=== design 1 ===
==> design_1/final_placement.png <==
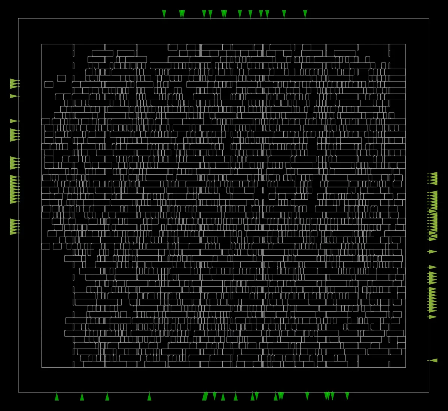

<file path="src/rtl/rob_pkg.sv">
// Shared constants and types for the reorder-buffer entry file:
// default widths, writeback port-select encoding and depth helper.
package rob_pkg;

  localparam int ROB_ADDR_WIDTH = 3;
  localparam int ROB_DATA_WIDTH = 16;
  localparam int ROB_DEST_WIDTH = 3;
  localparam int ROB_DEPTH      = 1 << ROB_ADDR_WIDTH;

  typedef logic [1:0] wb_sel_t;

  localparam wb_sel_t WB_SEL_A = 2'b00;
  localparam wb_sel_t WB_SEL_B = 2'b01;
  localparam wb_sel_t WB_SEL_C = 2'b10;

  function automatic int rob_depth(input int addr_width);
    return 1 << addr_width;
  endfunction

endpackage

</file>
<file path="src/rtl/rob_entry_file_if.sv">
// Allocate / writeback / commit bundle of the reorder-buffer entry file.
// master = instruction-side driver, slave = rob_entry_file.
interface rob_entry_file_if
  import rob_pkg::*;
#(
  parameter int ADDR_WIDTH = ROB_ADDR_WIDTH,
  parameter int DATA_WIDTH = ROB_DATA_WIDTH,
  parameter int DEST_WIDTH = ROB_DEST_WIDTH
);
  logic                  alloc_valid;
  logic [DEST_WIDTH-1:0] alloc_dest;
  logic                  alloc_ready;
  logic [ADDR_WIDTH-1:0] alloc_tag;
  logic                  we_a, we_b, we_c;
  logic [ADDR_WIDTH-1:0] addr_a, addr_b, addr_c;
  logic [DATA_WIDTH-1:0] data_a, data_b, data_c;
  logic                  flush;
  logic                  commit_valid;
  logic [DEST_WIDTH-1:0] commit_dest;
  logic [DATA_WIDTH-1:0] commit_data;
  logic [ADDR_WIDTH:0]   count;

  modport master (
    output alloc_valid, alloc_dest, we_a, we_b, we_c, addr_a, addr_b, addr_c,
           data_a, data_b, data_c, flush,
    input  alloc_ready, alloc_tag, commit_valid, commit_dest, commit_data, count
  );

  modport slave (
    input  alloc_valid, alloc_dest, we_a, we_b, we_c, addr_a, addr_b, addr_c,
           data_a, data_b, data_c, flush,
    output alloc_ready, alloc_tag, commit_valid, commit_dest, commit_data, count
  );
endinterface

</file>
<file path="src/rtl/rob_entry_wsel.sv">
// Per-entry writeback port selection: detects which ports target this entry
// and picks the winner with fixed priority a > b > c.
module rob_entry_wsel
  import rob_pkg::*;
#(
  parameter int ADDR_WIDTH = ROB_ADDR_WIDTH
) (
  input  logic                  we_a,
  input  logic                  we_b,
  input  logic                  we_c,
  input  logic [ADDR_WIDTH-1:0] addr_a,
  input  logic [ADDR_WIDTH-1:0] addr_b,
  input  logic [ADDR_WIDTH-1:0] addr_c,
  input  logic [ADDR_WIDTH-1:0] entry_idx,
  output logic                  entry_we,
  output wb_sel_t               sel
);
  logic hit_a, hit_b, hit_c;

  assign hit_a    = we_a && (addr_a == entry_idx);
  assign hit_b    = we_b && (addr_b == entry_idx);
  assign hit_c    = we_c && (addr_c == entry_idx);
  assign entry_we = hit_a || hit_b || hit_c;

  always_comb begin
    sel = WB_SEL_A;
    if (hit_a)      sel = WB_SEL_A;
    else if (hit_b) sel = WB_SEL_B;
    else if (hit_c) sel = WB_SEL_C;
  end
endmodule

</file>
<file path="src/rtl/rob_entry_file.sv">
// Circular reorder-buffer entry store: in-order allocate/retire, three
// out-of-order writeback ports. Optional ROB_WB_BYPASS_EN: same-edge commit of head writeback.
module rob_entry_file
  import rob_pkg::*;
#(
  parameter int ADDR_WIDTH = ROB_ADDR_WIDTH,
  parameter int DATA_WIDTH = ROB_DATA_WIDTH,
  parameter int DEST_WIDTH = ROB_DEST_WIDTH
) (
  input logic              clk,
  input logic              rst_n,
  rob_entry_file_if.slave  bus
);
  localparam int DEPTH = rob_depth(ADDR_WIDTH);
  typedef logic [ADDR_WIDTH-1:0] ptr_t;

  logic [DEPTH-1:0]      valid_vec, done_vec, entry_we, wb_fire, alloc_hit;
  logic [DEST_WIDTH-1:0] dest_arr [DEPTH];
  logic [DATA_WIDTH-1:0] data_arr [DEPTH];
  logic [DATA_WIDTH-1:0] wb_data  [DEPTH];

  ptr_t                  head_reg, tail_reg;
  logic [ADDR_WIDTH:0]   count_reg;
  logic                  commit_valid_reg;
  logic [DEST_WIDTH-1:0] commit_dest_reg;
  logic [DATA_WIDTH-1:0] commit_data_reg;

  logic alloc_ready, alloc_fire, commit_fire, bypass_hit;
  logic [DATA_WIDTH-1:0] commit_data_next;

  // Readiness looks at the registered count only, so a full buffer never
  // admits an allocation even when an entry retires on the same edge.
  assign alloc_ready = count_reg < (ADDR_WIDTH+1)'(DEPTH);
  assign alloc_fire  = bus.alloc_valid && alloc_ready;

  for (genvar gi = 0; gi < DEPTH; gi++) begin : g_entry
    wb_sel_t               sel;
    logic                  valid_reg, done_reg;
    logic [DEST_WIDTH-1:0] dest_reg;
    logic [DATA_WIDTH-1:0] data_reg;

    rob_entry_wsel #(.ADDR_WIDTH(ADDR_WIDTH)) u_wsel (
      .we_a      (bus.we_a),
      .we_b      (bus.we_b),
      .we_c      (bus.we_c),
      .addr_a    (bus.addr_a),
      .addr_b    (bus.addr_b),
      .addr_c    (bus.addr_c),
      .entry_idx (ptr_t'(gi)),
      .entry_we  (entry_we[gi]),
      .sel       (sel)
    );

    assign wb_data[gi]   = (sel == WB_SEL_B) ? bus.data_b :
                           (sel == WB_SEL_C) ? bus.data_c : bus.data_a;
    assign alloc_hit[gi] = alloc_fire && (tail_reg == ptr_t'(gi));
    // Writes only land on entries live before the edge; a same-cycle allocation wins.
    assign wb_fire[gi]   = entry_we[gi] && valid_reg && !alloc_hit[gi];

    assign valid_vec[gi] = valid_reg;
    assign done_vec[gi]  = done_reg;
    assign dest_arr[gi]  = dest_reg;
    assign data_arr[gi]  = data_reg;

    always_ff @(posedge clk or negedge rst_n) begin
      if (!rst_n) begin
        valid_reg <= 1'b0;
        done_reg  <= 1'b0;
        dest_reg  <= '0;
        data_reg  <= '0;
      end else if (bus.flush) begin
        valid_reg <= 1'b0;
        done_reg  <= 1'b0;
      end else begin
        if (commit_fire && (head_reg == ptr_t'(gi))) valid_reg <= 1'b0;
        if (alloc_hit[gi]) begin
          valid_reg <= 1'b1;
          done_reg  <= 1'b0;
          dest_reg  <= bus.alloc_dest;
        end else if (wb_fire[gi]) begin
          done_reg  <= 1'b1;
          data_reg  <= wb_data[gi];
        end
      end
    end
  end

`ifdef ROB_WB_BYPASS_EN
  assign bypass_hit = valid_vec[head_reg] && !done_vec[head_reg] && wb_fire[head_reg];
`else
  assign bypass_hit = 1'b0;
`endif

  assign commit_fire      = (count_reg != '0) && valid_vec[head_reg] &&
                            (done_vec[head_reg] || bypass_hit);
  assign commit_data_next = bypass_hit ? wb_data[head_reg] : data_arr[head_reg];

  always_ff @(posedge clk or negedge rst_n) begin
    if (!rst_n) begin
      head_reg         <= '0;
      tail_reg         <= '0;
      count_reg        <= '0;
      commit_valid_reg <= 1'b0;
      commit_dest_reg  <= '0;
      commit_data_reg  <= '0;
    end else if (bus.flush) begin
      head_reg         <= '0;
      tail_reg         <= '0;
      count_reg        <= '0;
      commit_valid_reg <= 1'b0;
    end else begin
      if (alloc_fire)  tail_reg <= tail_reg + ptr_t'(1);
      if (commit_fire) head_reg <= head_reg + ptr_t'(1);
      count_reg        <= count_reg + (ADDR_WIDTH+1)'(alloc_fire)
                                    - (ADDR_WIDTH+1)'(commit_fire);
      commit_valid_reg <= commit_fire;
      if (commit_fire) begin
        commit_dest_reg <= dest_arr[head_reg];
        commit_data_reg <= commit_data_next;
      end
    end
  end

  assign bus.alloc_ready  = alloc_ready;
  assign bus.alloc_tag    = tail_reg;
  assign bus.commit_valid = commit_valid_reg;
  assign bus.commit_dest  = commit_dest_reg;
  assign bus.commit_data  = commit_data_reg;
  assign bus.count        = count_reg;
endmodule
</file>
<file path="src/flat_wrapper.sv">
// flat-port wrapper written by rule: the top's interface ports become plain ports
module rob_entry_file_flat import rob_pkg::*;
#(
  parameter int ADDR_WIDTH = ROB_ADDR_WIDTH,
  parameter int DATA_WIDTH = ROB_DATA_WIDTH,
  parameter int DEST_WIDTH = ROB_DEST_WIDTH
)
  (clk, rst_n, bus_alloc_valid, bus_alloc_dest, bus_we_a, bus_we_b, bus_we_c, bus_addr_a, bus_addr_b, bus_addr_c, bus_data_a, bus_data_b, bus_data_c, bus_flush, bus_alloc_ready, bus_alloc_tag, bus_commit_valid, bus_commit_dest, bus_commit_data, bus_count);
  rob_entry_file_if #(.ADDR_WIDTH(ADDR_WIDTH), .DATA_WIDTH(DATA_WIDTH), .DEST_WIDTH(DEST_WIDTH)) bus_i ();
  input logic clk;
  input logic rst_n;
  input wire logic [$bits(bus_i.alloc_valid)-1:0] bus_alloc_valid;
  input wire logic [$bits(bus_i.alloc_dest)-1:0] bus_alloc_dest;
  input wire logic [$bits(bus_i.we_a)-1:0] bus_we_a;
  input wire logic [$bits(bus_i.we_b)-1:0] bus_we_b;
  input wire logic [$bits(bus_i.we_c)-1:0] bus_we_c;
  input wire logic [$bits(bus_i.addr_a)-1:0] bus_addr_a;
  input wire logic [$bits(bus_i.addr_b)-1:0] bus_addr_b;
  input wire logic [$bits(bus_i.addr_c)-1:0] bus_addr_c;
  input wire logic [$bits(bus_i.data_a)-1:0] bus_data_a;
  input wire logic [$bits(bus_i.data_b)-1:0] bus_data_b;
  input wire logic [$bits(bus_i.data_c)-1:0] bus_data_c;
  input wire logic [$bits(bus_i.flush)-1:0] bus_flush;
  output wire logic [$bits(bus_i.alloc_ready)-1:0] bus_alloc_ready;
  output wire logic [$bits(bus_i.alloc_tag)-1:0] bus_alloc_tag;
  output wire logic [$bits(bus_i.commit_valid)-1:0] bus_commit_valid;
  output wire logic [$bits(bus_i.commit_dest)-1:0] bus_commit_dest;
  output wire logic [$bits(bus_i.commit_data)-1:0] bus_commit_data;
  output wire logic [$bits(bus_i.count)-1:0] bus_count;
  assign bus_i.alloc_valid = bus_alloc_valid;
  assign bus_i.alloc_dest = bus_alloc_dest;
  assign bus_i.we_a = bus_we_a;
  assign bus_i.we_b = bus_we_b;
  assign bus_i.we_c = bus_we_c;
  assign bus_i.addr_a = bus_addr_a;
  assign bus_i.addr_b = bus_addr_b;
  assign bus_i.addr_c = bus_addr_c;
  assign bus_i.data_a = bus_data_a;
  assign bus_i.data_b = bus_data_b;
  assign bus_i.data_c = bus_data_c;
  assign bus_i.flush = bus_flush;
  assign bus_alloc_ready = bus_i.alloc_ready;
  assign bus_alloc_tag = bus_i.alloc_tag;
  assign bus_commit_valid = bus_i.commit_valid;
  assign bus_commit_dest = bus_i.commit_dest;
  assign bus_commit_data = bus_i.commit_data;
  assign bus_count = bus_i.count;
  rob_entry_file #(.ADDR_WIDTH(ADDR_WIDTH), .DATA_WIDTH(DATA_WIDTH), .DEST_WIDTH(DEST_WIDTH)) u_core (.clk(clk), .rst_n(rst_n), .bus(bus_i));
endmodule
</file>
<file path="config.mk">
export PLATFORM = sky130hd
export DESIGN_NAME = rob_entry_file_flat
export DESIGN_NICKNAME = d
export VERILOG_FILES = /design/src/rtl/rob_pkg.sv /design/src/rtl/rob_entry_file_if.sv /design/src/rtl/rob_entry_wsel.sv /design/src/rtl/rob_entry_file.sv /design/src/flat_wrapper.sv
export SDC_FILE = /design/constraint.sdc
export NUM_CORES = 1
export LEC_CHECK = 0
export ABC_AREA = 1
export CORE_ASPECT_RATIO = 0.9
export CORE_MARGIN = 10
export CORE_UTILIZATION = 54
export DETAILED_ROUTE_END_ITERATION = 10
export PLACE_DENSITY = 0.78
export SYNTH_ARGS = -nofsm -noshare
export SYNTH_HDL_FRONTEND = slang
export SYNTH_SLANG_ARGS = --single-unit
export TNS_END_PERCENT = 50
</file>
<file path="constraint.sdc">
create_clock -name clk -period 2.35 [get_ports clk]
set_clock_uncertainty 0.15 [all_clocks]
set_input_delay 0.5875 -clock clk [delete_from_list [all_inputs] [get_ports clk]]
set_output_delay 0.5875 -clock clk [all_outputs]
set_load 0.01 [all_outputs]
</file>
=== design 2 ===
--- src/rtl/ff_bist_if.sv ---
// rtl/ff_bist_if.sv - control, status and flip-flop-side signals of the ff_bist controller
interface ff_bist_if #(
  parameter int ERR_W = 8,
  parameter int IW    = 5
);
  logic             start;
  logic             busy;
  logic             done;
  logic             pass;
  logic [ERR_W-1:0] err_count;
  logic             fail_valid;
  logic [IW-1:0]    fail_index;
  logic             dut_reset;
  logic             dut_d;
  logic             dut_q;
  logic             dut_qbar;

  modport master (
    input  start, dut_q, dut_qbar,
    output busy, done, pass, err_count, fail_valid, fail_index, dut_reset, dut_d
  );

  modport slave (
    output start, dut_q, dut_qbar,
    input  busy, done, pass, err_count, fail_valid, fail_index, dut_reset, dut_d
  );
endinterface

--- src/rtl/ff_bist.sv ---
// rtl/ff_bist.sv - self-test controller that replays a bit pattern into a D flip-flop and checks Q/Qbar
module ff_bist #(
  parameter int                     PATTERN_LEN = 16,
  parameter logic [PATTERN_LEN-1:0] PATTERN     = 16'hB4C3,
  parameter int                     RST_CYCLES  = 2,
  parameter int                     ERR_W       = 8
) (
  input logic       clk,
  input logic       reset,
  ff_bist_if.master bus
);
  localparam int IW   = $clog2(PATTERN_LEN + 2);
  localparam int CMAX = (PATTERN_LEN > RST_CYCLES) ? PATTERN_LEN : RST_CYCLES;
  localparam int CW   = $clog2(CMAX + 1);
  localparam logic [CW-1:0] RST_LAST = CW'(RST_CYCLES - 1);
  localparam logic [CW-1:0] RUN_LAST = CW'(PATTERN_LEN - 1);

  typedef enum logic [2:0] {IDLE, RST, RUN, FLUSH, DONE} state_t;

  state_t               state, state_nxt;
  logic [CW-1:0]        cnt;
  logic [IW-1:0]        idx;
  logic [PATTERN_LEN:0] pat_sr;
  logic                 d_prev;
  logic                 dut_reset_q, dut_d_q;
  logic [ERR_W-1:0]     err_q;
  logic                 fail_valid_q;
  logic [IW-1:0]        fail_index_q;

  logic dut_reset_nxt, dut_d_nxt, clear, cmp_en, exp_bit, cmp_fail;

  always_ff @(posedge clk) begin
    if (reset) begin
      state        <= IDLE;
      cnt          <= '0;
      idx          <= '0;
      pat_sr       <= {1'b0, PATTERN};
      d_prev       <= 1'b0;
      dut_reset_q  <= 1'b1;
      dut_d_q      <= 1'b0;
      err_q        <= '0;
      fail_valid_q <= 1'b0;
      fail_index_q <= '0;
    end else begin
      state <= state_nxt;
      if ((state_nxt != state) || !((state == RST) || (state == RUN)))
        cnt <= '0;
      else
        cnt <= cnt + 1'b1;
      pat_sr      <= (state == RUN) ? (pat_sr >> 1) : {1'b0, PATTERN};
      d_prev      <= dut_d_q;
      dut_reset_q <= dut_reset_nxt;
      dut_d_q     <= dut_d_nxt;
      if (clear) begin
        idx          <= '0;
        err_q        <= '0;
        fail_valid_q <= 1'b0;
        fail_index_q <= '0;
      end else if (cmp_en) begin
        idx <= idx + 1'b1;
        if (cmp_fail) begin
          if (err_q != {ERR_W{1'b1}})
            err_q <= err_q + 1'b1;
          if (!fail_valid_q) begin
            fail_valid_q <= 1'b1;
            fail_index_q <= idx;
          end
        end
      end
    end
  end

  always_comb begin
    state_nxt = state;
    case (state)
      IDLE:    if (bus.start) state_nxt = RST;
      RST:     if (cnt == RST_LAST) state_nxt = RUN;
      RUN:     if (cnt == RUN_LAST) state_nxt = FLUSH;
      FLUSH:   state_nxt = DONE;
      DONE:    if (bus.start) state_nxt = RST;
      default: state_nxt = IDLE;
    endcase
  end

  // The bit driven in the previous cycle is what a healthy flop presents on Q now;
  // the last RST cycle drives 0, which doubles as the post-reset expectation.
  always_comb begin
    clear         = ((state == IDLE) || (state == DONE)) && bus.start;
    cmp_en        = (state == RUN) || (state == FLUSH);
    exp_bit       = d_prev;
    cmp_fail      = cmp_en && ((bus.dut_q != exp_bit) || (bus.dut_qbar != ~exp_bit));
    dut_reset_nxt = (state_nxt == RST);
    dut_d_nxt     = 1'b0;
    if (state_nxt == RUN)
      dut_d_nxt = (state == RUN) ? pat_sr[1] : pat_sr[0];
  end

  assign bus.dut_reset  = dut_reset_q;
  assign bus.dut_d      = dut_d_q;
  assign bus.busy       = (state == RST) || (state == RUN) || (state == FLUSH);
  assign bus.done       = (state == DONE);
  assign bus.pass       = (state == DONE) && (err_q == '0);
  assign bus.err_count  = err_q;
  assign bus.fail_valid = fail_valid_q;
  assign bus.fail_index = fail_index_q;
endmodule

--- src/flat_wrapper.sv ---
// flat-port wrapper written by rule: the top's interface ports become plain ports
module ff_bist_flat 
#(
  parameter int                     PATTERN_LEN = 16,
  parameter logic [PATTERN_LEN-1:0] PATTERN     = 16'hB4C3,
  parameter int                     RST_CYCLES  = 2,
  parameter int                     ERR_W       = 8
)
  (clk, reset, bus_start, bus_dut_q, bus_dut_qbar, bus_busy, bus_done, bus_pass, bus_err_count, bus_fail_valid, bus_fail_index, bus_dut_reset, bus_dut_d);
  ff_bist_if #(.ERR_W(ERR_W), .IW(5)) bus_i ();
  input logic clk;
  input logic reset;
  input wire logic [$bits(bus_i.start)-1:0] bus_start;
  input wire logic [$bits(bus_i.dut_q)-1:0] bus_dut_q;
  input wire logic [$bits(bus_i.dut_qbar)-1:0] bus_dut_qbar;
  output wire logic [$bits(bus_i.busy)-1:0] bus_busy;
  output wire logic [$bits(bus_i.done)-1:0] bus_done;
  output wire logic [$bits(bus_i.pass)-1:0] bus_pass;
  output wire logic [$bits(bus_i.err_count)-1:0] bus_err_count;
  output wire logic [$bits(bus_i.fail_valid)-1:0] bus_fail_valid;
  output wire logic [$bits(bus_i.fail_index)-1:0] bus_fail_index;
  output wire logic [$bits(bus_i.dut_reset)-1:0] bus_dut_reset;
  output wire logic [$bits(bus_i.dut_d)-1:0] bus_dut_d;
  assign bus_i.start = bus_start;
  assign bus_i.dut_q = bus_dut_q;
  assign bus_i.dut_qbar = bus_dut_qbar;
  assign bus_busy = bus_i.busy;
  assign bus_done = bus_i.done;
  assign bus_pass = bus_i.pass;
  assign bus_err_count = bus_i.err_count;
  assign bus_fail_valid = bus_i.fail_valid;
  assign bus_fail_index = bus_i.fail_index;
  assign bus_dut_reset = bus_i.dut_reset;
  assign bus_dut_d = bus_i.dut_d;
  ff_bist #(.PATTERN_LEN(PATTERN_LEN), .PATTERN(PATTERN), .RST_CYCLES(RST_CYCLES), .ERR_W(ERR_W)) u_core (.clk(clk), .reset(reset), .bus(bus_i));
endmodule
--- config.mk ---
export PLATFORM = sky130hd
export DESIGN_NAME = ff_bist_flat
export DESIGN_NICKNAME = d
export VERILOG_FILES = /design/src/rtl/ff_bist_if.sv /design/src/rtl/ff_bist.sv /design/src/flat_wrapper.sv
export SDC_FILE = /design/constraint.sdc
export NUM_CORES = 1
export LEC_CHECK = 0
export CAP_MARGIN = 15
export CORE_MARGIN = 2
export CORE_UTILIZATION = 53
export DETAILED_ROUTE_END_ITERATION = 16
export PLACE_DENSITY = 0.77
export SLEW_MARGIN = 0
export SYNTH_ARGS = -nofsm -noshare
export SYNTH_HDL_FRONTEND = slang
export SYNTH_SLANG_ARGS = --single-unit
--- constraint.sdc ---
create_clock -name clk -period 2 [get_ports clk]
set_input_delay 0.4 -clock clk [delete_from_list [all_inputs] [get_ports clk]]
set_output_delay 0.4 -clock clk [all_outputs]
set_load 0.1 [all_outputs]
=== design 3 ===
$ cat src/rtl/band_sched_pkg.sv
// ---------------------------------------------------------------------------
// band_sched_pkg
// Shared equalizer definitions: band encodings, band count, jobs per frame
// and the scheduler state encoding.
// ---------------------------------------------------------------------------
package band_sched_pkg;

  typedef enum logic [2:0] {
    BAND_LP = 3'd0,
    BAND_B1 = 3'd1,
    BAND_B2 = 3'd2,
    BAND_B3 = 3'd3,
    BAND_HP = 3'd4
  } band_e;

  localparam int NUM_BANDS      = 5;
  localparam int NUM_CHANS      = 2;
  localparam int JOBS_PER_FRAME = NUM_BANDS * NUM_CHANS;

  typedef enum logic [1:0] {
    S_IDLE  = 2'd0,
    S_RUN   = 2'd1,
    S_DRAIN = 2'd2
  } sched_state_e;

endpackage

$ cat src/rtl/band_sched_cap_tag_pipe.sv
// ---------------------------------------------------------------------------
// cap_tag_pipe
// MAC_LAT-deep delay line carrying the end-of-job strobe together with the
// band/channel tag of that job, so the capture strobe lines up with the
// accumulator result.
//
// Ports:
//   clk, rst_n  clock, asynchronous active-low reset
//   strobe      last tap of a job is being issued this cycle
//   band, chan  tag of the job issuing that last tap
//   cap         strobe delayed by MAC_LAT cycles
//   cap_band    band tag delayed by MAC_LAT cycles
//   cap_chan    channel tag delayed by MAC_LAT cycles
// ---------------------------------------------------------------------------
module cap_tag_pipe #(
  parameter int MAC_LAT = 2
) (
  input  logic       clk,
  input  logic       rst_n,
  input  logic       strobe,
  input  logic [2:0] band,
  input  logic       chan,
  output logic       cap,
  output logic [2:0] cap_band,
  output logic       cap_chan
);

  logic       vld_p  [MAC_LAT];
  logic [2:0] band_p [MAC_LAT];
  logic       chan_p [MAC_LAT];

  always_ff @(posedge clk or negedge rst_n) begin
    if (!rst_n) begin
      for (int i = 0; i < MAC_LAT; i++) begin
        vld_p[i]  <= 1'b0;
        band_p[i] <= 3'd0;
        chan_p[i] <= 1'b0;
      end
    end else begin
      vld_p[0]  <= strobe;
      band_p[0] <= band;
      chan_p[0] <= chan;
      for (int i = 1; i < MAC_LAT; i++) begin
        vld_p[i]  <= vld_p[i-1];
        band_p[i] <= band_p[i-1];
        chan_p[i] <= chan_p[i-1];
      end
    end
  end

  assign cap      = vld_p[MAC_LAT-1];
  assign cap_band = band_p[MAC_LAT-1];
  assign cap_chan = chan_p[MAC_LAT-1];

endmodule

$ cat src/rtl/band_sched.sv
// ---------------------------------------------------------------------------
// band_sched
// Per-sample scheduler for the 5-band stereo equalizer. Each accepted sample
// starts a frame of 10 filter jobs (band-major, left then right), each job
// issuing NTAPS consecutive MAC strobes. Capture strobes follow each job's
// last tap by MAC_LAT cycles. Also tracks overrun and queue warm-up.
//
// Ports:
//   clk, rst_n   clock, asynchronous active-low reset
//   valid        new stereo sample pair (accepted only while idle)
//   clr_ovr      clear the sticky overrun flag
//   mac_en       MAC accumulate strobe
//   mac_clr      accumulator clear on the first tap of a job
//   tap_idx      coefficient/queue read index
//   band, chan   tag of the job currently issuing taps
//   acc_cap      accumulator result valid
//   cap_band/chan tag of the captured result
//   frame_done   all jobs of the frame captured
//   busy         frame in progress
//   sequencing   queues primed (WARMUP samples accepted)
//   overrun      sticky: valid arrived while busy
// ---------------------------------------------------------------------------
module band_sched
  import band_sched_pkg::*;
#(
  parameter int NTAPS   = 32,
  parameter int MAC_LAT = 2,
  parameter int WARMUP  = 1024
) (
  input  logic                     clk,
  input  logic                     rst_n,
  input  logic                     valid,
  input  logic                     clr_ovr,
  output logic                     mac_en,
  output logic                     mac_clr,
  output logic [$clog2(NTAPS)-1:0] tap_idx,
  output logic [2:0]               band,
  output logic                     chan,
  output logic                     acc_cap,
  output logic [2:0]               cap_band,
  output logic                     cap_chan,
  output logic                     frame_done,
  output logic                     busy,
  output logic                     sequencing,
  output logic                     overrun
);

  localparam int TAP_W = $clog2(NTAPS);
  localparam int CNT_W = $clog2(WARMUP + 1);

  sched_state_e     state, state_nxt;
  logic             accept;
  logic             last_tap;
  logic             last_job;
  logic             job_end;
  logic             frame_end;
  logic [CNT_W-1:0] warm_cnt;

  assign accept    = valid && (state == S_IDLE);
  assign last_tap  = (tap_idx == TAP_W'(NTAPS - 1));
  assign last_job  = (band == 3'(BAND_HP)) && chan;
  assign job_end   = mac_en && last_tap;
  // Only the final job of a frame carries the (HP, right) tag, so its
  // capture marks the end of the frame.
  assign frame_end = acc_cap && (cap_band == 3'(BAND_HP)) && cap_chan;

  // State register
  always_ff @(posedge clk or negedge rst_n) begin
    if (!rst_n) state <= S_IDLE;
    else        state <= state_nxt;
  end

  // Next-state and strobe decode
  always_comb begin
    state_nxt = state;
    mac_en    = 1'b0;
    mac_clr   = 1'b0;
    busy      = 1'b0;
    case (state)
      S_IDLE: begin
        if (valid) state_nxt = S_RUN;
      end
      S_RUN: begin
        mac_en  = 1'b1;
        mac_clr = (tap_idx == '0);
        busy    = 1'b1;
        if (last_tap && last_job) state_nxt = S_DRAIN;
      end
      S_DRAIN: begin
        busy = 1'b1;
        if (frame_end) state_nxt = S_IDLE;
      end
      default: state_nxt = S_IDLE;
    endcase
  end

  // Tap / job sequencing; values hold once the last tap of the frame issues
  always_ff @(posedge clk or negedge rst_n) begin
    if (!rst_n) begin
      tap_idx <= '0;
      band    <= 3'd0;
      chan    <= 1'b0;
    end else if (accept) begin
      tap_idx <= '0;
      band    <= 3'(BAND_LP);
      chan    <= 1'b0;
    end else if (state == S_RUN) begin
      if (!last_tap) begin
        tap_idx <= tap_idx + TAP_W'(1);
      end else if (!last_job) begin
        tap_idx <= '0;
        if (chan) begin
          chan <= 1'b0;
          band <= band + 3'd1;
        end else begin
          chan <= 1'b1;
        end
      end
    end
  end

  // Frame completion, overrun and warm-up tracking
  always_ff @(posedge clk or negedge rst_n) begin
    if (!rst_n) begin
      frame_done <= 1'b0;
      overrun    <= 1'b0;
      warm_cnt   <= '0;
    end else begin
      frame_done <= frame_end;
      if (valid && busy)  overrun <= 1'b1;
      else if (clr_ovr)   overrun <= 1'b0;
      if (accept && (warm_cnt != CNT_W'(WARMUP)))
        warm_cnt <= warm_cnt + CNT_W'(1);
    end
  end

  assign sequencing = (warm_cnt == CNT_W'(WARMUP));

  cap_tag_pipe #(
    .MAC_LAT(MAC_LAT)
  ) u_cap_tag_pipe (
    .clk     (clk),
    .rst_n   (rst_n),
    .strobe  (job_end),
    .band    (band),
    .chan    (chan),
    .cap     (acc_cap),
    .cap_band(cap_band),
    .cap_chan(cap_chan)
  );

endmodule

$ cat config.mk
export PLATFORM = sky130hd
export DESIGN_NAME = band_sched
export DESIGN_NICKNAME = d
export VERILOG_FILES = /design/src/rtl/band_sched_pkg.sv /design/src/rtl/band_sched_cap_tag_pipe.sv /design/src/rtl/band_sched.sv
export SDC_FILE = /design/constraint.sdc
export NUM_CORES = 1
export LEC_CHECK = 0
export CAP_MARGIN = 20
export CORE_AREA = 2 2 66 68
export DETAILED_ROUTE_END_ITERATION = 12
export DIE_AREA = 0 0 68 70
export GPL_ROUTABILITY_DRIVEN = 0
export PLACE_DENSITY_LB_ADDON = 0.2
export REMOVE_ABC_BUFFERS = 1
export SLEW_MARGIN = 20
export SYNTH_ARGS = -nofsm -noshare
export SYNTH_HDL_FRONTEND = slang
export SYNTH_SLANG_ARGS = --single-unit
export TNS_END_PERCENT = 20
$ cat constraint.sdc
create_clock -name clk -period 1.8 [get_ports clk]
set_clock_uncertainty 0.15 [all_clocks]
set_input_delay 0.36 -clock clk [delete_from_list [all_inputs] [get_ports clk]]
set_output_delay 0.36 -clock clk [all_outputs]
set_load 0.05 [all_outputs]
==> design_2/final_placement.png <==
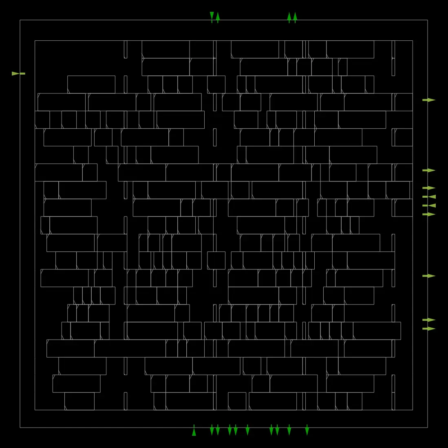
fin util: 68.28%
FILL cells: 263
non-filler cells, final: 265
flop share of the area: 40.75%
Core ar.: 3337 um2

==> impl_metrics.yaml, design 2 <==
# implementation run metrics
worst_hold_path:
  min_path_type: "reg2reg"
clock_network:
  cts_hold_buf: 0
synthesis:
  topCombFamilyByArea: "simple AND/OR/NAND/NOR gates"
  topCellsByArea: "dfxtp_1 (50%), nor2_1 (4.9%), ha_1 (4.1%)"
  async_flop_share_pct: 0
  synth_cell_type_count: 41
  top_area_share_pct: 49.86
timing:
  skew_ps: 9.902
  slew_violations: 0
setup_path:
  worstReg2RegEnd: "u_core.bus.err_count[0]"
  worstPathRequired_ps: 1600
  crit_path_top_delay_cell: "dfxtp_4"
  r2r_cells: 4
drt:
  antenna_left: 0
  drtIter0Drc: 104
cells_and_area:
  largest_reg_flops: 16
  nClkBuffers: 5
  logic_area_um2: 868.3
  seqCellArea_um2: 928.4
power_and_ir_drop:
  powerSeq_mw: 0.936
  combinationalPowerShare_pct: 8.2
global_route:
  grt_pass1_vias: 1376
  grt_overflow: 0
status:
  outcome: "completed"
die:
  io_pins: 24
-- design 2: routing by layer --
metal / global-route usage, % / vias to the layer above / share of wire, %
met4: 6.944 / 0 / 1.1
met2: 34.04 / 41 / 52
met1: 21.94 / 671 / 42
met3: 5.225 / 5 / 4.5
li1: - / 709 / -
met5: 0 / - / 0
-- design 2: through the flow --
stage / hold slack, ps / utilization, %
floorplan: 384.6 / -
global placement: 392.8 / 65.32
detailed placement: 392.4 / 65.32
CTS: 417.8 / 67.83
global route: 436.2 / 68.28
finish: 415.7 / 68.28
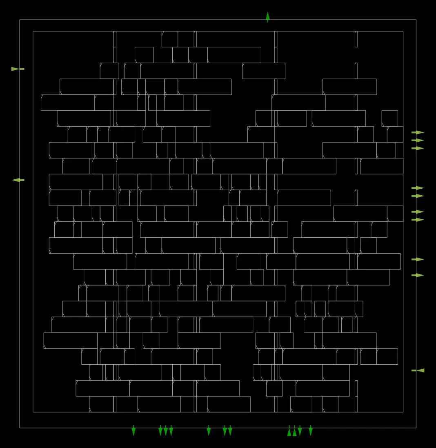
(design_3/final_placement.png)
Core ar.: 4144 um2
flop share of the area: 35.83%
FILL cells: 361
fin util: 57.31%

==> impl_metrics.yaml, design 3 <==
# implementation run metrics
drt:
  vias_per_cell: 4.865
cells_and_area:
  clkCellAreaFrac_pct: 3.319
  reg_top3: "warm_cnt: 11 flops, tap_idx: 5 flops"
global_route:
  top_usage_layer: "met2"
  use_met3_pct: 3.865
synthesis:
  synth_chip_area_um2: 1564
  netlist_top_cells_count: "dfrtp_1 (34), ha_1 (12), nor2_1 (11)"
worst_hold_path:
  holdPathEnd: "u_cap_tag_pipe.cap_band[0]"
timing:
  finalSetupViolations: 7
  fin_ws_ps: -118.2
die:
  fp_util_pct: 37.74
power_and_ir_drop:
  powerDensity_nw_per_um2: 553.8
  power_mw: 1.315
  pg_comb_mw: 0.0341
setup_path:
  cpLargestDelayFamily: "simple AND/OR/NAND/NOR gates"
  worstReg2RegEnd: "tap_idx[2]"
status:
  violations: "negative setup slack"
  outcome: "complete, but fails checks"
## design 3: through the flow
stage	setup TNS [ps]	util, %
2_1_floorplan	-4195	-
5_1_grt	-1002	57.31
6_report	-415.0	57.31
3_5_place_dp	-1722	50.18
3_3_place_gp	-1161	50.18
4_1_cts	-386.8	54.44
## design 3: timing repair
action                     in CTS  in global routing
pin swaps                      11                  7
buffers inserted                3                  6
setup endpoints to repair      13                 21
gates resized                  16                 20
hold buffers                    0                  0
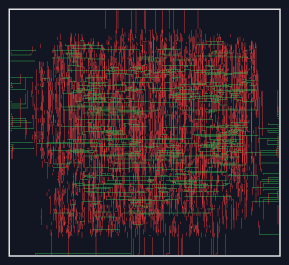
(design_1/metal_stack.png)
Scale: 1.5 px per um. Only two layers are drawn.
Key: green = met3 [wire length 4580 um]; red = met2 [wire length 18900 um]

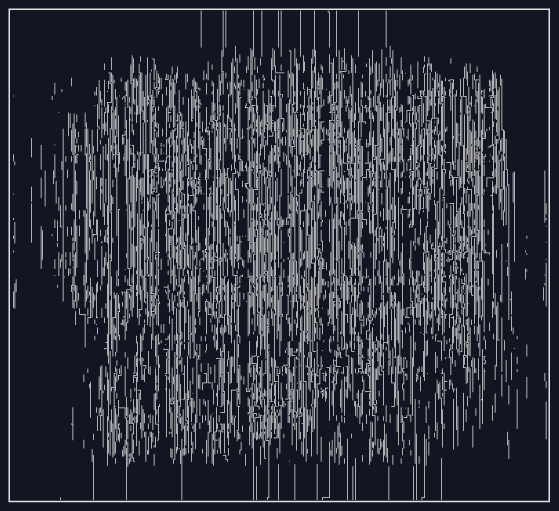
(design_1/met2.png)
Scale: 3 px per um.
The wires run mostly vertical. The longest straight run is 75.1 um. The layer carries 18900 um of wire. The layer holds 44% of the routed length.

About design_1/final_placement.png:
Core ar.: 22510 um2
Rows: 52
Seq cells: 198
Well Taps: 297
FILL cells: 1936

==> impl_metrics.yaml, design 1 <==
# implementation run metrics
setup_path:
  critPathLaunchType: "flip-flop"
  end_kind: "flip-flop"
synthesis:
  top_area_cell: "dfrtp_1"
  topCellsByArea: "dfrtp_1 (40%), nand2_1 (13%), a21oi_1 (8.3%)"
  ys_seq_share_pct: 40.06
  flop_cell: "dfrtp_1"
  synth_chip_area_um2: 12370
  top_cell: "nand2_1"
timing:
  fin_setup_tns_ps: 0
  tightest_slew_ps: 825.2
drt:
  wl_met3_um: 4583
  wl_met2_um: 18890
  vias_per_cell: 5.935
  wl_um: 42920
  firstDrtPassIters: 7
global_route:
  use_met3_pct: 7.056
  grt_pass1_vias: 12660
  met1_usage_pct: 37.86
status:
  outcome: "completed"
cells_and_area:
  inverters: 139
  logic_area_um2: 6439
  dominant-cell-class: "multi-input combinational cells"
  diodes: 0
power_and_ir_drop:
  power_clock_mw: 3.03
  powerDensity_nw_per_um2: 703.6
  ir_worst_vdd_v: 0.0004456
  seqPwrFrac_pct: 44.1
placed_design:
  hpwl_um: 31520
-- design 1: worst max-delay path, cell delays in order, from the launching register on --
cell and delay [ps]:
dfrtp_2 460, buf_12 160, nand3_2 60, nand2_2 70, nand2_2 80, nand3_2 90
nand2_2 100, nor2_4 50, ha_4 250, inv_2 30, ha_4 150, fa_2 520
inv_2 30, nor2_2 60
-- design 1: repair_timing --
item / 4_1_cts / 5_1_grt
hold endpoints to repair: 40 / 0
endpoints found under the setup margin: 1 / 9
hold buffers: 1 / 0
pin swaps: 3 / 8
resized: 1 / 10
buffers inserted: 1 / 1

==> notes/layouts.md <==
Pictures saved along the way, in no particular order.

I/O pins on the die edge.
image #1
Scale: 3 px per um. Pins as bars across the die edge, other pins in gray.
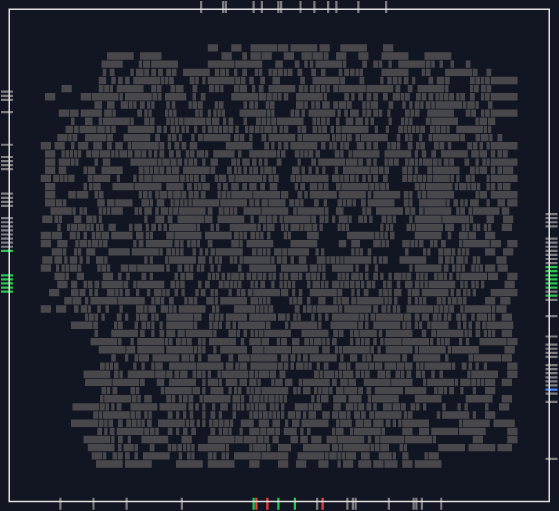
image #2
Scale: 8 px per um. Pins as bars across the die edge, other pins in gray.
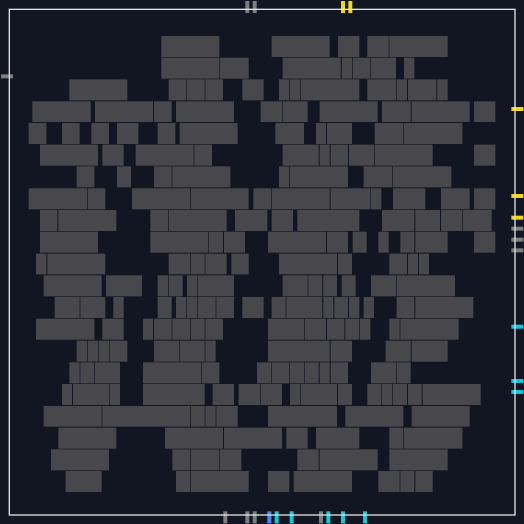
image #3
Scale: 6 px per um. Pins as bars across the die edge, other pins in gray.
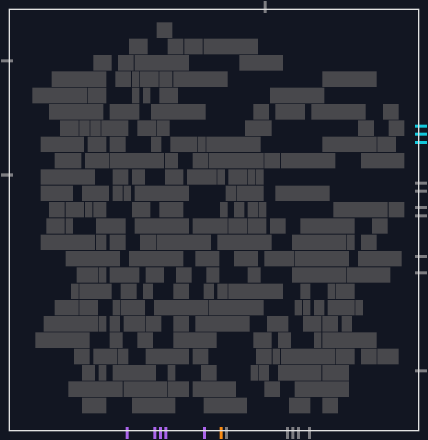
image #1 -> design 1
image #3 -> design 3
image #2 -> design 2


=== design 4 ===
==> design_4/pins.png <==
Pins as bars across the die edge, other pins in gray.
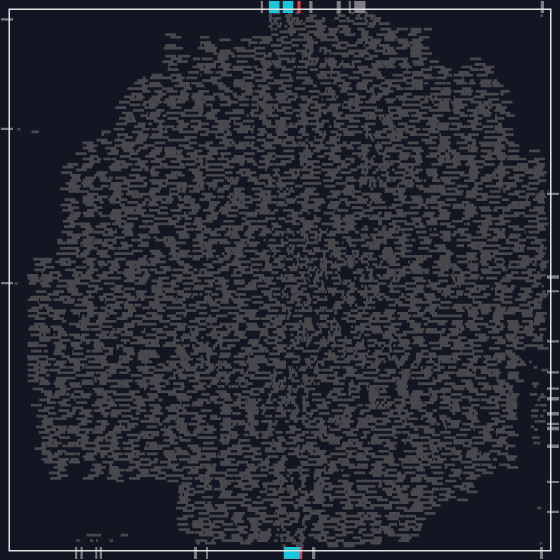

### src/rtl/branch_sentinel_bank_pkg.sv
// Shared definitions for branch_sentinel_bank: sweep FSM states and the
// layout of the configuration address ({entry index, sel}).
package branch_sentinel_bank_pkg;

    typedef enum logic {
        SWEEP = 1'b0,
        RUN   = 1'b1
    } sweep_state_t;

    // sel bit of the configuration address
    localparam logic SEL_SENTINEL = 1'b0;
    localparam logic SEL_MASK     = 1'b1;

    // Configuration-address fields: sel in the LSB, entry index above it
    localparam int CFG_SEL_WIDTH = 1;
    localparam int CFG_SEL_LSB   = 0;
    localparam int CFG_INDEX_LSB = CFG_SEL_LSB + CFG_SEL_WIDTH;

endpackage

### src/rtl/Delay_Line.sv
// Fixed-depth register delay line, cleared synchronously.
module Delay_Line #(
    parameter int DEPTH = 1,
    parameter int WIDTH = 1
) (
    input  logic             clock,
    input  logic             clear,
    input  logic [WIDTH-1:0] in,
    output logic [WIDTH-1:0] out
);

    logic [DEPTH-1:0][WIDTH-1:0] vld_pipe;

    // Shift the input through DEPTH registers
    always_ff @(posedge clock) begin
        if (clear) begin
            vld_pipe <= '0;
        end else begin
            vld_pipe[0] <= in;
            for (int i = 1; i < DEPTH; i++)
                vld_pipe[i] <= vld_pipe[i-1];
        end
    end

    assign out = vld_pipe[DEPTH-1];

endmodule

### src/rtl/RAM_SDP.sv
// Simple dual-port RAM: one write port, one registered read port.
// READ_NEW_DATA selects forwarding of same-address write data on a read.
module RAM_SDP #(
    parameter int WORD_WIDTH    = 36,
    parameter int ADDR_WIDTH    = 3,
    parameter int DEPTH         = 8,
    parameter     RAMSTYLE      = "",
    parameter int READ_NEW_DATA = 0
) (
    input  logic                  clock,
    input  logic                  wren,
    input  logic [ADDR_WIDTH-1:0] write_addr,
    input  logic [WORD_WIDTH-1:0] write_data,
    input  logic [ADDR_WIDTH-1:0] read_addr,
    output logic [WORD_WIDTH-1:0] read_data
);

    (* ramstyle = RAMSTYLE *)
    logic [WORD_WIDTH-1:0] mem [DEPTH];

    // Write port plus registered read with selectable read-during-write
    always_ff @(posedge clock) begin
        if (wren)
            mem[write_addr] <= write_data;
        if ((READ_NEW_DATA != 0) && wren && (write_addr == read_addr))
            read_data <= write_data;
        else
            read_data <= mem[read_addr];
    end

endmodule

### src/rtl/Thread_Number.sv
// Round-robin thread counter: 0..THREAD_COUNT-1, wraps, clear forces 0.
module Thread_Number #(
    parameter int THREAD_COUNT       = 8,
    parameter int THREAD_COUNT_WIDTH = 3
) (
    input  logic                          clock,
    input  logic                          clear,
    output logic [THREAD_COUNT_WIDTH-1:0] current_thread
);

    // Advance one thread per cycle, wrapping after the last one
    always_ff @(posedge clock) begin
        if (clear)
            current_thread <= '0;
        else if (current_thread == THREAD_COUNT_WIDTH'(THREAD_COUNT - 1))
            current_thread <= '0;
        else
            current_thread <= current_thread + 1'b1;
    end

endmodule

### src/rtl/branch_sentinel_bank_entry.sv
// sentinel_entry: one sentinel/mask pair per thread. RAM read at stage 0,
// sentinel & ~mask registered with the mask at stage 1, compare against R
// at stage 2 (combinational).
module sentinel_entry
    import branch_sentinel_bank_pkg::*;
#(
    parameter int WORD_WIDTH           = 36,
    parameter int THREAD_COUNT         = 8,
    parameter int THREAD_COUNT_WIDTH   = 3,
    parameter int SENTINEL_INDEX_WIDTH = 2,
    parameter int ENTRY_INDEX          = 0,
    parameter     RAMSTYLE             = "",
    parameter int READ_NEW_DATA        = 0
) (
    input  logic                            clock,
    input  logic                            sweep_wren,
    input  logic [THREAD_COUNT_WIDTH-1:0]   sweep_addr,
    input  logic [THREAD_COUNT_WIDTH-1:0]   thread,
    input  logic                            cfg_wren,
    input  logic                            cfg_sel,
    input  logic [SENTINEL_INDEX_WIDTH-1:0] cfg_index,
    input  logic [WORD_WIDTH-1:0]           cfg_data,
    input  logic [WORD_WIDTH-1:0]           R,
    output logic                            match
);

    logic                          entry_hit;
    logic                          sentinel_wren;
    logic                          mask_wren;
    logic [THREAD_COUNT_WIDTH-1:0] write_addr;
    logic [WORD_WIDTH-1:0]         write_data;
    logic [WORD_WIDTH-1:0]         sentinel_rd;
    logic [WORD_WIDTH-1:0]         mask_rd;
    logic [WORD_WIDTH-1:0]         sentinel_masked_q;
    logic [WORD_WIDTH-1:0]         mask_q;

    // The sweep owns both write ports while it runs
    assign entry_hit     = cfg_wren && (cfg_index == SENTINEL_INDEX_WIDTH'(ENTRY_INDEX));
    assign sentinel_wren = sweep_wren || (entry_hit && (cfg_sel == SEL_SENTINEL));
    assign mask_wren     = sweep_wren || (entry_hit && (cfg_sel == SEL_MASK));
    assign write_addr    = sweep_wren ? sweep_addr : thread;
    assign write_data    = sweep_wren ? '0 : cfg_data;

    RAM_SDP #(
        .WORD_WIDTH    (WORD_WIDTH),
        .ADDR_WIDTH    (THREAD_COUNT_WIDTH),
        .DEPTH         (THREAD_COUNT),
        .RAMSTYLE      (RAMSTYLE),
        .READ_NEW_DATA (READ_NEW_DATA)
    ) u_sentinel_ram (
        .clock      (clock),
        .wren       (sentinel_wren),
        .write_addr (write_addr),
        .write_data (write_data),
        .read_addr  (thread),
        .read_data  (sentinel_rd)
    );

    RAM_SDP #(
        .WORD_WIDTH    (WORD_WIDTH),
        .ADDR_WIDTH    (THREAD_COUNT_WIDTH),
        .DEPTH         (THREAD_COUNT),
        .RAMSTYLE      (RAMSTYLE),
        .READ_NEW_DATA (READ_NEW_DATA)
    ) u_mask_ram (
        .clock      (clock),
        .wren       (mask_wren),
        .write_addr (write_addr),
        .write_data (write_data),
        .read_addr  (thread),
        .read_data  (mask_rd)
    );

    // Stage 1: pre-mask the sentinel so stage 2 only masks R
    always_ff @(posedge clock) begin
        sentinel_masked_q <= sentinel_rd & ~mask_rd;
        mask_q            <= mask_rd;
    end

    assign match = ((R & ~mask_q) == sentinel_masked_q);

endmodule

### src/rtl/branch_sentinel_bank.sv
// branch_sentinel_bank: per-thread bank of masked sentinels compared against
// the stage-2 result R. A sweep FSM zeroes all storage after clear; outputs
// stay gated until post-sweep data has reached stage 2.
// Optional feature macro: BRANCH_SENTINEL_BANK_HIT_COUNT_EN adds a
// per-thread saturating hit counter shown on hit_count.
module branch_sentinel_bank
    import branch_sentinel_bank_pkg::*;
#(
    parameter int WORD_WIDTH           = 36,
    parameter int SENTINEL_COUNT       = 4,
    parameter int SENTINEL_INDEX_WIDTH = 2,
    parameter int THREAD_COUNT         = 8,
    parameter int THREAD_COUNT_WIDTH   = 3,
    parameter     RAMSTYLE             = "",
    parameter int READ_NEW_DATA        = 0,
    parameter int HIT_COUNT_WIDTH      = 8
) (
    input  logic                            clock,
    input  logic                            clear,
    input  logic [WORD_WIDTH-1:0]           R,
    input  logic                            configuration_wren,
    input  logic [SENTINEL_INDEX_WIDTH:0]   configuration_addr,
    input  logic [WORD_WIDTH-1:0]           configuration_data,
    output logic                            ready,
    output logic [SENTINEL_COUNT-1:0]       match,
    output logic                            any_match,
    output logic [HIT_COUNT_WIDTH-1:0]      hit_count
);

    sweep_state_t                    state;
    logic [THREAD_COUNT_WIDTH-1:0]   thread;
    logic [THREAD_COUNT_WIDTH-1:0]   sweep_addr;
    logic                            sweep_wren;
    logic [SENTINEL_INDEX_WIDTH-1:0] cfg_index;
    logic                            cfg_sel;
    logic                            cfg_in_range;
    logic                            cfg_wren;
    logic                            ready_d2;
    logic                            out_gate;
    logic [SENTINEL_COUNT-1:0]       match_raw;

    Thread_Number #(
        .THREAD_COUNT       (THREAD_COUNT),
        .THREAD_COUNT_WIDTH (THREAD_COUNT_WIDTH)
    ) u_thread (
        .clock          (clock),
        .clear          (clear),
        .current_thread (thread)
    );

    // Sweep FSM: zero one thread address per cycle, then run until clear
    always_ff @(posedge clock) begin
        if (clear) begin
            state      <= SWEEP;
            sweep_addr <= '0;
            ready      <= 1'b0;
        end else begin
            case (state)
                SWEEP: begin
                    if (sweep_addr == THREAD_COUNT_WIDTH'(THREAD_COUNT - 1)) begin
                        state      <= RUN;
                        sweep_addr <= '0;
                        ready      <= 1'b1;
                    end else begin
                        sweep_addr <= sweep_addr + 1'b1;
                    end
                end
                RUN: ready <= 1'b1;
                default: begin
                    state      <= SWEEP;
                    sweep_addr <= '0;
                    ready      <= 1'b0;
                end
            endcase
        end
    end

    assign sweep_wren   = (state == SWEEP);
    assign cfg_index    = configuration_addr[CFG_INDEX_LSB +: SENTINEL_INDEX_WIDTH];
    assign cfg_sel      = configuration_addr[CFG_SEL_LSB];
    assign cfg_in_range = 32'(cfg_index) < 32'(SENTINEL_COUNT);
    assign cfg_wren     = configuration_wren && (state == RUN) && !clear && cfg_in_range;

    genvar g;
    generate
        for (g = 0; g < SENTINEL_COUNT; g++) begin : g_entry
            sentinel_entry #(
                .WORD_WIDTH           (WORD_WIDTH),
                .THREAD_COUNT         (THREAD_COUNT),
                .THREAD_COUNT_WIDTH   (THREAD_COUNT_WIDTH),
                .SENTINEL_INDEX_WIDTH (SENTINEL_INDEX_WIDTH),
                .ENTRY_INDEX          (g),
                .RAMSTYLE             (RAMSTYLE),
                .READ_NEW_DATA        (READ_NEW_DATA)
            ) u_entry (
                .clock      (clock),
                .sweep_wren (sweep_wren),
                .sweep_addr (sweep_addr),
                .thread     (thread),
                .cfg_wren   (cfg_wren),
                .cfg_sel    (cfg_sel),
                .cfg_index  (cfg_index),
                .cfg_data   (configuration_data),
                .R          (R),
                .match      (match_raw[g])
            );
        end
    endgenerate

    // Stage 2 sees post-sweep data two cycles after ready; ready itself drops
    // on the cycle after clear, so the AND closes the gate at once
    Delay_Line #(
        .DEPTH (2),
        .WIDTH (1)
    ) u_ready_delay (
        .clock (clock),
        .clear (clear),
        .in    (ready),
        .out   (ready_d2)
    );

    assign out_gate  = ready && ready_d2;
    assign match     = match_raw & {SENTINEL_COUNT{out_gate}};
    assign any_match = |match;

`ifdef BRANCH_SENTINEL_BANK_HIT_COUNT_EN
    logic [THREAD_COUNT_WIDTH-1:0] thread_s2;
    logic [HIT_COUNT_WIDTH-1:0]    count_s1;
    logic [HIT_COUNT_WIDTH-1:0]    count_s2;
    logic [HIT_COUNT_WIDTH-1:0]    count_next;
    logic                          count_wren;
    logic [THREAD_COUNT_WIDTH-1:0] count_waddr;
    logic [HIT_COUNT_WIDTH-1:0]    count_wdata;

    Delay_Line #(
        .DEPTH (2),
        .WIDTH (THREAD_COUNT_WIDTH)
    ) u_thread_delay (
        .clock (clock),
        .clear (clear),
        .in    (thread),
        .out   (thread_s2)
    );

    RAM_SDP #(
        .WORD_WIDTH    (HIT_COUNT_WIDTH),
        .ADDR_WIDTH    (THREAD_COUNT_WIDTH),
        .DEPTH         (THREAD_COUNT),
        .RAMSTYLE      (RAMSTYLE),
        .READ_NEW_DATA (READ_NEW_DATA)
    ) u_count_ram (
        .clock      (clock),
        .wren       (count_wren),
        .write_addr (count_waddr),
        .write_data (count_wdata),
        .read_addr  (thread),
        .read_data  (count_s1)
    );

    Delay_Line #(
        .DEPTH (1),
        .WIDTH (HIT_COUNT_WIDTH)
    ) u_count_delay (
        .clock (clock),
        .clear (clear),
        .in    (count_s1),
        .out   (count_s2)
    );

    // Saturating increment written back to the stage-2 thread on a hit
    assign count_next  = (count_s2 == {HIT_COUNT_WIDTH{1'b1}}) ? count_s2 : count_s2 + 1'b1;
    assign count_wren  = sweep_wren || any_match;
    assign count_waddr = sweep_wren ? sweep_addr : thread_s2;
    assign count_wdata = sweep_wren ? '0 : count_next;
    assign hit_count   = out_gate ? count_s2 : '0;
`else
    assign hit_count = '0;
`endif

endmodule

### config.mk
export PLATFORM = sky130hd
export DESIGN_NAME = branch_sentinel_bank
export DESIGN_NICKNAME = d
export VERILOG_FILES = /design/src/rtl/branch_sentinel_bank_pkg.sv /design/src/rtl/Delay_Line.sv /design/src/rtl/RAM_SDP.sv /design/src/rtl/Thread_Number.sv /design/src/rtl/branch_sentinel_bank_entry.sv /design/src/rtl/branch_sentinel_bank.sv
export SDC_FILE = /design/constraint.sdc
export NUM_CORES = 2
export LEC_CHECK = 0
export CAP_MARGIN = 20
export CORE_MARGIN = 1
export CORE_UTILIZATION = 35
export DETAILED_ROUTE_END_ITERATION = 10
export HOLD_SLACK_MARGIN = 0.12
export PLACE_DENSITY = 0.47
export SYNTH_ARGS = -nofsm -noshare
export SYNTH_HDL_FRONTEND = slang
export SYNTH_SLANG_ARGS = --single-unit
### constraint.sdc
create_clock -name clock -period 3.9 [get_ports clock]
set_clock_uncertainty 0.2 [all_clocks]
set_input_delay 0.78 -clock clock [delete_from_list [all_inputs] [get_ports clock]]
set_output_delay 0.78 -clock clock [all_outputs]
set_load 0.05 [all_outputs]
=== design 5 ===
$ cat src/rtl/cochlea_event_readout_if.sv
// Readout stream bus for cochlea_event_readout: one channel count per transfer.
// A word moves when rd_valid and rd_ready are both high.
interface cochlea_event_readout_if #(
  parameter int CNT_W = 8
);
  logic             rd_valid;
  logic             rd_ready;
  logic [CNT_W-1:0] rd_data;
  logic [2:0]       rd_ch;
  logic             rd_last;

  modport master (
    output rd_valid, rd_data, rd_ch, rd_last,
    input  rd_ready
  );

  modport slave (
    input  rd_valid, rd_data, rd_ch, rd_last,
    output rd_ready
  );
endinterface

$ cat src/rtl/cochlea_event_readout.sv
// Cochlear filter-bank back-end: syncs decisions, counts ones per window, streams counts.
// Define COCHLEA_CNT_SAT_EN to make the per-channel counters saturate instead of wrap.
module cochlea_event_readout #(
  parameter int N_CH  = 8,
  parameter int CNT_W = 8,
  parameter int WIN_W = 10
) (
  input  logic                     clk,
  input  logic                     rst,
  input  logic                     en,
  input  logic [WIN_W-1:0]         win_len,
  input  logic [N_CH-1:0]          high_buf,
  input  logic [N_CH-1:0]          phi1b_dig,
  output logic [N_CH-1:0]          fb1,
  cochlea_event_readout_if.master  rd,
  output logic                     overrun
);

  typedef enum logic {IDLE, SEND} state_t;

  localparam logic [CNT_W-1:0] CNT_ONE  = 1;
  localparam logic [WIN_W:0]   WIN_ONE  = 1;
  localparam logic [2:0]       LAST_IDX = 3'(N_CH - 1);

  state_t           state_q, state_d;
  logic [N_CH-1:0]  hb_s1, hb_s2, hb_r;
  logic [N_CH-1:0]  ph_s1, ph_s2, ph_h, ev;
  logic [CNT_W-1:0] cnt      [N_CH];
  logic [CNT_W-1:0] cnt_inc  [N_CH];
  logic [CNT_W-1:0] snap_buf [N_CH];
  logic [WIN_W-1:0] win_cnt;
  logic [WIN_W:0]   win_inc, win_eff;
  logic [2:0]       idx;
  logic             close, xfer;

  // The event is registered so high_buf is sampled with the same alignment as phi.
  always_ff @(posedge clk or posedge rst) begin
    if (rst) begin
      hb_s1 <= '0;
      hb_s2 <= '0;
      hb_r  <= '0;
      ph_s1 <= '0;
      ph_s2 <= '0;
      ph_h  <= '0;
      ev    <= '0;
    end else begin
      hb_s1 <= high_buf;
      hb_s2 <= hb_s1;
      hb_r  <= hb_s2;
      ph_s1 <= phi1b_dig;
      ph_s2 <= ph_s1;
      ph_h  <= ph_s2;
      ev    <= ph_s2 & ~ph_h;
    end
  end

  always_ff @(posedge clk or posedge rst) begin
    if (rst) begin
      fb1 <= '0;
    end else begin
      for (int i = 0; i < N_CH; i++) begin
        if (ev[i]) fb1[i] <= hb_r[i];
      end
    end
  end

  always_comb begin
    for (int i = 0; i < N_CH; i++) begin
      cnt_inc[i] = cnt[i];
      if (ev[i] && hb_r[i]) begin
`ifdef COCHLEA_CNT_SAT_EN
        if (cnt[i] != '1) cnt_inc[i] = cnt[i] + CNT_ONE;
`else
        cnt_inc[i] = cnt[i] + CNT_ONE;
`endif
      end
    end
    win_inc = {1'b0, win_cnt} + WIN_ONE;
    win_eff = (win_len == '0) ? WIN_ONE : {1'b0, win_len};
    // Greater-or-equal so a shrunken win_len closes on the very next ev[0].
    close   = en && ev[0] && (win_inc >= win_eff);
  end

  always_ff @(posedge clk or posedge rst) begin
    if (rst) begin
      for (int i = 0; i < N_CH; i++) cnt[i] <= '0;
      win_cnt <= '0;
    end else if (!en || close) begin
      for (int i = 0; i < N_CH; i++) cnt[i] <= '0;
      win_cnt <= '0;
    end else begin
      for (int i = 0; i < N_CH; i++) cnt[i] <= cnt_inc[i];
      if (ev[0]) win_cnt <= win_inc[WIN_W-1:0];
    end
  end

  assign xfer = (state_q == SEND) && rd.rd_ready;

  // Snapshots arriving while a readout is busy are dropped and flagged.
  always_ff @(posedge clk or posedge rst) begin
    if (rst) begin
      for (int i = 0; i < N_CH; i++) snap_buf[i] <= '0;
      idx     <= '0;
      overrun <= 1'b0;
    end else begin
      if (!en) overrun <= 1'b0;
      else if (close && state_q == SEND) overrun <= 1'b1;
      if (close && state_q == IDLE) begin
        for (int i = 0; i < N_CH; i++) snap_buf[i] <= cnt_inc[i];
        idx <= '0;
      end else if (xfer) begin
        idx <= idx + 3'd1;
      end
    end
  end

  always_ff @(posedge clk or posedge rst) begin
    if (rst) state_q <= IDLE;
    else     state_q <= state_d;
  end

  always_comb begin
    state_d     = state_q;
    rd.rd_valid = 1'b0;
    rd.rd_last  = 1'b0;
    case (state_q)
      IDLE: begin
        if (close) state_d = SEND;
      end
      SEND: begin
        rd.rd_valid = 1'b1;
        rd.rd_last  = (idx == LAST_IDX);
        if (xfer && idx == LAST_IDX) state_d = IDLE;
      end
      default: state_d = IDLE;
    endcase
  end

  assign rd.rd_data = snap_buf[idx];
  assign rd.rd_ch   = idx;

endmodule
$ cat src/flat_wrapper.sv
// flat-port wrapper written by rule: the top's interface ports become plain ports
module cochlea_event_readout_flat 
#(
  parameter int N_CH  = 8,
  parameter int CNT_W = 8,
  parameter int WIN_W = 10
)
  (clk, rst, en, win_len, high_buf, phi1b_dig, fb1, overrun, rd_rd_valid, rd_rd_data, rd_rd_ch, rd_rd_last, rd_rd_ready);
  cochlea_event_readout_if #(.CNT_W(CNT_W)) rd_i ();
  input  logic clk;
  input  logic rst;
  input  logic en;
  input  logic [WIN_W-1:0] win_len;
  input  logic [N_CH-1:0] high_buf;
  input  logic [N_CH-1:0] phi1b_dig;
  output logic [N_CH-1:0] fb1;
  output logic overrun;
  output wire logic [$bits(rd_i.rd_valid)-1:0] rd_rd_valid;
  output wire logic [$bits(rd_i.rd_data)-1:0] rd_rd_data;
  output wire logic [$bits(rd_i.rd_ch)-1:0] rd_rd_ch;
  output wire logic [$bits(rd_i.rd_last)-1:0] rd_rd_last;
  input wire logic [$bits(rd_i.rd_ready)-1:0] rd_rd_ready;
  assign rd_rd_valid = rd_i.rd_valid;
  assign rd_rd_data = rd_i.rd_data;
  assign rd_rd_ch = rd_i.rd_ch;
  assign rd_rd_last = rd_i.rd_last;
  assign rd_i.rd_ready = rd_rd_ready;
  cochlea_event_readout #(.N_CH(N_CH), .CNT_W(CNT_W), .WIN_W(WIN_W)) u_core (.clk(clk), .rst(rst), .en(en), .win_len(win_len), .high_buf(high_buf), .phi1b_dig(phi1b_dig), .fb1(fb1), .rd(rd_i), .overrun(overrun));
endmodule
$ cat config.mk
export PLATFORM = sky130hd
export DESIGN_NAME = cochlea_event_readout_flat
export DESIGN_NICKNAME = d
export VERILOG_FILES = /design/src/rtl/cochlea_event_readout_if.sv /design/src/rtl/cochlea_event_readout.sv /design/src/flat_wrapper.sv
export SDC_FILE = /design/constraint.sdc
export NUM_CORES = 1
export LEC_CHECK = 0
export CORE_UTILIZATION = 60
export CTS_BUF_LIST = sky130_fd_sc_hd__clkbuf_4 sky130_fd_sc_hd__clkbuf_8
export CTS_CLUSTER_SIZE = 14
export DETAILED_ROUTE_END_ITERATION = 12
export PLACE_DENSITY = 0.89
export SYNTH_ARGS = -nofsm -noshare
export SYNTH_HDL_FRONTEND = slang
export SYNTH_SLANG_ARGS = --single-unit
$ cat constraint.sdc
create_clock -name clk -period 7.7 [get_ports clk]
set_clock_uncertainty 0.1 [all_clocks]
set_input_delay 0.77 -clock clk [delete_from_list [all_inputs] [get_ports clk]]
set_output_delay 0.77 -clock clk [all_outputs]
set_load 0.03 [all_outputs]
==> design_5/port_nets.png <==
Scale: 2 px per um.
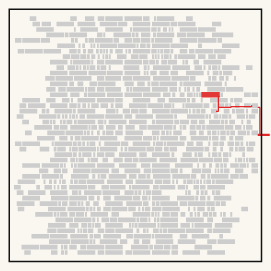
Key: red = overrun [bits 1, direction output, end cells 1, buffers 1, wire 42.1 um]

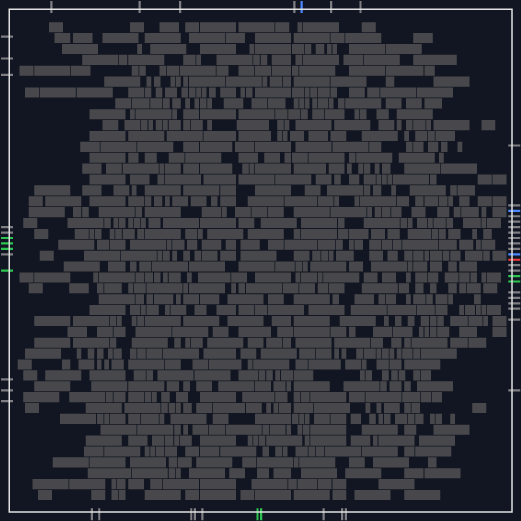
(design_5/pins.png)
Scale: 4 px per um. Pins as bars across the die edge, other pins in gray.
Key: blue = rd_rd_ch [pins 3, direction output, edge 2 east, 1 north]; green = rd_rd_data [pins 8, direction output, edge 4 west, 2 south, 2 east]; red = overrun [pins 1, direction output, edge east]

==> impl_metrics.yaml, design 5 <==
# implementation run metrics
clock_network:
  cts.sinks: 207
status:
  outcome: "complete, but fails checks"
  violations: "design-rule violations"
drt:
  firstDrtPassIters: 9
  drc: 6
  vias_per_cell: 6.060
global_route:
  top_usage_layer: "met2"
cells_and_area:
  seqCellArea_um2: 5181
  final_net_count: 863
placed_design:
  numPortBuffers: 51
  place_inst: 963
  dpl-instance-area_um2: 9723
  routabilityCongestion: 0.8969
die:
  chipArea_um2: 15710
synthesis:
  synth_chip_area_um2: 9128
  ys.flops: 207
timing:
  finalSetupViolations: 0
power_and_ir_drop:
  pg_comb_mw: 0.151
## design 5: placed cells by master, fill, tap and decap left out, types with 12 or more instances in the layout
| master | instances |
|---|---|
| mux2_1 | 16 |
| o21ai_0 | 18 |
| nand2_1 | 105 |
| clkdlybuf4s50_1 | 50 |
| nor2_1 | 14 |
| clkbuf_8 | 41 |
| xnor2_1 | 40 |
| mux4_2 | 16 |
| xor2_1 | 24 |
| nand4_1 | 12 |
| mux2_2 | 64 |
| nand3_1 | 28 |
| a21oi_1 | 66 |
| inv_1 | 20 |
| dfrtp_1 | 206 |
| ha_1 | 21 |
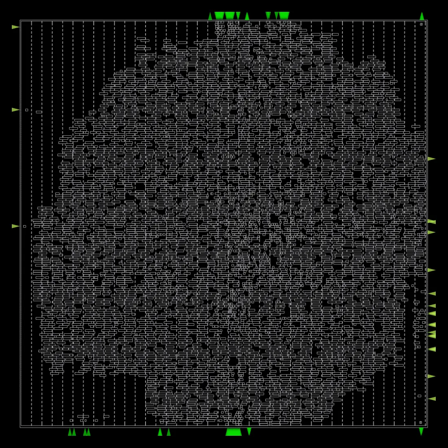
(design_4/final_placement.png)
fin util: 42.47%
Core ar.: 290800 um2
non-filler cells, final: 9329
Seq cells: 2890
FILL cells: 25290

Notes on design_4/pins.png above:
Key: purple = clear [pins 1, direction input, edge south]; cyan = configuration_data [pins 36, direction input, edge 20 north, 16 south]; red = configuration_addr [pins 3, direction input, edge 2 north, 1 south]

==> impl_metrics.yaml, design 4 <==
# implementation run metrics
status:
  violations: "negative setup slack"
  outcome: "complete, but fails checks"
timing:
  fin_ws_ps: -77.71
  timing.fmax_ghz: 0.2514
  final.min_clock_period_ps: 3978
  slew_violations: 0
  finalSetupViolations: 1
setup_path:
  cpLargestDelayFamily: "simple AND/OR/NAND/NOR gates"
  crit_path_top_delay_cell: "clkdlybuf4s50_1"
  r2r-start: "u_thread.current_thread[0]"
  cp_num_buf_inv: 3
power_and_ir_drop:
  pg_comb_mw: 6.90
die:
  io_pins: 92
synthesis:
  yosysCellCount: 4570
  synth-edff-count: 2304
drt:
  wl_per_cell_um: 30.69
worst_hold_path:
  holdPathEnd: "g_entry[3].u_entry.mask_q[26]"
cells_and_area:
  clkCellAreaFrac_pct: 8.409
clock_network:
  cts_buffer_depth: 4
[design 4: sequential cells by signal (all words and copies together) (netlist names)]
signal,flops
u_ready_delay.out,1
ready,1
g_entry.u_entry.u_mask_ram.mem,1152
g_entry.u_entry.u_sentinel_ram.read_data,144
u_thread.current_thread,3
g_entry.u_entry.mask_q,144
state,1
u_ready_delay.vld_pipe,1
g_entry.u_entry.u_sentinel_ram.mem,1152
g_entry.u_entry.u_mask_ram.read_data,144
g_entry.u_entry.sentinel_masked_q,144
sweep_addr,3

=== design 6 ===
==> design_6/port_nets.png <==
Scale: 2 px per um.
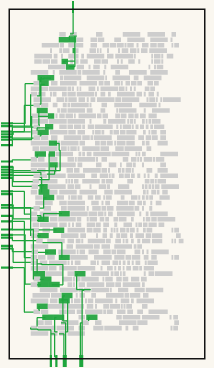

`config.mk`:
```
export PLATFORM = sky130hd
export DESIGN_NAME = fp_sqrt
export DESIGN_NICKNAME = d
export VERILOG_FILES = /design/src/rtl/fp_pkg.sv /design/src/rtl/fp_sqrt_step.sv /design/src/rtl/fp_sqrt.sv
export SDC_FILE = /design/constraint.sdc
export NUM_CORES = 1
export LEC_CHECK = 0
export CORE_ASPECT_RATIO = 2
export CORE_MARGIN = 10
export CORE_UTILIZATION = 58
export CTS_CLUSTER_SIZE = 10
export DETAILED_ROUTE_END_ITERATION = 8
export GPL_TIMING_DRIVEN = 0
export PLACE_DENSITY_LB_ADDON = 0.3
export SYNTH_ARGS = -nofsm -noshare
export SYNTH_HDL_FRONTEND = slang
export SYNTH_HIERARCHICAL = 1
export SYNTH_SLANG_ARGS = --single-unit
```
`constraint.sdc`:
```
create_clock -name clk -period 4.05 [get_ports clk]
set_clock_uncertainty 0.1 [all_clocks]
set_input_delay 0.405 -clock clk [delete_from_list [all_inputs] [get_ports clk]]
set_output_delay 0.405 -clock clk [all_outputs]
set_load 0.1 [all_outputs]
```
`src/rtl/fp_pkg.sv`:
```
// Shared constants and types for the signed fixed-point operator family.
package fp_pkg;

  localparam int unsigned FpWidth  = 32;
  localparam int unsigned FracBits = FpWidth / 2;

  typedef enum logic [1:0] {
    StIdle,
    StCalc,
    StDone
  } fp_state_e;

endpackage

```
`src/rtl/fp_sqrt_step.sv`:
```
// One restoring digit-by-digit square-root step: consumes two radicand bits, yields one root bit.
module fp_sqrt_step #(
  parameter int unsigned RootW = 24,
  parameter int unsigned RemW  = RootW + 2
) (
  input  logic [RemW-1:0]  rem_i,
  input  logic [RootW-1:0] root_i,
  input  logic [1:0]       bits_i,
  output logic [RemW-1:0]  rem_o,
  output logic [RootW-1:0] root_o
);

  logic [RemW-1:0] shifted;
  logic [RemW-1:0] trial;
  logic            ge;

  // The remainder never exceeds 2*root, so the bits shifted out at the top are always zero.
  assign shifted = {rem_i[RemW-3:0], bits_i};
  assign trial   = RemW'({root_i, 2'b01});
  assign ge      = (shifted >= trial);

  assign rem_o  = ge ? (shifted - trial) : shifted;
  assign root_o = {root_i[RootW-2:0], ge};

endmodule

```
`src/rtl/fp_sqrt.sv`:
```
// Iterative fixed-point square root with valid/ready handshakes on both sides.
module fp_sqrt
  import fp_pkg::*;
#(
  parameter int unsigned n = FpWidth
) (
  input  logic         clk,
  input  logic         rst_n,
  input  logic         in_valid,
  output logic         in_ready,
  input  logic [n-1:0] a,
  output logic         out_valid,
  input  logic         out_ready,
  output logic [n-1:0] result,
  output logic         neg
);

  localparam int unsigned Iter = 3 * n / 4;
  localparam int unsigned RadW = n + n / 2;
  localparam int unsigned RemW = Iter + 2;
  localparam int unsigned CntW = $clog2(Iter + 1);

  fp_state_e         state_q, state_d;
  logic [RadW-1:0]   rad_q, rad_d;
  logic [RemW-1:0]   rem_q, rem_d;
  logic [Iter-1:0]   root_q, root_d;
  logic [CntW-1:0]   cnt_q, cnt_d;
  logic [n-1:0]      result_q, result_d;
  logic              neg_q, neg_d;

  logic [RemW-1:0]   step_rem;
  logic [Iter-1:0]   step_root;

  fp_sqrt_step #(
    .RootW (Iter),
    .RemW  (RemW)
  ) u_step (
    .rem_i  (rem_q),
    .root_i (root_q),
    .bits_i (rad_q[RadW-1 -: 2]),
    .rem_o  (step_rem),
    .root_o (step_root)
  );

  always_comb begin
    state_d  = state_q;
    rad_d    = rad_q;
    rem_d    = rem_q;
    root_d   = root_q;
    cnt_d    = cnt_q;
    result_d = result_q;
    neg_d    = neg_q;
    unique case (state_q)
      StIdle: begin
        if (in_valid) begin
          if (a[n-1]) begin
            result_d = '0;
            neg_d    = 1'b1;
            state_d  = StDone;
          end else begin
            rad_d   = {a, {(n / 2){1'b0}}};
            rem_d   = '0;
            root_d  = '0;
            neg_d   = 1'b0;
            cnt_d   = CntW'(Iter);
            state_d = StCalc;
          end
        end
      end
      StCalc: begin
        rad_d  = rad_q << 2;
        rem_d  = step_rem;
        root_d = step_root;
        cnt_d  = cnt_q - CntW'(1);
        if (cnt_q == CntW'(1)) begin
          result_d             = '0;
          result_d[Iter-1:0]   = step_root;
          state_d              = StDone;
        end
      end
      StDone: begin
        if (out_ready) begin
          state_d = StIdle;
        end
      end
      default: state_d = StIdle;
    endcase
  end

  always_ff @(posedge clk or negedge rst_n) begin
    if (!rst_n) begin
      state_q  <= StIdle;
      rad_q    <= '0;
      rem_q    <= '0;
      root_q   <= '0;
      cnt_q    <= '0;
      result_q <= '0;
      neg_q    <= 1'b0;
    end else begin
      state_q  <= state_d;
      rad_q    <= rad_d;
      rem_q    <= rem_d;
      root_q   <= root_d;
      cnt_q    <= cnt_d;
      result_q <= result_d;
      neg_q    <= neg_d;
    end
  end

  assign in_ready  = (state_q == StIdle);
  assign out_valid = (state_q == StDone);
  assign result    = result_q;
  assign neg       = neg_q;

endmodule

```
=== design 7 ===
$ cat src/rtl/booth_mult_arbiter.sv
// Round-robin arbiter that shares one external W x W multiplier among N_REQ requesters.
// Operands are held for MUL_LAT cycles, then the product is registered and returned to its owner.
module booth_mult_arbiter #(
  parameter int unsigned N_REQ   = 4,
  parameter int unsigned W       = 8,
  parameter int unsigned MUL_LAT = 1
) (
  input  logic               clk,
  input  logic               rst,
  input  logic [N_REQ-1:0]   req_valid,
  input  logic [N_REQ*W-1:0] req_a,
  input  logic [N_REQ*W-1:0] req_b,
  output logic [N_REQ-1:0]   req_ready,
  output logic [N_REQ-1:0]   rsp_valid,
  input  logic [N_REQ-1:0]   rsp_ready,
  output logic [2*W-1:0]     rsp_p,
  output logic [W-1:0]       mul_a,
  output logic [W-1:0]       mul_b,
  input  logic [2*W-1:0]     mul_p,
  output logic               busy,
  output logic [15:0]        op_count
);
  localparam int unsigned IdxW = $clog2(N_REQ);
  localparam int unsigned CntW = (MUL_LAT > 1) ? $clog2(MUL_LAT) : 1;

  typedef enum logic [1:0] {StIdle, StWait, StResp} state_e;

  state_e           r_state;
  logic [IdxW-1:0]  r_last;
  logic [IdxW-1:0]  r_owner;
  logic [CntW-1:0]  r_cnt;
  logic [W-1:0]     r_a;
  logic [W-1:0]     r_b;
  logic [2*W-1:0]   r_rsp_p;
  logic [N_REQ-1:0] r_rsp_valid;
  logic [15:0]      r_op_count;

  logic             w_found;
  logic [IdxW-1:0]  w_grant;

  // Search starts one past the last winner and wraps, so the last winner has lowest priority.
  always_comb begin : p_pick
    int unsigned idx;
    logic [IdxW-1:0] cand;
    idx     = 0;
    cand    = '0;
    w_found = 1'b0;
    w_grant = '0;
    for (int unsigned k = 1; k <= N_REQ; k++) begin
      idx = 32'(r_last) + k;
      if (idx >= N_REQ) idx = idx - N_REQ;
      cand = IdxW'(idx);
      if (!w_found && req_valid[cand]) begin
        w_found = 1'b1;
        w_grant = cand;
      end
    end
  end

  assign req_ready = ((r_state == StIdle) && w_found) ? (N_REQ'(1) << w_grant) : '0;
  assign rsp_valid = r_rsp_valid;
  assign rsp_p     = r_rsp_p;
  assign mul_a     = r_a;
  assign mul_b     = r_b;
  assign busy      = (r_state != StIdle);
  assign op_count  = r_op_count;

  always_ff @(posedge clk) begin
    if (rst) begin
      r_state     <= StIdle;
      r_last      <= IdxW'(N_REQ - 1);
      r_owner     <= '0;
      r_cnt       <= '0;
      r_a         <= '0;
      r_b         <= '0;
      r_rsp_p     <= '0;
      r_rsp_valid <= '0;
      r_op_count  <= '0;
    end else begin
      case (r_state)
        StIdle: begin
          if (w_found) begin
            r_a     <= req_a[w_grant*W +: W];
            r_b     <= req_b[w_grant*W +: W];
            r_owner <= w_grant;
            r_last  <= w_grant;
            r_cnt   <= CntW'(MUL_LAT - 1);
            r_state <= StWait;
          end
        end
        StWait: begin
          if (r_cnt != '0) begin
            r_cnt <= r_cnt - CntW'(1);
          end else begin
            r_rsp_p     <= mul_p;
            r_rsp_valid <= N_REQ'(1) << r_owner;
            r_state     <= StResp;
          end
        end
        StResp: begin
          if (rsp_ready[r_owner]) begin
            r_rsp_valid <= '0;
            r_op_count  <= r_op_count + 16'd1;
            r_state     <= StIdle;
          end
        end
        default: r_state <= StIdle;
      endcase
    end
  end

endmodule

$ cat config.mk
export PLATFORM = sky130hd
export DESIGN_NAME = booth_mult_arbiter
export DESIGN_NICKNAME = d
export VERILOG_FILES = /design/src/rtl/booth_mult_arbiter.sv
export SDC_FILE = /design/constraint.sdc
export NUM_CORES = 1
export LEC_CHECK = 0
export CAP_MARGIN = 30
export CORE_ASPECT_RATIO = 0.6
export CORE_MARGIN = 3
export CORE_UTILIZATION = 37
export CTS_CLUSTER_SIZE = 30
export DETAILED_ROUTE_END_ITERATION = 12
export PLACE_DENSITY_LB_ADDON = 0.15
export SKIP_CTS_REPAIR_TIMING = 1
export SYNTH_ARGS = -nofsm -noshare
export SYNTH_HDL_FRONTEND = slang
export SYNTH_SLANG_ARGS = --single-unit
$ cat constraint.sdc
create_clock -name clk -period 1.49 [get_ports clk]
set_input_delay 0.298 -clock clk [delete_from_list [all_inputs] [get_ports clk]]
set_output_delay 0.298 -clock clk [all_outputs]
set_load 0.05 [all_outputs]
==> design_7/final_placement.png <==
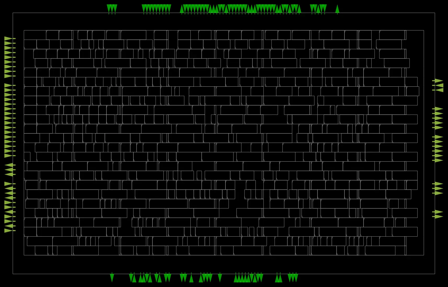
fin util: 82.47%
Seq cells: 58
FILL cells: 434
Rows: 24

==> impl_metrics.yaml, design 7 <==
# implementation run metrics
status:
  outcome: "complete, but fails checks"
  violations: "negative setup slack"
timing:
  timing_hold_violations_final: 0
  fin_ws_ps: -507.6
  finalSetupViolations: 41
  relSlewSlack_pct: 72.27
  hold_ws_ps: 297.3
global_route:
  top_usage_layer: "met2"
drt:
  antenna_left: 0
setup_path:
  crit_type: "reg2out"
  end_kind: "primary output"
  crit_path_top_delay_cell: "dfxtp_4"
synthesis:
  yosysWarnings: 0
  top_area_cell: "dfxtp_1"
  top_area_share_pct: 38.63
cells_and_area:
  nClkBuffers: 12
placed_design:
  post-place-ws_ps: -801.1
clock_network:
  insertion_delay_ps: 320
power_and_ir_drop:
  powerSeq_mw: 1.87
flow_run:
  warning_count: 28
design 7: placed cells by master, fill, tap and decap left out, types with 5 or more instances in the layout:
cell type         n
and4_1           17
inv_1            20
o21ai_4           5
mux2i_1          14
buf_12           58
buf_6            15
buf_4            42
clkdlybuf4s50_1  83
a21oi_2           7
dfxtp_1          43
o21ai_0           9
nor2_1           14
a21oi_1          22
a31oi_1          16
clkbuf_16         9
nand3_1           5
o21ai_2           6
o211ai_2         10
xor2_1            5
nor2_4            5
dfxtp_2          12
nand2_1          53
o211ai_1          7
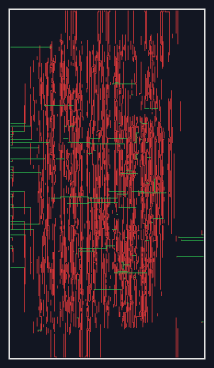
(design_6/metal_stack.png)
Scale: 2 px per um. Only two layers are drawn.
Key: green = met3 [wire length 532 um]; red = met2 [wire length 9490 um]

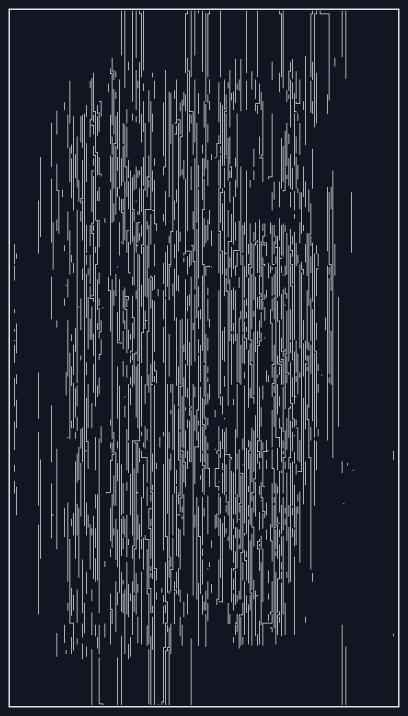
(design_6/met2.png)
Scale: 4 px per um.
The layer holds 58% of the routed length. The layer carries 9490 um of wire. The longest straight run is 103 um. The wires run mostly vertical.

About design_6/port_nets.png:
Key: green = a [bits 32, direction input, end cells 35, buffers 32, wire 966 um]

==> impl_metrics.yaml, design 6 <==
# implementation run metrics
clock_network:
  cts_made_buffers: 9
  cts_buffer_depth: 2
setup_path:
  crit_path_end: "rem_q[9]"
  slowest_delay_ps: 410
  critPathLaunchType: "flip-flop"
  cp_cell_sequence: "inv_1 > ha_1 > clkbuf_1 > o21ai_0 > nor2_1 > o41ai_1 > a21oi_1 > o21a_1 > nor3_4 > inv_2 > buf_6 > mux2_4 > a22o_1"
  startpoint: "root_q[18]"
timing:
  timing.fmax_ghz: 0.2994
  finalSetupViolations: 0
  hold_ws_ps: -5.834
  timing_hold_violations_final: 2
  rsz0062_at_grt: "false"
die:
  dieWidth_um: 97
  chipArea_um2: 16880
cells_and_area:
  final_net_count: 770
  final_common_cell: "dfrtp_1"
  area_growth_pct: 16.55
  ff_count: 112
  nMultiInputCombCells: 395
  comb-cell-share_pct: 42.50
status:
  violations: "negative hold slack"
  outcome: "complete, but fails checks"
## design 6: through the flow
stage               power [mW]  TNS, ps  util, %
finish                   7.019        0    68.51
global placement         5.962  -201490    65.86
detailed placement       6.131        0    66.07
global route             7.451        0    68.51
CTS                      7.018        0    68.51
floorplan                5.249        0        -
## design 6: power by group
part	switching [mW]	internal [mW]	total (mW)
Combinational	2.19	2.22	4.41
Clock	0.435	0.428	0.863
Sequential	0.271	1.47	1.75
## design 6: layer usage
layer	up-vias	wire length (um)	global-route usage [%]
met5	-	0	0
li1	2315	-	-
met1	2485	5603	17.91
met2	120	9485	37.35
met3	43	532	3.614
met4	0	778	11.43

=== design 8 ===
==> design_8/port_nets.png <==
Scale: 1 px per um.
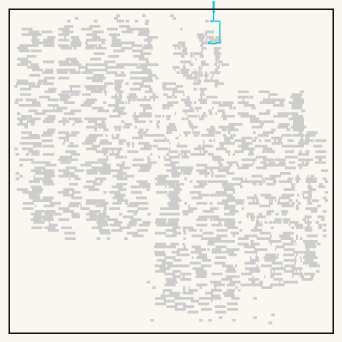

[src/rtl/pixel_align.sv]
// pixel_align: single-clock N-channel pixel aligner and combiner.
//
// Each channel feeds a small register FIFO holding {sof, data}. In SYNC,
// every channel whose head is not a start-of-frame is discarded until all
// heads are at a start-of-frame. In RUN, one word from every channel is
// combined into a single output word. Overflow or frame misalignment flushes
// all FIFOs, returns to SYNC and raises a stretched error flag.
//
// Optional feature macro: PIXEL_ALIGN_DROP_CNT_EN adds the drop_cnt port, a
// saturating count of channel-words dropped.
//
// Ports:
//   clk        single clock
//   rst        synchronous, active-high reset
//   in_valid   [CH]     per-channel write strobe (no back-pressure)
//   in_sof     [CH]     per-channel start-of-frame marker
//   in_data    [CH*DW]  channel c at [c*DW +: DW]
//   out_valid           combined word held in the output register
//   out_ready           consumer accepts the held word
//   out_sof             held word is the first word of a frame
//   out_data   [CH*DW]  combined word, same packing as in_data
//   ovf        [CH]     sticky per-channel overflow flags
//   error               stretched error indication
//   drop_cnt   [16]     (PIXEL_ALIGN_DROP_CNT_EN only) dropped-word count
//
// Output handshake: a word transfers on a clock edge where out_valid and
// out_ready are both high; while out_valid is high and out_ready low, out_sof
// and out_data hold stable; a new word may load in the same cycle the old one
// is accepted.

module pixel_align #(
    parameter int CH       = 2,
    parameter int DW       = 16,
    parameter int DEPTH    = 16,
    parameter int ERR_HOLD = 500000
) (
    input  logic             clk,
    input  logic             rst,
    input  logic [CH-1:0]    in_valid,
    input  logic [CH-1:0]    in_sof,
    input  logic [CH*DW-1:0] in_data,
    output logic             out_valid,
    input  logic             out_ready,
    output logic             out_sof,
    output logic [CH*DW-1:0] out_data,
    output logic [CH-1:0]    ovf,
    output logic             error
`ifdef PIXEL_ALIGN_DROP_CNT_EN
    ,
    output logic [15:0]      drop_cnt
`endif
);
    localparam int AW = $clog2(DEPTH);
    localparam int PW = AW + 1;
    localparam int EW = $clog2(ERR_HOLD + 1);

    typedef enum logic {ST_SYNC = 1'b0, ST_RUN = 1'b1} state_t;

    // r_state is the FSM state register; it is the point to probe when
    // debugging alignment behaviour.
    state_t r_state;
    state_t w_state_nxt;

    logic [DW:0]      r_mem [CH][DEPTH];
    logic [PW-1:0]    r_wr_ptr [CH];
    logic [PW-1:0]    r_rd_ptr [CH];
    logic             r_out_valid;
    logic             r_out_sof;
    logic [CH*DW-1:0] r_out_data;
    logic [CH-1:0]    r_ovf;
    logic [EW-1:0]    r_err_cnt;

    logic [CH-1:0]    w_full;
    logic [CH-1:0]    w_empty;
    logic [CH-1:0]    w_head_sof;
    logic [CH*DW-1:0] w_head_data;
    logic [CH-1:0]    w_ovf_ev;
    logic [CH-1:0]    w_pop;
    logic             w_any_ovf;
    logic             w_all_ne;
    logic             w_slot_free;
    logic             w_load;
    logic             w_misalign;
    logic             w_flush;

    // Per-channel FIFO status and head word.
    always_comb begin
        w_full      = '0;
        w_empty     = '0;
        w_head_sof  = '0;
        w_head_data = '0;
        w_ovf_ev    = '0;
        for (int c = 0; c < CH; c++) begin
            w_full[c]  = (r_wr_ptr[c][AW] != r_rd_ptr[c][AW]) &&
                         (r_wr_ptr[c][AW-1:0] == r_rd_ptr[c][AW-1:0]);
            w_empty[c] = (r_wr_ptr[c] == r_rd_ptr[c]);
            w_head_sof[c]           = r_mem[c][r_rd_ptr[c][AW-1:0]][DW];
            w_head_data[c*DW +: DW] = r_mem[c][r_rd_ptr[c][AW-1:0]][DW-1:0];
            // full is taken before any same-cycle pop, so this is always a loss
            w_ovf_ev[c] = in_valid[c] & w_full[c];
        end
    end

    assign w_any_ovf   = |w_ovf_ev;
    assign w_all_ne    = &(~w_empty);
    assign w_slot_free = !r_out_valid || out_ready;
    assign w_flush     = w_any_ovf | w_misalign;

    // Next-state and pop/load decisions.
    always_comb begin
        w_state_nxt = r_state;
        w_pop       = '0;
        w_load      = 1'b0;
        w_misalign  = 1'b0;
        case (r_state)
            ST_SYNC: begin
                w_pop = ~w_empty & ~w_head_sof;
                if (w_all_ne && (&w_head_sof)) begin
                    w_state_nxt = ST_RUN;
                end
            end
            ST_RUN: begin
                if (w_all_ne && w_slot_free) begin
                    if ((&w_head_sof) || !(|w_head_sof)) begin
                        w_pop  = '1;
                        w_load = 1'b1;
                    end else begin
                        w_misalign  = 1'b1;
                        w_state_nxt = ST_SYNC;
                    end
                end
            end
            default: w_state_nxt = ST_SYNC;
        endcase
        // Overflow wins: the flush discards everything, so nothing is popped.
        if (w_any_ovf) begin
            w_pop       = '0;
            w_load      = 1'b0;
            w_state_nxt = ST_SYNC;
        end
    end

    always_ff @(posedge clk) begin
        if (rst) begin
            r_state <= ST_SYNC;
        end else begin
            r_state <= w_state_nxt;
        end
    end

    // FIFO storage and pointers. A flush also swallows same-cycle writes.
    always_ff @(posedge clk) begin
        if (rst) begin
            for (int c = 0; c < CH; c++) begin
                r_wr_ptr[c] <= '0;
                r_rd_ptr[c] <= '0;
            end
        end else begin
            for (int c = 0; c < CH; c++) begin
                if (w_flush) begin
                    r_wr_ptr[c] <= '0;
                    r_rd_ptr[c] <= '0;
                end else begin
                    if (in_valid[c] && !w_full[c]) begin
                        r_mem[c][r_wr_ptr[c][AW-1:0]] <= {in_sof[c], in_data[c*DW +: DW]};
                        r_wr_ptr[c] <= r_wr_ptr[c] + 1'b1;
                    end
                    if (w_pop[c]) begin
                        r_rd_ptr[c] <= r_rd_ptr[c] + 1'b1;
                    end
                end
            end
        end
    end

    // Output register; a flush never touches it.
    always_ff @(posedge clk) begin
        if (rst) begin
            r_out_valid <= 1'b0;
            r_out_sof   <= 1'b0;
            r_out_data  <= '0;
        end else if (w_load) begin
            r_out_valid <= 1'b1;
            r_out_sof   <= w_head_sof[0];
            r_out_data  <= w_head_data;
        end else if (out_ready) begin
            r_out_valid <= 1'b0;
        end
    end

    // Sticky overflow flags and error stretcher (reload on every event).
    always_ff @(posedge clk) begin
        if (rst) begin
            r_ovf     <= '0;
            r_err_cnt <= '0;
        end else begin
            r_ovf <= r_ovf | w_ovf_ev;
            if (w_flush) begin
                r_err_cnt <= EW'(ERR_HOLD);
            end else if (r_err_cnt != '0) begin
                r_err_cnt <= r_err_cnt - 1'b1;
            end
        end
    end

    assign out_valid = r_out_valid;
    assign out_sof   = r_out_sof;
    assign out_data  = r_out_data;
    assign ovf       = r_ovf;
    assign error     = (r_err_cnt != '0);

`ifdef PIXEL_ALIGN_DROP_CNT_EN
    logic [15:0]   r_drop_cnt;
    logic [31:0]   w_drop_num;
    logic [32:0]   w_drop_sum;
    logic [PW-1:0] w_occ;

    // Words lost this cycle: on a flush, every stored word plus any write
    // arriving that cycle; otherwise, the discards made while in SYNC.
    always_comb begin
        w_drop_num = '0;
        w_occ      = '0;
        for (int c = 0; c < CH; c++) begin
            w_occ = r_wr_ptr[c] - r_rd_ptr[c];
            if (w_flush) begin
                w_drop_num = w_drop_num + 32'(w_occ) + 32'(in_valid[c]);
            end else if (r_state == ST_SYNC) begin
                w_drop_num = w_drop_num + 32'(w_pop[c]);
            end
        end
    end

    assign w_drop_sum = {17'b0, r_drop_cnt} + {1'b0, w_drop_num};

    always_ff @(posedge clk) begin
        if (rst) begin
            r_drop_cnt <= '0;
        end else if (w_drop_sum > 33'h0_0000_FFFF) begin
            r_drop_cnt <= 16'hFFFF;
        end else begin
            r_drop_cnt <= w_drop_sum[15:0];
        end
    end

    assign drop_cnt = r_drop_cnt;
`endif

endmodule

[config.mk]
export PLATFORM = sky130hd
export DESIGN_NAME = pixel_align
export DESIGN_NICKNAME = d
export VERILOG_FILES = /design/src/rtl/pixel_align.sv
export SDC_FILE = /design/constraint.sdc
export NUM_CORES = 1
export LEC_CHECK = 0
export CAP_MARGIN = 15
export CORE_MARGIN = 4
export CORE_UTILIZATION = 25
export DETAILED_ROUTE_END_ITERATION = 7
export PLACE_DENSITY = 0.38
export SETUP_SLACK_MARGIN = 0.4
export SYNTH_ARGS = -nofsm -noshare
export SYNTH_HDL_FRONTEND = slang
export SYNTH_SLANG_ARGS = --single-unit
[constraint.sdc]
create_clock -name clk -period 9 [get_ports clk]
set_input_delay 1.35 -clock clk [delete_from_list [all_inputs] [get_ports clk]]
set_output_delay 1.35 -clock clk [all_outputs]
set_load 0.01 [all_outputs]
=== design 9 ===
[src/rtl/arbiter8way16.sv]
// Eight-requester round-robin arbiter feeding one 16-bit word path into a
// single-entry valid/ready output register.

module mux8way16 (
    input  logic [15:0] a,
    input  logic [15:0] b,
    input  logic [15:0] c,
    input  logic [15:0] d,
    input  logic [15:0] e,
    input  logic [15:0] f,
    input  logic [15:0] g,
    input  logic [15:0] h,
    input  logic [2:0]  sel,
    output logic [15:0] out
);
    always_comb begin
        out = a;
        case (sel)
            3'd0: out = a;
            3'd1: out = b;
            3'd2: out = c;
            3'd3: out = d;
            3'd4: out = e;
            3'd5: out = f;
            3'd6: out = g;
            3'd7: out = h;
            default: out = a;
        endcase
    end
endmodule

// Handshake: a word moves to the consumer on an edge where out_valid && out_ready;
// requester i hands over its word on an edge where ack[i] is high.
module arbiter8way16 (
    input  logic        clk,
    input  logic        reset,
    input  logic [7:0]  req,
    input  logic [15:0] a,
    input  logic [15:0] b,
    input  logic [15:0] c,
    input  logic [15:0] d,
    input  logic [15:0] e,
    input  logic [15:0] f,
    input  logic [15:0] g,
    input  logic [15:0] h,
    output logic [7:0]  ack,
    output logic [15:0] out,
    output logic [2:0]  out_src,
    output logic        out_valid,
    input  logic        out_ready
);
    typedef enum logic {
        EMPTY = 1'b0,
        FULL  = 1'b1
    } state_e;

    state_e      state_q;
    logic [15:0] out_q;
    logic [2:0]  src_q;
    logic [2:0]  ptr_q;
    logic [2:0]  ptr_d;
    logic [2:0]  win;
    logic [2:0]  idx;
    logic        found;
    logic [15:0] mux_out;
    logic        load;
    logic        capture;

    // Scan from ptr upward with 3-bit wrap; first asserted request wins.
    always_comb begin
        win   = ptr_q;
        idx   = ptr_q;
        found = 1'b0;
        for (int k = 0; k < 8; k++) begin
            idx = ptr_q + 3'(k);
            if (!found && req[idx]) begin
                win   = idx;
                found = 1'b1;
            end
        end
    end

    mux8way16 u_mux (
        .a   (a),
        .b   (b),
        .c   (c),
        .d   (d),
        .e   (e),
        .f   (f),
        .g   (g),
        .h   (h),
        .sel (win),
        .out (mux_out)
    );

    assign load    = (state_q == EMPTY) || out_ready;
    assign capture = load && found && !reset;
    assign ptr_d   = win + 3'd1;
    assign ack     = capture ? (8'd1 << win) : 8'd0;

    always_ff @(posedge clk or posedge reset) begin
        if (reset) begin
            state_q <= EMPTY;
            out_q   <= 16'd0;
            src_q   <= 3'd0;
            ptr_q   <= 3'd0;
        end else begin
            if (capture) begin
                out_q <= mux_out;
                src_q <= win;
                ptr_q <= ptr_d;
            end
            case (state_q)
                EMPTY: if (capture) state_q <= FULL;
                FULL:  if (out_ready && !capture) state_q <= EMPTY;
                default: state_q <= EMPTY;
            endcase
        end
    end

    assign out       = out_q;
    assign out_src   = src_q;
    assign out_valid = (state_q == FULL);
endmodule
[config.mk]
export PLATFORM = sky130hd
export DESIGN_NAME = arbiter8way16
export DESIGN_NICKNAME = d
export VERILOG_FILES = /design/src/rtl/arbiter8way16.sv
export SDC_FILE = /design/constraint.sdc
export NUM_CORES = 1
export LEC_CHECK = 0
export ABC_AREA = 1
export CAP_MARGIN = 20
export CELL_PAD_IN_SITES_DETAIL_PLACEMENT = 1
export CELL_PAD_IN_SITES_GLOBAL_PLACEMENT = 2
export CORE_ASPECT_RATIO = 1.4
export CORE_MARGIN = 3
export CORE_UTILIZATION = 19
export DETAILED_ROUTE_END_ITERATION = 16
export PLACE_DENSITY_LB_ADDON = 0.1
export SYNTH_ARGS = -nofsm -noshare
export SYNTH_HDL_FRONTEND = slang
export SYNTH_HIERARCHICAL = 1
export SYNTH_SLANG_ARGS = --single-unit
[constraint.sdc]
create_clock -name clk -period 5.1 [get_ports clk]
set_clock_uncertainty 0.1 [all_clocks]
set_input_delay 1.02 -clock clk [delete_from_list [all_inputs] [get_ports clk]]
set_output_delay 1.02 -clock clk [all_outputs]
set_load 0.01 [all_outputs]
=== design 10 ===
<file path="src/rtl/sextium_pkg.sv">
// Shared definitions for the Sextium III core: word width, syscall codes
// and the I/O unit state encoding.
package sextium_pkg;

    localparam int WORD_W = 16;

    localparam int SYS_HALT  = 0;
    localparam int SYS_READ  = 1;
    localparam int SYS_WRITE = 2;

    typedef enum logic [2:0] {
        IO_IDLE,
        IO_READ,
        IO_WRITE,
        IO_NOP,
        IO_DRAIN,
        IO_HALT
    } io_state_t;

endpackage

</file>
<file path="src/rtl/io_unit_if.sv">
// Valid/ready input and output word streams of the syscall I/O unit.
// The master side is the I/O unit, the slave side is the stream environment.
interface io_unit_if #(
    parameter int W = sextium_pkg::WORD_W
) ();

    logic [W-1:0] rx_data;
    logic         rx_valid;
    logic         rx_ready;
    logic [W-1:0] tx_data;
    logic         tx_valid;
    logic         tx_ready;

    modport master (
        input  rx_data,
        input  rx_valid,
        output rx_ready,
        output tx_data,
        output tx_valid,
        input  tx_ready
    );

    modport slave (
        output rx_data,
        output rx_valid,
        input  rx_ready,
        input  tx_data,
        input  tx_valid,
        output tx_ready
    );

endinterface

</file>
<file path="src/rtl/io_txfifo.sv">
// Synchronous output FIFO for the I/O unit: push/full, pop/empty/head,
// asynchronous active-low reset. DEPTH must be a power of two, at least 2.
module io_txfifo #(
    parameter int W     = 16,
    parameter int DEPTH = 4
) (
    input  logic         clock,
    input  logic         reset,
    input  logic         push,
    input  logic [W-1:0] push_data,
    output logic         full,
    input  logic         pop,
    output logic         empty,
    output logic [W-1:0] head
);

    localparam int AW = $clog2(DEPTH);
    localparam int CW = AW + 1;

    logic [W-1:0]  mem [DEPTH];
    logic [AW-1:0] wr_ptr_q, wr_ptr_d;
    logic [AW-1:0] rd_ptr_q, rd_ptr_d;
    logic [CW-1:0] count_q, count_d;
    logic          do_push, do_pop;

    assign full    = (count_q == CW'(DEPTH));
    assign empty   = (count_q == '0);
    assign do_push = push && !full;
    assign do_pop  = pop && !empty;
    assign head    = mem[rd_ptr_q];

    // Pointers are exactly log2(DEPTH) bits wide, so they wrap on their own.
    always_comb begin
        wr_ptr_d = wr_ptr_q;
        rd_ptr_d = rd_ptr_q;
        count_d  = count_q;
        if (do_push) begin
            wr_ptr_d = wr_ptr_q + 1'b1;
        end
        if (do_pop) begin
            rd_ptr_d = rd_ptr_q + 1'b1;
        end
        case ({do_push, do_pop})
            2'b10:   count_d = count_q + 1'b1;
            2'b01:   count_d = count_q - 1'b1;
            default: count_d = count_q;
        endcase
    end

    always_ff @(posedge clock or negedge reset) begin
        if (!reset) begin
            wr_ptr_q <= '0;
            rd_ptr_q <= '0;
            count_q  <= '0;
        end else begin
            wr_ptr_q <= wr_ptr_d;
            rd_ptr_q <= rd_ptr_d;
            count_q  <= count_d;
        end
    end

    always_ff @(posedge clock) begin
        if (do_push) begin
            mem[wr_ptr_q] <= push_data;
        end
    end

endmodule

</file>
<file path="src/rtl/io_unit.sv">
// Syscall I/O unit: executes HALT / READ / WRITE selected by ACC against the
// rx/tx streams. Define IO_TXFIFO_EN to buffer WRITEs in a TXDEPTH-entry FIFO.
module io_unit
    import sextium_pkg::*;
#(
    parameter int W       = WORD_W,
    parameter int TXDEPTH = 4
) (
    input  logic         clock,
    input  logic         reset,
    input  logic         runio,
    input  logic [W-1:0] acc_in,
    input  logic [W-1:0] dr_in,
    output logic         iobusy,
    output logic [W-1:0] io_out,
    output logic         io_wr,
    output logic         halted,
    io_unit_if.master    io
);

    io_state_t    state_q, state_d;
    logic [W-1:0] dr_q, dr_d;
    logic [W-1:0] io_out_q, io_out_d;
    logic         io_wr_q, io_wr_d;
    logic         write_done;
    logic         tx_drained;

`ifdef IO_TXFIFO_EN
    logic         fifo_full;
    logic         fifo_empty;
    logic         fifo_push;
    logic         fifo_pop;
    logic [W-1:0] fifo_head;

    // Push decision sees only the occupancy at the start of the cycle.
    assign fifo_push = (state_q == IO_WRITE) && !fifo_full;
    assign fifo_pop  = !fifo_empty && io.tx_ready;

    io_txfifo #(
        .W     (W),
        .DEPTH (TXDEPTH)
    ) u_txfifo (
        .clock     (clock),
        .reset     (reset),
        .push      (fifo_push),
        .push_data (dr_q),
        .full      (fifo_full),
        .pop       (fifo_pop),
        .empty     (fifo_empty),
        .head      (fifo_head)
    );

    assign write_done  = fifo_push;
    assign tx_drained  = fifo_empty;
    assign io.tx_valid = !fifo_empty;
    assign io.tx_data  = fifo_empty ? '0 : fifo_head;
`else
    assign write_done  = io.tx_ready;
    assign tx_drained  = 1'b1;
    assign io.tx_valid = (state_q == IO_WRITE);
    assign io.tx_data  = (state_q == IO_WRITE) ? dr_q : '0;
`endif

    always_comb begin
        state_d  = state_q;
        dr_d     = dr_q;
        io_out_d = io_out_q;
        io_wr_d  = 1'b0;
        unique case (state_q)
            IO_IDLE: begin
                if (runio) begin
                    dr_d = dr_in;
                    if (acc_in == W'(SYS_HALT)) begin
                        state_d = IO_DRAIN;
                    end else if (acc_in == W'(SYS_READ)) begin
                        state_d = IO_READ;
                    end else if (acc_in == W'(SYS_WRITE)) begin
                        state_d = IO_WRITE;
                    end else begin
                        state_d = IO_NOP;
                    end
                end
            end
            IO_READ: begin
                if (io.rx_valid) begin
                    io_out_d = io.rx_data;
                    io_wr_d  = 1'b1;
                    state_d  = IO_IDLE;
                end
            end
            IO_WRITE: begin
                if (write_done) begin
                    state_d = IO_IDLE;
                end
            end
            IO_NOP: begin
                state_d = IO_IDLE;
            end
            IO_DRAIN: begin
                if (tx_drained) begin
                    state_d = IO_HALT;
                end
            end
            IO_HALT: begin
                state_d = IO_HALT;
            end
            default: begin
                state_d = IO_IDLE;
            end
        endcase
    end

    always_ff @(posedge clock or negedge reset) begin
        if (!reset) begin
            state_q  <= IO_IDLE;
            dr_q     <= '0;
            io_out_q <= '0;
            io_wr_q  <= 1'b0;
        end else begin
            state_q  <= state_d;
            dr_q     <= dr_d;
            io_out_q <= io_out_d;
            io_wr_q  <= io_wr_d;
        end
    end

    assign iobusy      = (state_q != IO_IDLE);
    assign halted      = (state_q == IO_HALT);
    assign io.rx_ready = (state_q == IO_READ);
    assign io_out      = io_out_q;
    assign io_wr       = io_wr_q;

endmodule

</file>
<file path="src/flat_wrapper.sv">
// flat-port wrapper written by rule: the top's interface ports become plain ports
module io_unit_flat import sextium_pkg::*;
#(
    parameter int W       = WORD_W,
    parameter int TXDEPTH = 4
)
  (clock, reset, runio, acc_in, dr_in, iobusy, io_out, io_wr, halted, io_rx_data, io_rx_valid, io_rx_ready, io_tx_data, io_tx_valid, io_tx_ready);
  io_unit_if #(.W(W)) io_i ();
  input  logic clock;
  input  logic reset;
  input  logic runio;
  input  logic [W-1:0] acc_in;
  input  logic [W-1:0] dr_in;
  output logic iobusy;
  output logic [W-1:0] io_out;
  output logic io_wr;
  output logic halted;
  input wire logic [$bits(io_i.rx_data)-1:0] io_rx_data;
  input wire logic [$bits(io_i.rx_valid)-1:0] io_rx_valid;
  output wire logic [$bits(io_i.rx_ready)-1:0] io_rx_ready;
  output wire logic [$bits(io_i.tx_data)-1:0] io_tx_data;
  output wire logic [$bits(io_i.tx_valid)-1:0] io_tx_valid;
  input wire logic [$bits(io_i.tx_ready)-1:0] io_tx_ready;
  assign io_i.rx_data = io_rx_data;
  assign io_i.rx_valid = io_rx_valid;
  assign io_rx_ready = io_i.rx_ready;
  assign io_tx_data = io_i.tx_data;
  assign io_tx_valid = io_i.tx_valid;
  assign io_i.tx_ready = io_tx_ready;
  io_unit #(.W(W), .TXDEPTH(TXDEPTH)) u_core (.clock(clock), .reset(reset), .runio(runio), .acc_in(acc_in), .dr_in(dr_in), .iobusy(iobusy), .io_out(io_out), .io_wr(io_wr), .halted(halted), .io(io_i));
endmodule
</file>
<file path="config.mk">
export PLATFORM = sky130hd
export DESIGN_NAME = io_unit_flat
export DESIGN_NICKNAME = d
export VERILOG_FILES = /design/src/rtl/sextium_pkg.sv /design/src/rtl/io_unit_if.sv /design/src/rtl/io_txfifo.sv /design/src/rtl/io_unit.sv /design/src/flat_wrapper.sv
export SDC_FILE = /design/constraint.sdc
export NUM_CORES = 1
export LEC_CHECK = 0
export CAP_MARGIN = 20
export CORE_MARGIN = 5
export CORE_UTILIZATION = 38
export CTS_CLUSTER_DIAMETER = 100
export CTS_CLUSTER_SIZE = 30
export DETAILED_ROUTE_END_ITERATION = 8
export GPL_TIMING_DRIVEN = 0
export PLACE_DENSITY = 0.87
export SKIP_LAST_GASP = 1
export SLEW_MARGIN = 15
export SYNTH_ARGS = -nofsm -noshare
export SYNTH_HDL_FRONTEND = slang
export SYNTH_HIERARCHICAL = 1
export SYNTH_SLANG_ARGS = --single-unit
</file>
<file path="constraint.sdc">
create_clock -name clock -period 1.8 [get_ports clock]
set_input_delay 0.36 -clock clock [delete_from_list [all_inputs] [get_ports clock]]
set_output_delay 0.36 -clock clock [all_outputs]
set_load 0.005 [all_outputs]
</file>
=== design 11 ===
### config.mk
export PLATFORM = sky130hd
export DESIGN_NAME = spi_master_ctrl
export DESIGN_NICKNAME = d
export VERILOG_FILES = /design/src/rtl/spi_master_ctrl.sv
export SDC_FILE = /design/constraint.sdc
export NUM_CORES = 1
export LEC_CHECK = 0
export ABC_AREA = 1
export CORE_AREA = 8 8 81 83
export CTS_BUF_LIST = sky130_fd_sc_hd__clkbuf_16
export DETAILED_ROUTE_END_ITERATION = 10
export DIE_AREA = 0 0 89 91
export GPL_TIMING_DRIVEN = 0
export SLEW_MARGIN = 20
export SYNTH_ARGS = -nofsm -noshare
export SYNTH_HDL_FRONTEND = slang
export SYNTH_SLANG_ARGS = --single-unit
### constraint.sdc
create_clock -name CLK -period 1.7 [get_ports CLK]
set_input_delay 0.17 -clock CLK [delete_from_list [all_inputs] [get_ports CLK]]
set_output_delay 0.17 -clock CLK [all_outputs]
set_load 0.02 [all_outputs]
### src/rtl/spi_master_ctrl.sv
// Single-channel SPI master: one DATA_WIDTH-bit full-duplex transfer per START, all four CPK/CPH modes.
// Define SPI_LOOPBACK_EN to feed the MOSI register back as the sampled bit instead of MISO.
module spi_master_ctrl #(
    parameter int CLK_DIV    = 2,
    parameter int DATA_WIDTH = 8
) (
    input  logic                  CLK,
    input  logic                  RESET,
    input  logic                  START,
    input  logic                  CPK,
    input  logic                  CPH,
    input  logic [DATA_WIDTH-1:0] TX_DATA,
    input  logic                  MISO,
    output logic                  SCK,
    output logic                  SS,
    output logic                  MOSI,
    output logic                  BUSY,
    output logic                  DONE,
    output logic [DATA_WIDTH-1:0] RX_DATA
);
    localparam int DIV_W     = $clog2(CLK_DIV + 1);
    localparam int EDGE_W    = $clog2(2 * DATA_WIDTH + 1);
    localparam int LAST_EDGE = 2 * DATA_WIDTH;

    typedef enum logic [1:0] {IDLE, SETUP, SHIFT, HOLD} state_t;

    state_t                state_q, state_d;
    logic [DIV_W-1:0]      div_q, div_d;
    logic [EDGE_W-1:0]     edge_q, edge_d;
    logic [DATA_WIDTH-1:0] shift_q, shift_d;
    logic [DATA_WIDTH-1:0] rx_q, rx_d;
    logic                  cpk_q, cpk_d;
    logic                  cph_q, cph_d;
    logic                  sck_q, sck_d;
    logic                  ss_q, ss_d;
    logic                  mosi_q, mosi_d;
    logic                  busy_q, busy_d;
    logic                  done_q, done_d;

    logic                  tick;
    logic                  miso_bit;
    logic [EDGE_W-1:0]     edge_next;

    assign tick      = (div_q == DIV_W'(CLK_DIV - 1));
    assign edge_next = edge_q + 1'b1;

`ifdef SPI_LOOPBACK_EN
    assign miso_bit = mosi_q;
`else
    assign miso_bit = MISO;
`endif

    always_comb begin
        state_d = state_q;
        div_d   = div_q;
        edge_d  = edge_q;
        shift_d = shift_q;
        rx_d    = rx_q;
        cpk_d   = cpk_q;
        cph_d   = cph_q;
        sck_d   = sck_q;
        ss_d    = ss_q;
        mosi_d  = mosi_q;
        busy_d  = busy_q;
        done_d  = 1'b0;

        case (state_q)
            IDLE: begin
                sck_d  = CPK;
                div_d  = '0;
                edge_d = '0;
                if (START) begin
                    cpk_d   = CPK;
                    cph_d   = CPH;
                    shift_d = TX_DATA;
                    ss_d    = 1'b0;
                    busy_d  = 1'b1;
                    state_d = SETUP;
                    if (!CPH) begin
                        mosi_d = TX_DATA[DATA_WIDTH-1];
                    end
                end
            end
            SETUP, SHIFT: begin
                div_d = tick ? '0 : div_q + 1'b1;
                if (tick) begin
                    edge_d = edge_next;
                    sck_d  = ~sck_q;
                    // Odd edges sample when CPH=0, even edges sample when CPH=1; the other edge drives.
                    if (edge_next[0] != cph_q) begin
                        shift_d = {shift_q[DATA_WIDTH-2:0], miso_bit};
                    end else if (edge_next != EDGE_W'(LAST_EDGE)) begin
                        mosi_d = shift_q[DATA_WIDTH-1];
                    end
                    state_d = (edge_next == EDGE_W'(LAST_EDGE)) ? HOLD : SHIFT;
                end
            end
            HOLD: begin
                div_d = tick ? '0 : div_q + 1'b1;
                if (tick) begin
                    if (edge_q == EDGE_W'(LAST_EDGE + 1)) begin
                        ss_d    = 1'b1;
                        mosi_d  = 1'b0;
                        busy_d  = 1'b0;
                        done_d  = 1'b1;
                        rx_d    = shift_q;
                        state_d = IDLE;
                    end else begin
                        edge_d = edge_next;
                    end
                end
            end
            default: state_d = IDLE;
        endcase
    end

    always_ff @(posedge CLK) begin
        if (!RESET) begin
            state_q <= IDLE;
            div_q   <= '0;
            edge_q  <= '0;
            shift_q <= '0;
            rx_q    <= '0;
            cpk_q   <= 1'b0;
            cph_q   <= 1'b0;
            sck_q   <= 1'b0;
            ss_q    <= 1'b1;
            mosi_q  <= 1'b0;
            busy_q  <= 1'b0;
            done_q  <= 1'b0;
        end else begin
            state_q <= state_d;
            div_q   <= div_d;
            edge_q  <= edge_d;
            shift_q <= shift_d;
            rx_q    <= rx_d;
            cpk_q   <= cpk_d;
            cph_q   <= cph_d;
            sck_q   <= sck_d;
            ss_q    <= ss_d;
            mosi_q  <= mosi_d;
            busy_q  <= busy_d;
            done_q  <= done_d;
        end
    end

    assign SCK     = sck_q;
    assign SS      = ss_q;
    assign MOSI    = mosi_q;
    assign BUSY    = busy_q;
    assign DONE    = done_q;
    assign RX_DATA = rx_q;
endmodule


==> screenshots <==
Signal wires by layer.
shot_01.png
Scale: 4 px per um. Only two layers are drawn.
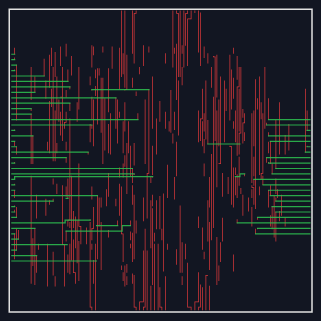
shot_02.png
Scale: 1 px per um. Only two layers are drawn.
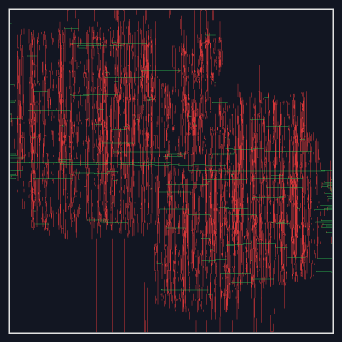
shot_03.png
Scale: 1.5 px per um. Only two layers are drawn.
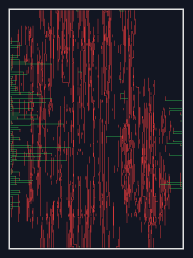
shot_04.png
Scale: 3 px per um. Only two layers are drawn.
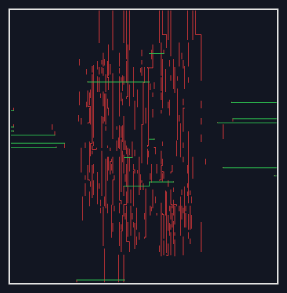
| from | picture |
|---|---|
| design 8 | shot_02.png |
| design 9 | shot_03.png |
| design 10 | shot_01.png |
| design 11 | shot_04.png |
- largest die: shot_02.png

Key to shot_02.png:
Key: green = met3 [wire length 2270 um]; red = met2 [wire length 33.9 mm]

==> design_10/met2.png <==
Scale: 6 px per um.
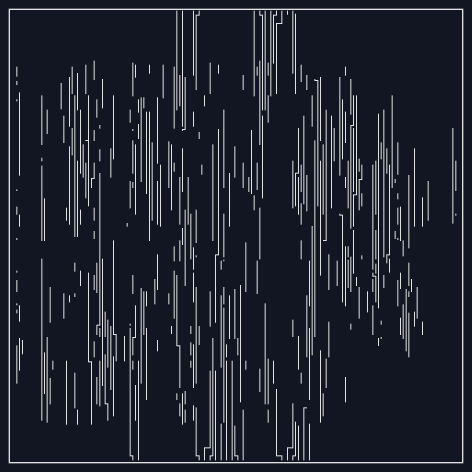
The layer carries 2300 um of wire. The layer holds 49% of the routed length. The wires run mostly vertical. 259 nets have wire on it. The longest straight run is 32.6 um.

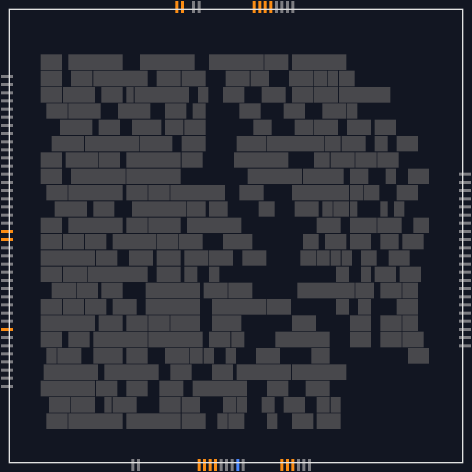
(design_10/pins.png)
Scale: 6 px per um. Pins as bars across the die edge, other pins in gray.
Key: orange = dr_in [pins 16, direction input, edge 7 south, 6 north, 3 west]; blue = io_tx_valid [pins 1, direction output, edge south]
All pins by edge: 39 west, 22 east, 17 south, 12 north.

==> impl_metrics.yaml, design 10 <==
# implementation run metrics
synthesis:
  synthesis.nets: 165
  top_area_cell: "dfrtp_1"
die:
  coreArea_um2: 4058
  rows: 23
timing:
  finalSetupViolations: 9
  fin_ws_ps: -56.47
status:
  violations: "negative setup slack"
  outcome: "complete, but fails checks"
cells_and_area:
  final_net_count: 278
  area_growth_pct: 74.61
global_route:
  use_met3_pct: 9.631
setup_path:
  cp.depth: 6
design 10: area by class of cell:
class | instances | area (um2) | share of cell area [%]
Tap cell | 50 | 62.56 | 2.209
Multi-Input combinational cell | 71 | 704.4 | 24.88
Inverter | 1 | 3.754 | 0.1326
Timing Repair Buffer | 107 | 1023 | 36.15
Clock buffer | 8 | 90.09 | 3.182
Sequential cell | 36 | 904.6 | 31.95
Buffer | 3 | 42.54 | 1.502
design 10: kinds of logic after synthesis:
group / synth area share, %
buf+inv: 3.086
compound gates: 2.237
mux: 24.31
flops: 55.56
simple gates: 14.81
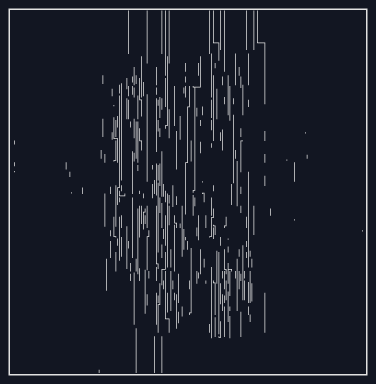
(design_11/met2.png)
Scale: 4 px per um.
The longest straight run is 25.8 um. The wires run mostly vertical. The layer carries 1540 um of wire.

==> impl_metrics.yaml, design 11 <==
# implementation run metrics
status:
  outcome: "completed"
setup_path:
  crit_path_end: "shift_q[5]"
  worstReg2RegEnd: "shift_q[5]"
placed_design:
  routabilityCongestion: 0.7859
  hpwl_um: 2591
  place_inst: 293
global_route:
  top_usage_layer: "met2"
  grt_max_degree: 11
  use_met2_pct: 12.74
cells_and_area:
  n_all_buffers: 35
  fin_area_um2: 2038
  final_net_count: 250
  seq_share_pct: 30.51
synthesis:
  syn_area_um2: 1523
  netlist_top_cells_count: "dfxtp_1 (31), nand2_1 (30), a21oi_1 (25)"
  top_area_share_pct: 40.76
timing:
  timing.fmax_ghz: 0.6319
  fin_ws_ps: 117.5
  slew_violations: 0
worst_hold_path:
  hold_path_depth: 1
clock_network:
  cts_buffer_depth: 2
  htreeDepth: 2
die:
  io_pins: 27
  die_h_um: 91
flow_run:
  warning_count: 29
drt:
  top_layer: "met4"
-- design 11: cells by family (layout without fill, tap and decap cells) --
logic type	count (synthesis)	after routing	share of synthesized area (%)
multiplexers	8	8	5.259
AND/OR/NAND/NOR	59	59	18.24
adder cells (fa/ha/maj)	6	6	4.930
AND-OR/OR-AND	56	56	20.30
flip-flops	31	31	40.76
buffers and inverters	35	70	10.52
-- design 11: critical path, cell delays in order (launching register included) --
cell	delay (ps)
dfxtp_2	330
inv_1	40
ha_1	290
buf_6	150
inv_2	80
nand2_2	70
a21oi_4	220
buf_2	220
a21oi_1	80
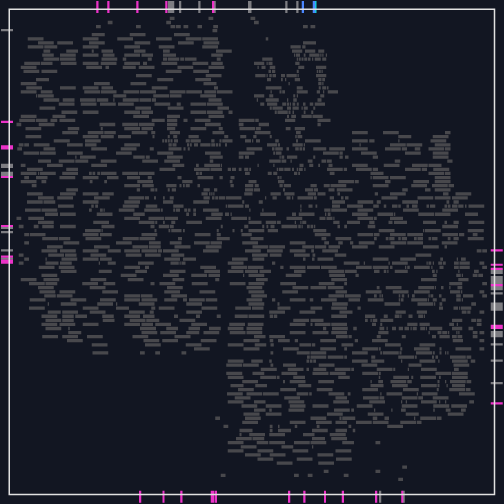
(design_8/pins.png)
Scale: 1.5 px per um. Pins as bars across the die edge, other pins in gray.
Key: magenta = in_data [pins 32, direction input, edge 12 south, 8 west, 7 east, 5 north]; blue = ovf [pins 2, direction output, edge north]; cyan = error [pins 1, direction output, edge north]

About design_8/port_nets.png:
Key: cyan = error [bits 1, direction output, end cells 1, buffers 1, wire 52.4 um]

==> impl_metrics.yaml, design 8 <==
# implementation run metrics
timing:
  fin_ws_ps: 3933
clock_network:
  cts_made_buffers: 72
  htreeDepth: 3
die:
  coreArea_um2: 98280
  io_pins: 76
  chipArea_um2: 104000
status:
  outcome: "completed"
synthesis:
  synthesis.nets: 1392
  syn_area_per_cell_um2: 18.44
  yosysCellCount: 1341
  top_cell: "edfxtp_1"
cells_and_area:
  n_all_buffers: 90
  drive_above_1_share_pct: 19.99
  lay_top_cells: "edfxtp_1 (564), mux4_2 (104), clkdlybuf4s50_1 (75), clkbuf_16 (73), dfxtp_1 (56)"
placed_design:
  dpl-instance-area_um2: 26790
  place_inst: 2637
worst_hold_path:
  hold_path_depth: 2
drt:
  top_layer: "met4"
==> design 8: cell families (layout without fill, tap and decap cells) <==
| logic type | Yosys count | count (layout) | synth area share (%) |
|---|---|---|---|
| compound gates | 187 | 187 | 5.496 |
| xor+xnor | 39 | 39 | 1.594 |
| fa+ha+maj | 12 | 12 | 0.6072 |
| buf+inv | 89 | 229 | 1.827 |
| flops | 620 | 620 | 73.03 |
| mux | 172 | 172 | 12.39 |
| other cells | 0 | 2 | 0 |
| simple gates | 222 | 222 | 5.055 |
==> design 8: worst min-delay path: stages, from the launching register on <==
cell	delay [ps]
dfxtp_1	300
nand2_1	50
mux2i_1	50
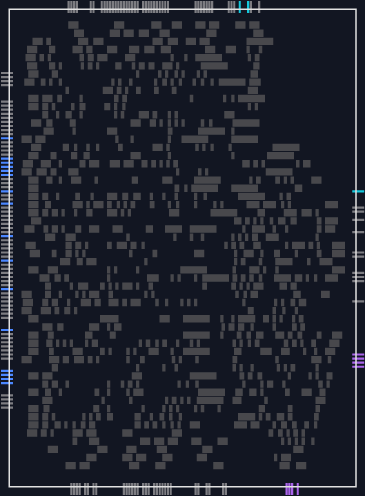
(design_9/pins.png)
Scale: 3 px per um. Pins as bars across the die edge, other pins in gray.
Key: cyan = out_src [pins 3, direction output, edge 2 north, 1 east]; purple = req [pins 8, direction input, edge 4 south, 4 east]; blue = h [pins 16, direction input, edge west]

==> impl_metrics.yaml, design 9 <==
# implementation run metrics
setup_path:
  cpLargestDelayFamily: "simple AND/OR/NAND/NOR gates"
  crit_path_end: "ack[7]"
global_route:
  top_usage_layer: "met2"
  grtUsageTotal_pct: 15.28
  use_met2_pct: 29.69
  use_met3_pct: 2.433
  grt_pass1_vias: 4294
  antenna_found_initial: 0
  grt_pass1_wl_um: 22180
synthesis:
  compound_area_share_pct: 3.005
  yosysCellCount: 534
clock_network:
  clkTransAtPathRegs_ps: 60
  cts_made_buffers: 3
timing:
  finalSetupViolations: 0
  period_used_pct: 94.26
  final.min_clock_period_ps: 4807
placed_design:
  routabilityCongestion: 0.8025
drt:
  firstDrtPassIters: 4
  top_layer: "met4"
cells_and_area:
  final_cells: 887
status:
  outcome: "completed"
die:
  io_pins: 167
worst_hold_path:
  min_path_type: "reg2reg"
## design 9: area by class of cell
class | instances | area (um2) | area share, %
tap | 199 | 249.0 | 4.929
timing repair buffer | 186 | 1828 | 36.19
clock buffer | 3 | 75.07 | 1.486
clock inverter | 1 | 5.005 | 0.09908
inverter | 40 | 152.6 | 3.022
sequential | 23 | 575.6 | 11.39
multi-input combinational | 435 | 2166 | 42.88
## design 9: worst min-delay path, stage by stage (launching register included)
cell and delay, ps:
dfrtp_1 350, nand2_1 60, nand2_1 50
## design 9: state kept, by name, summed over array words and instances, names as in the netlist
name       cells
ptr_q          3
out_valid      1
out           16
out_src        3


==> layout pictures side by side <==
I/O pins on the die edge.
Scale: 4 px per um. Pins as bars across the die edge, other pins in gray.
(a)
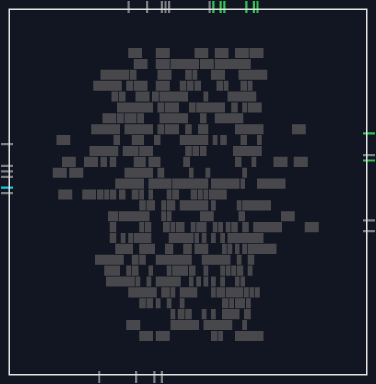
(b)
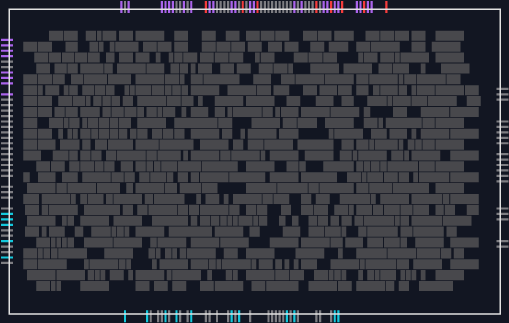
(c)
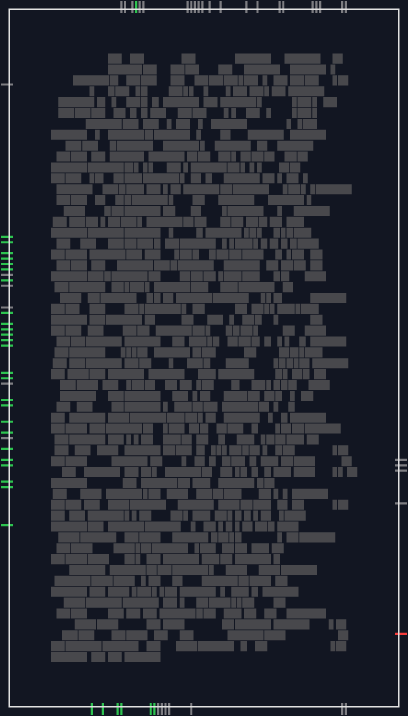
(c) is design 6.
(b) is design 7.
(a) is design 11.

Key to (c):
Key: green = a [pins 32, direction input, edge 25 west, 6 south, 1 north]; red = rst_n [pins 1, direction input, edge east]


==> gallery <==
Nets reached from selected ports.
Plate I
Scale: 4 px per um.
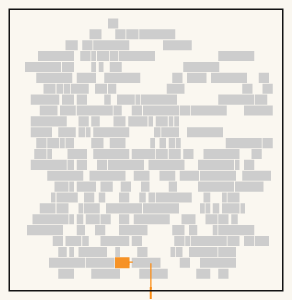
Plate II
Scale: 1.5 px per um.
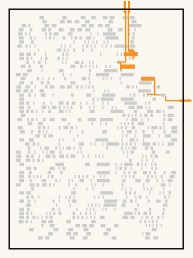
Plate III
Scale: 4 px per um.
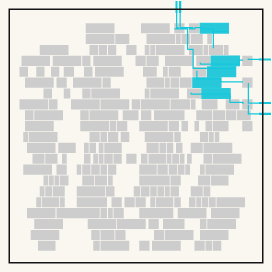
Plate IV
Scale: 1.5 px per um.
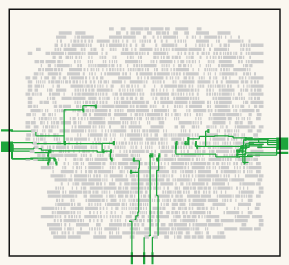
Plate V
Scale: 4 px per um.
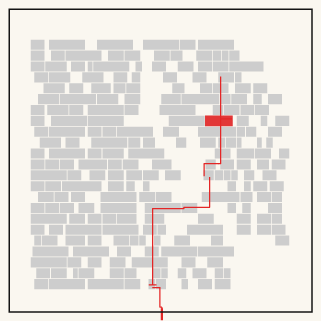
Plate VI
Scale: 3 px per um.
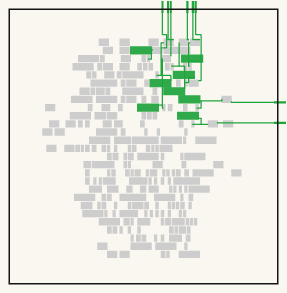
- smallest die: Plate III
- largest die: Plate IV
- design 2 = Plate III
- design 10 = Plate V
- design 11 = Plate VI
- design 1 = Plate IV
- design 9 = Plate II
- design 3 = Plate I

Key to Plate III:
Key: cyan = bus_fail_index [bits 5, direction output, end cells 5, buffers 5, wire 110 um]

Power figures rest on the tool's default switching activity, not on a simulated workload.
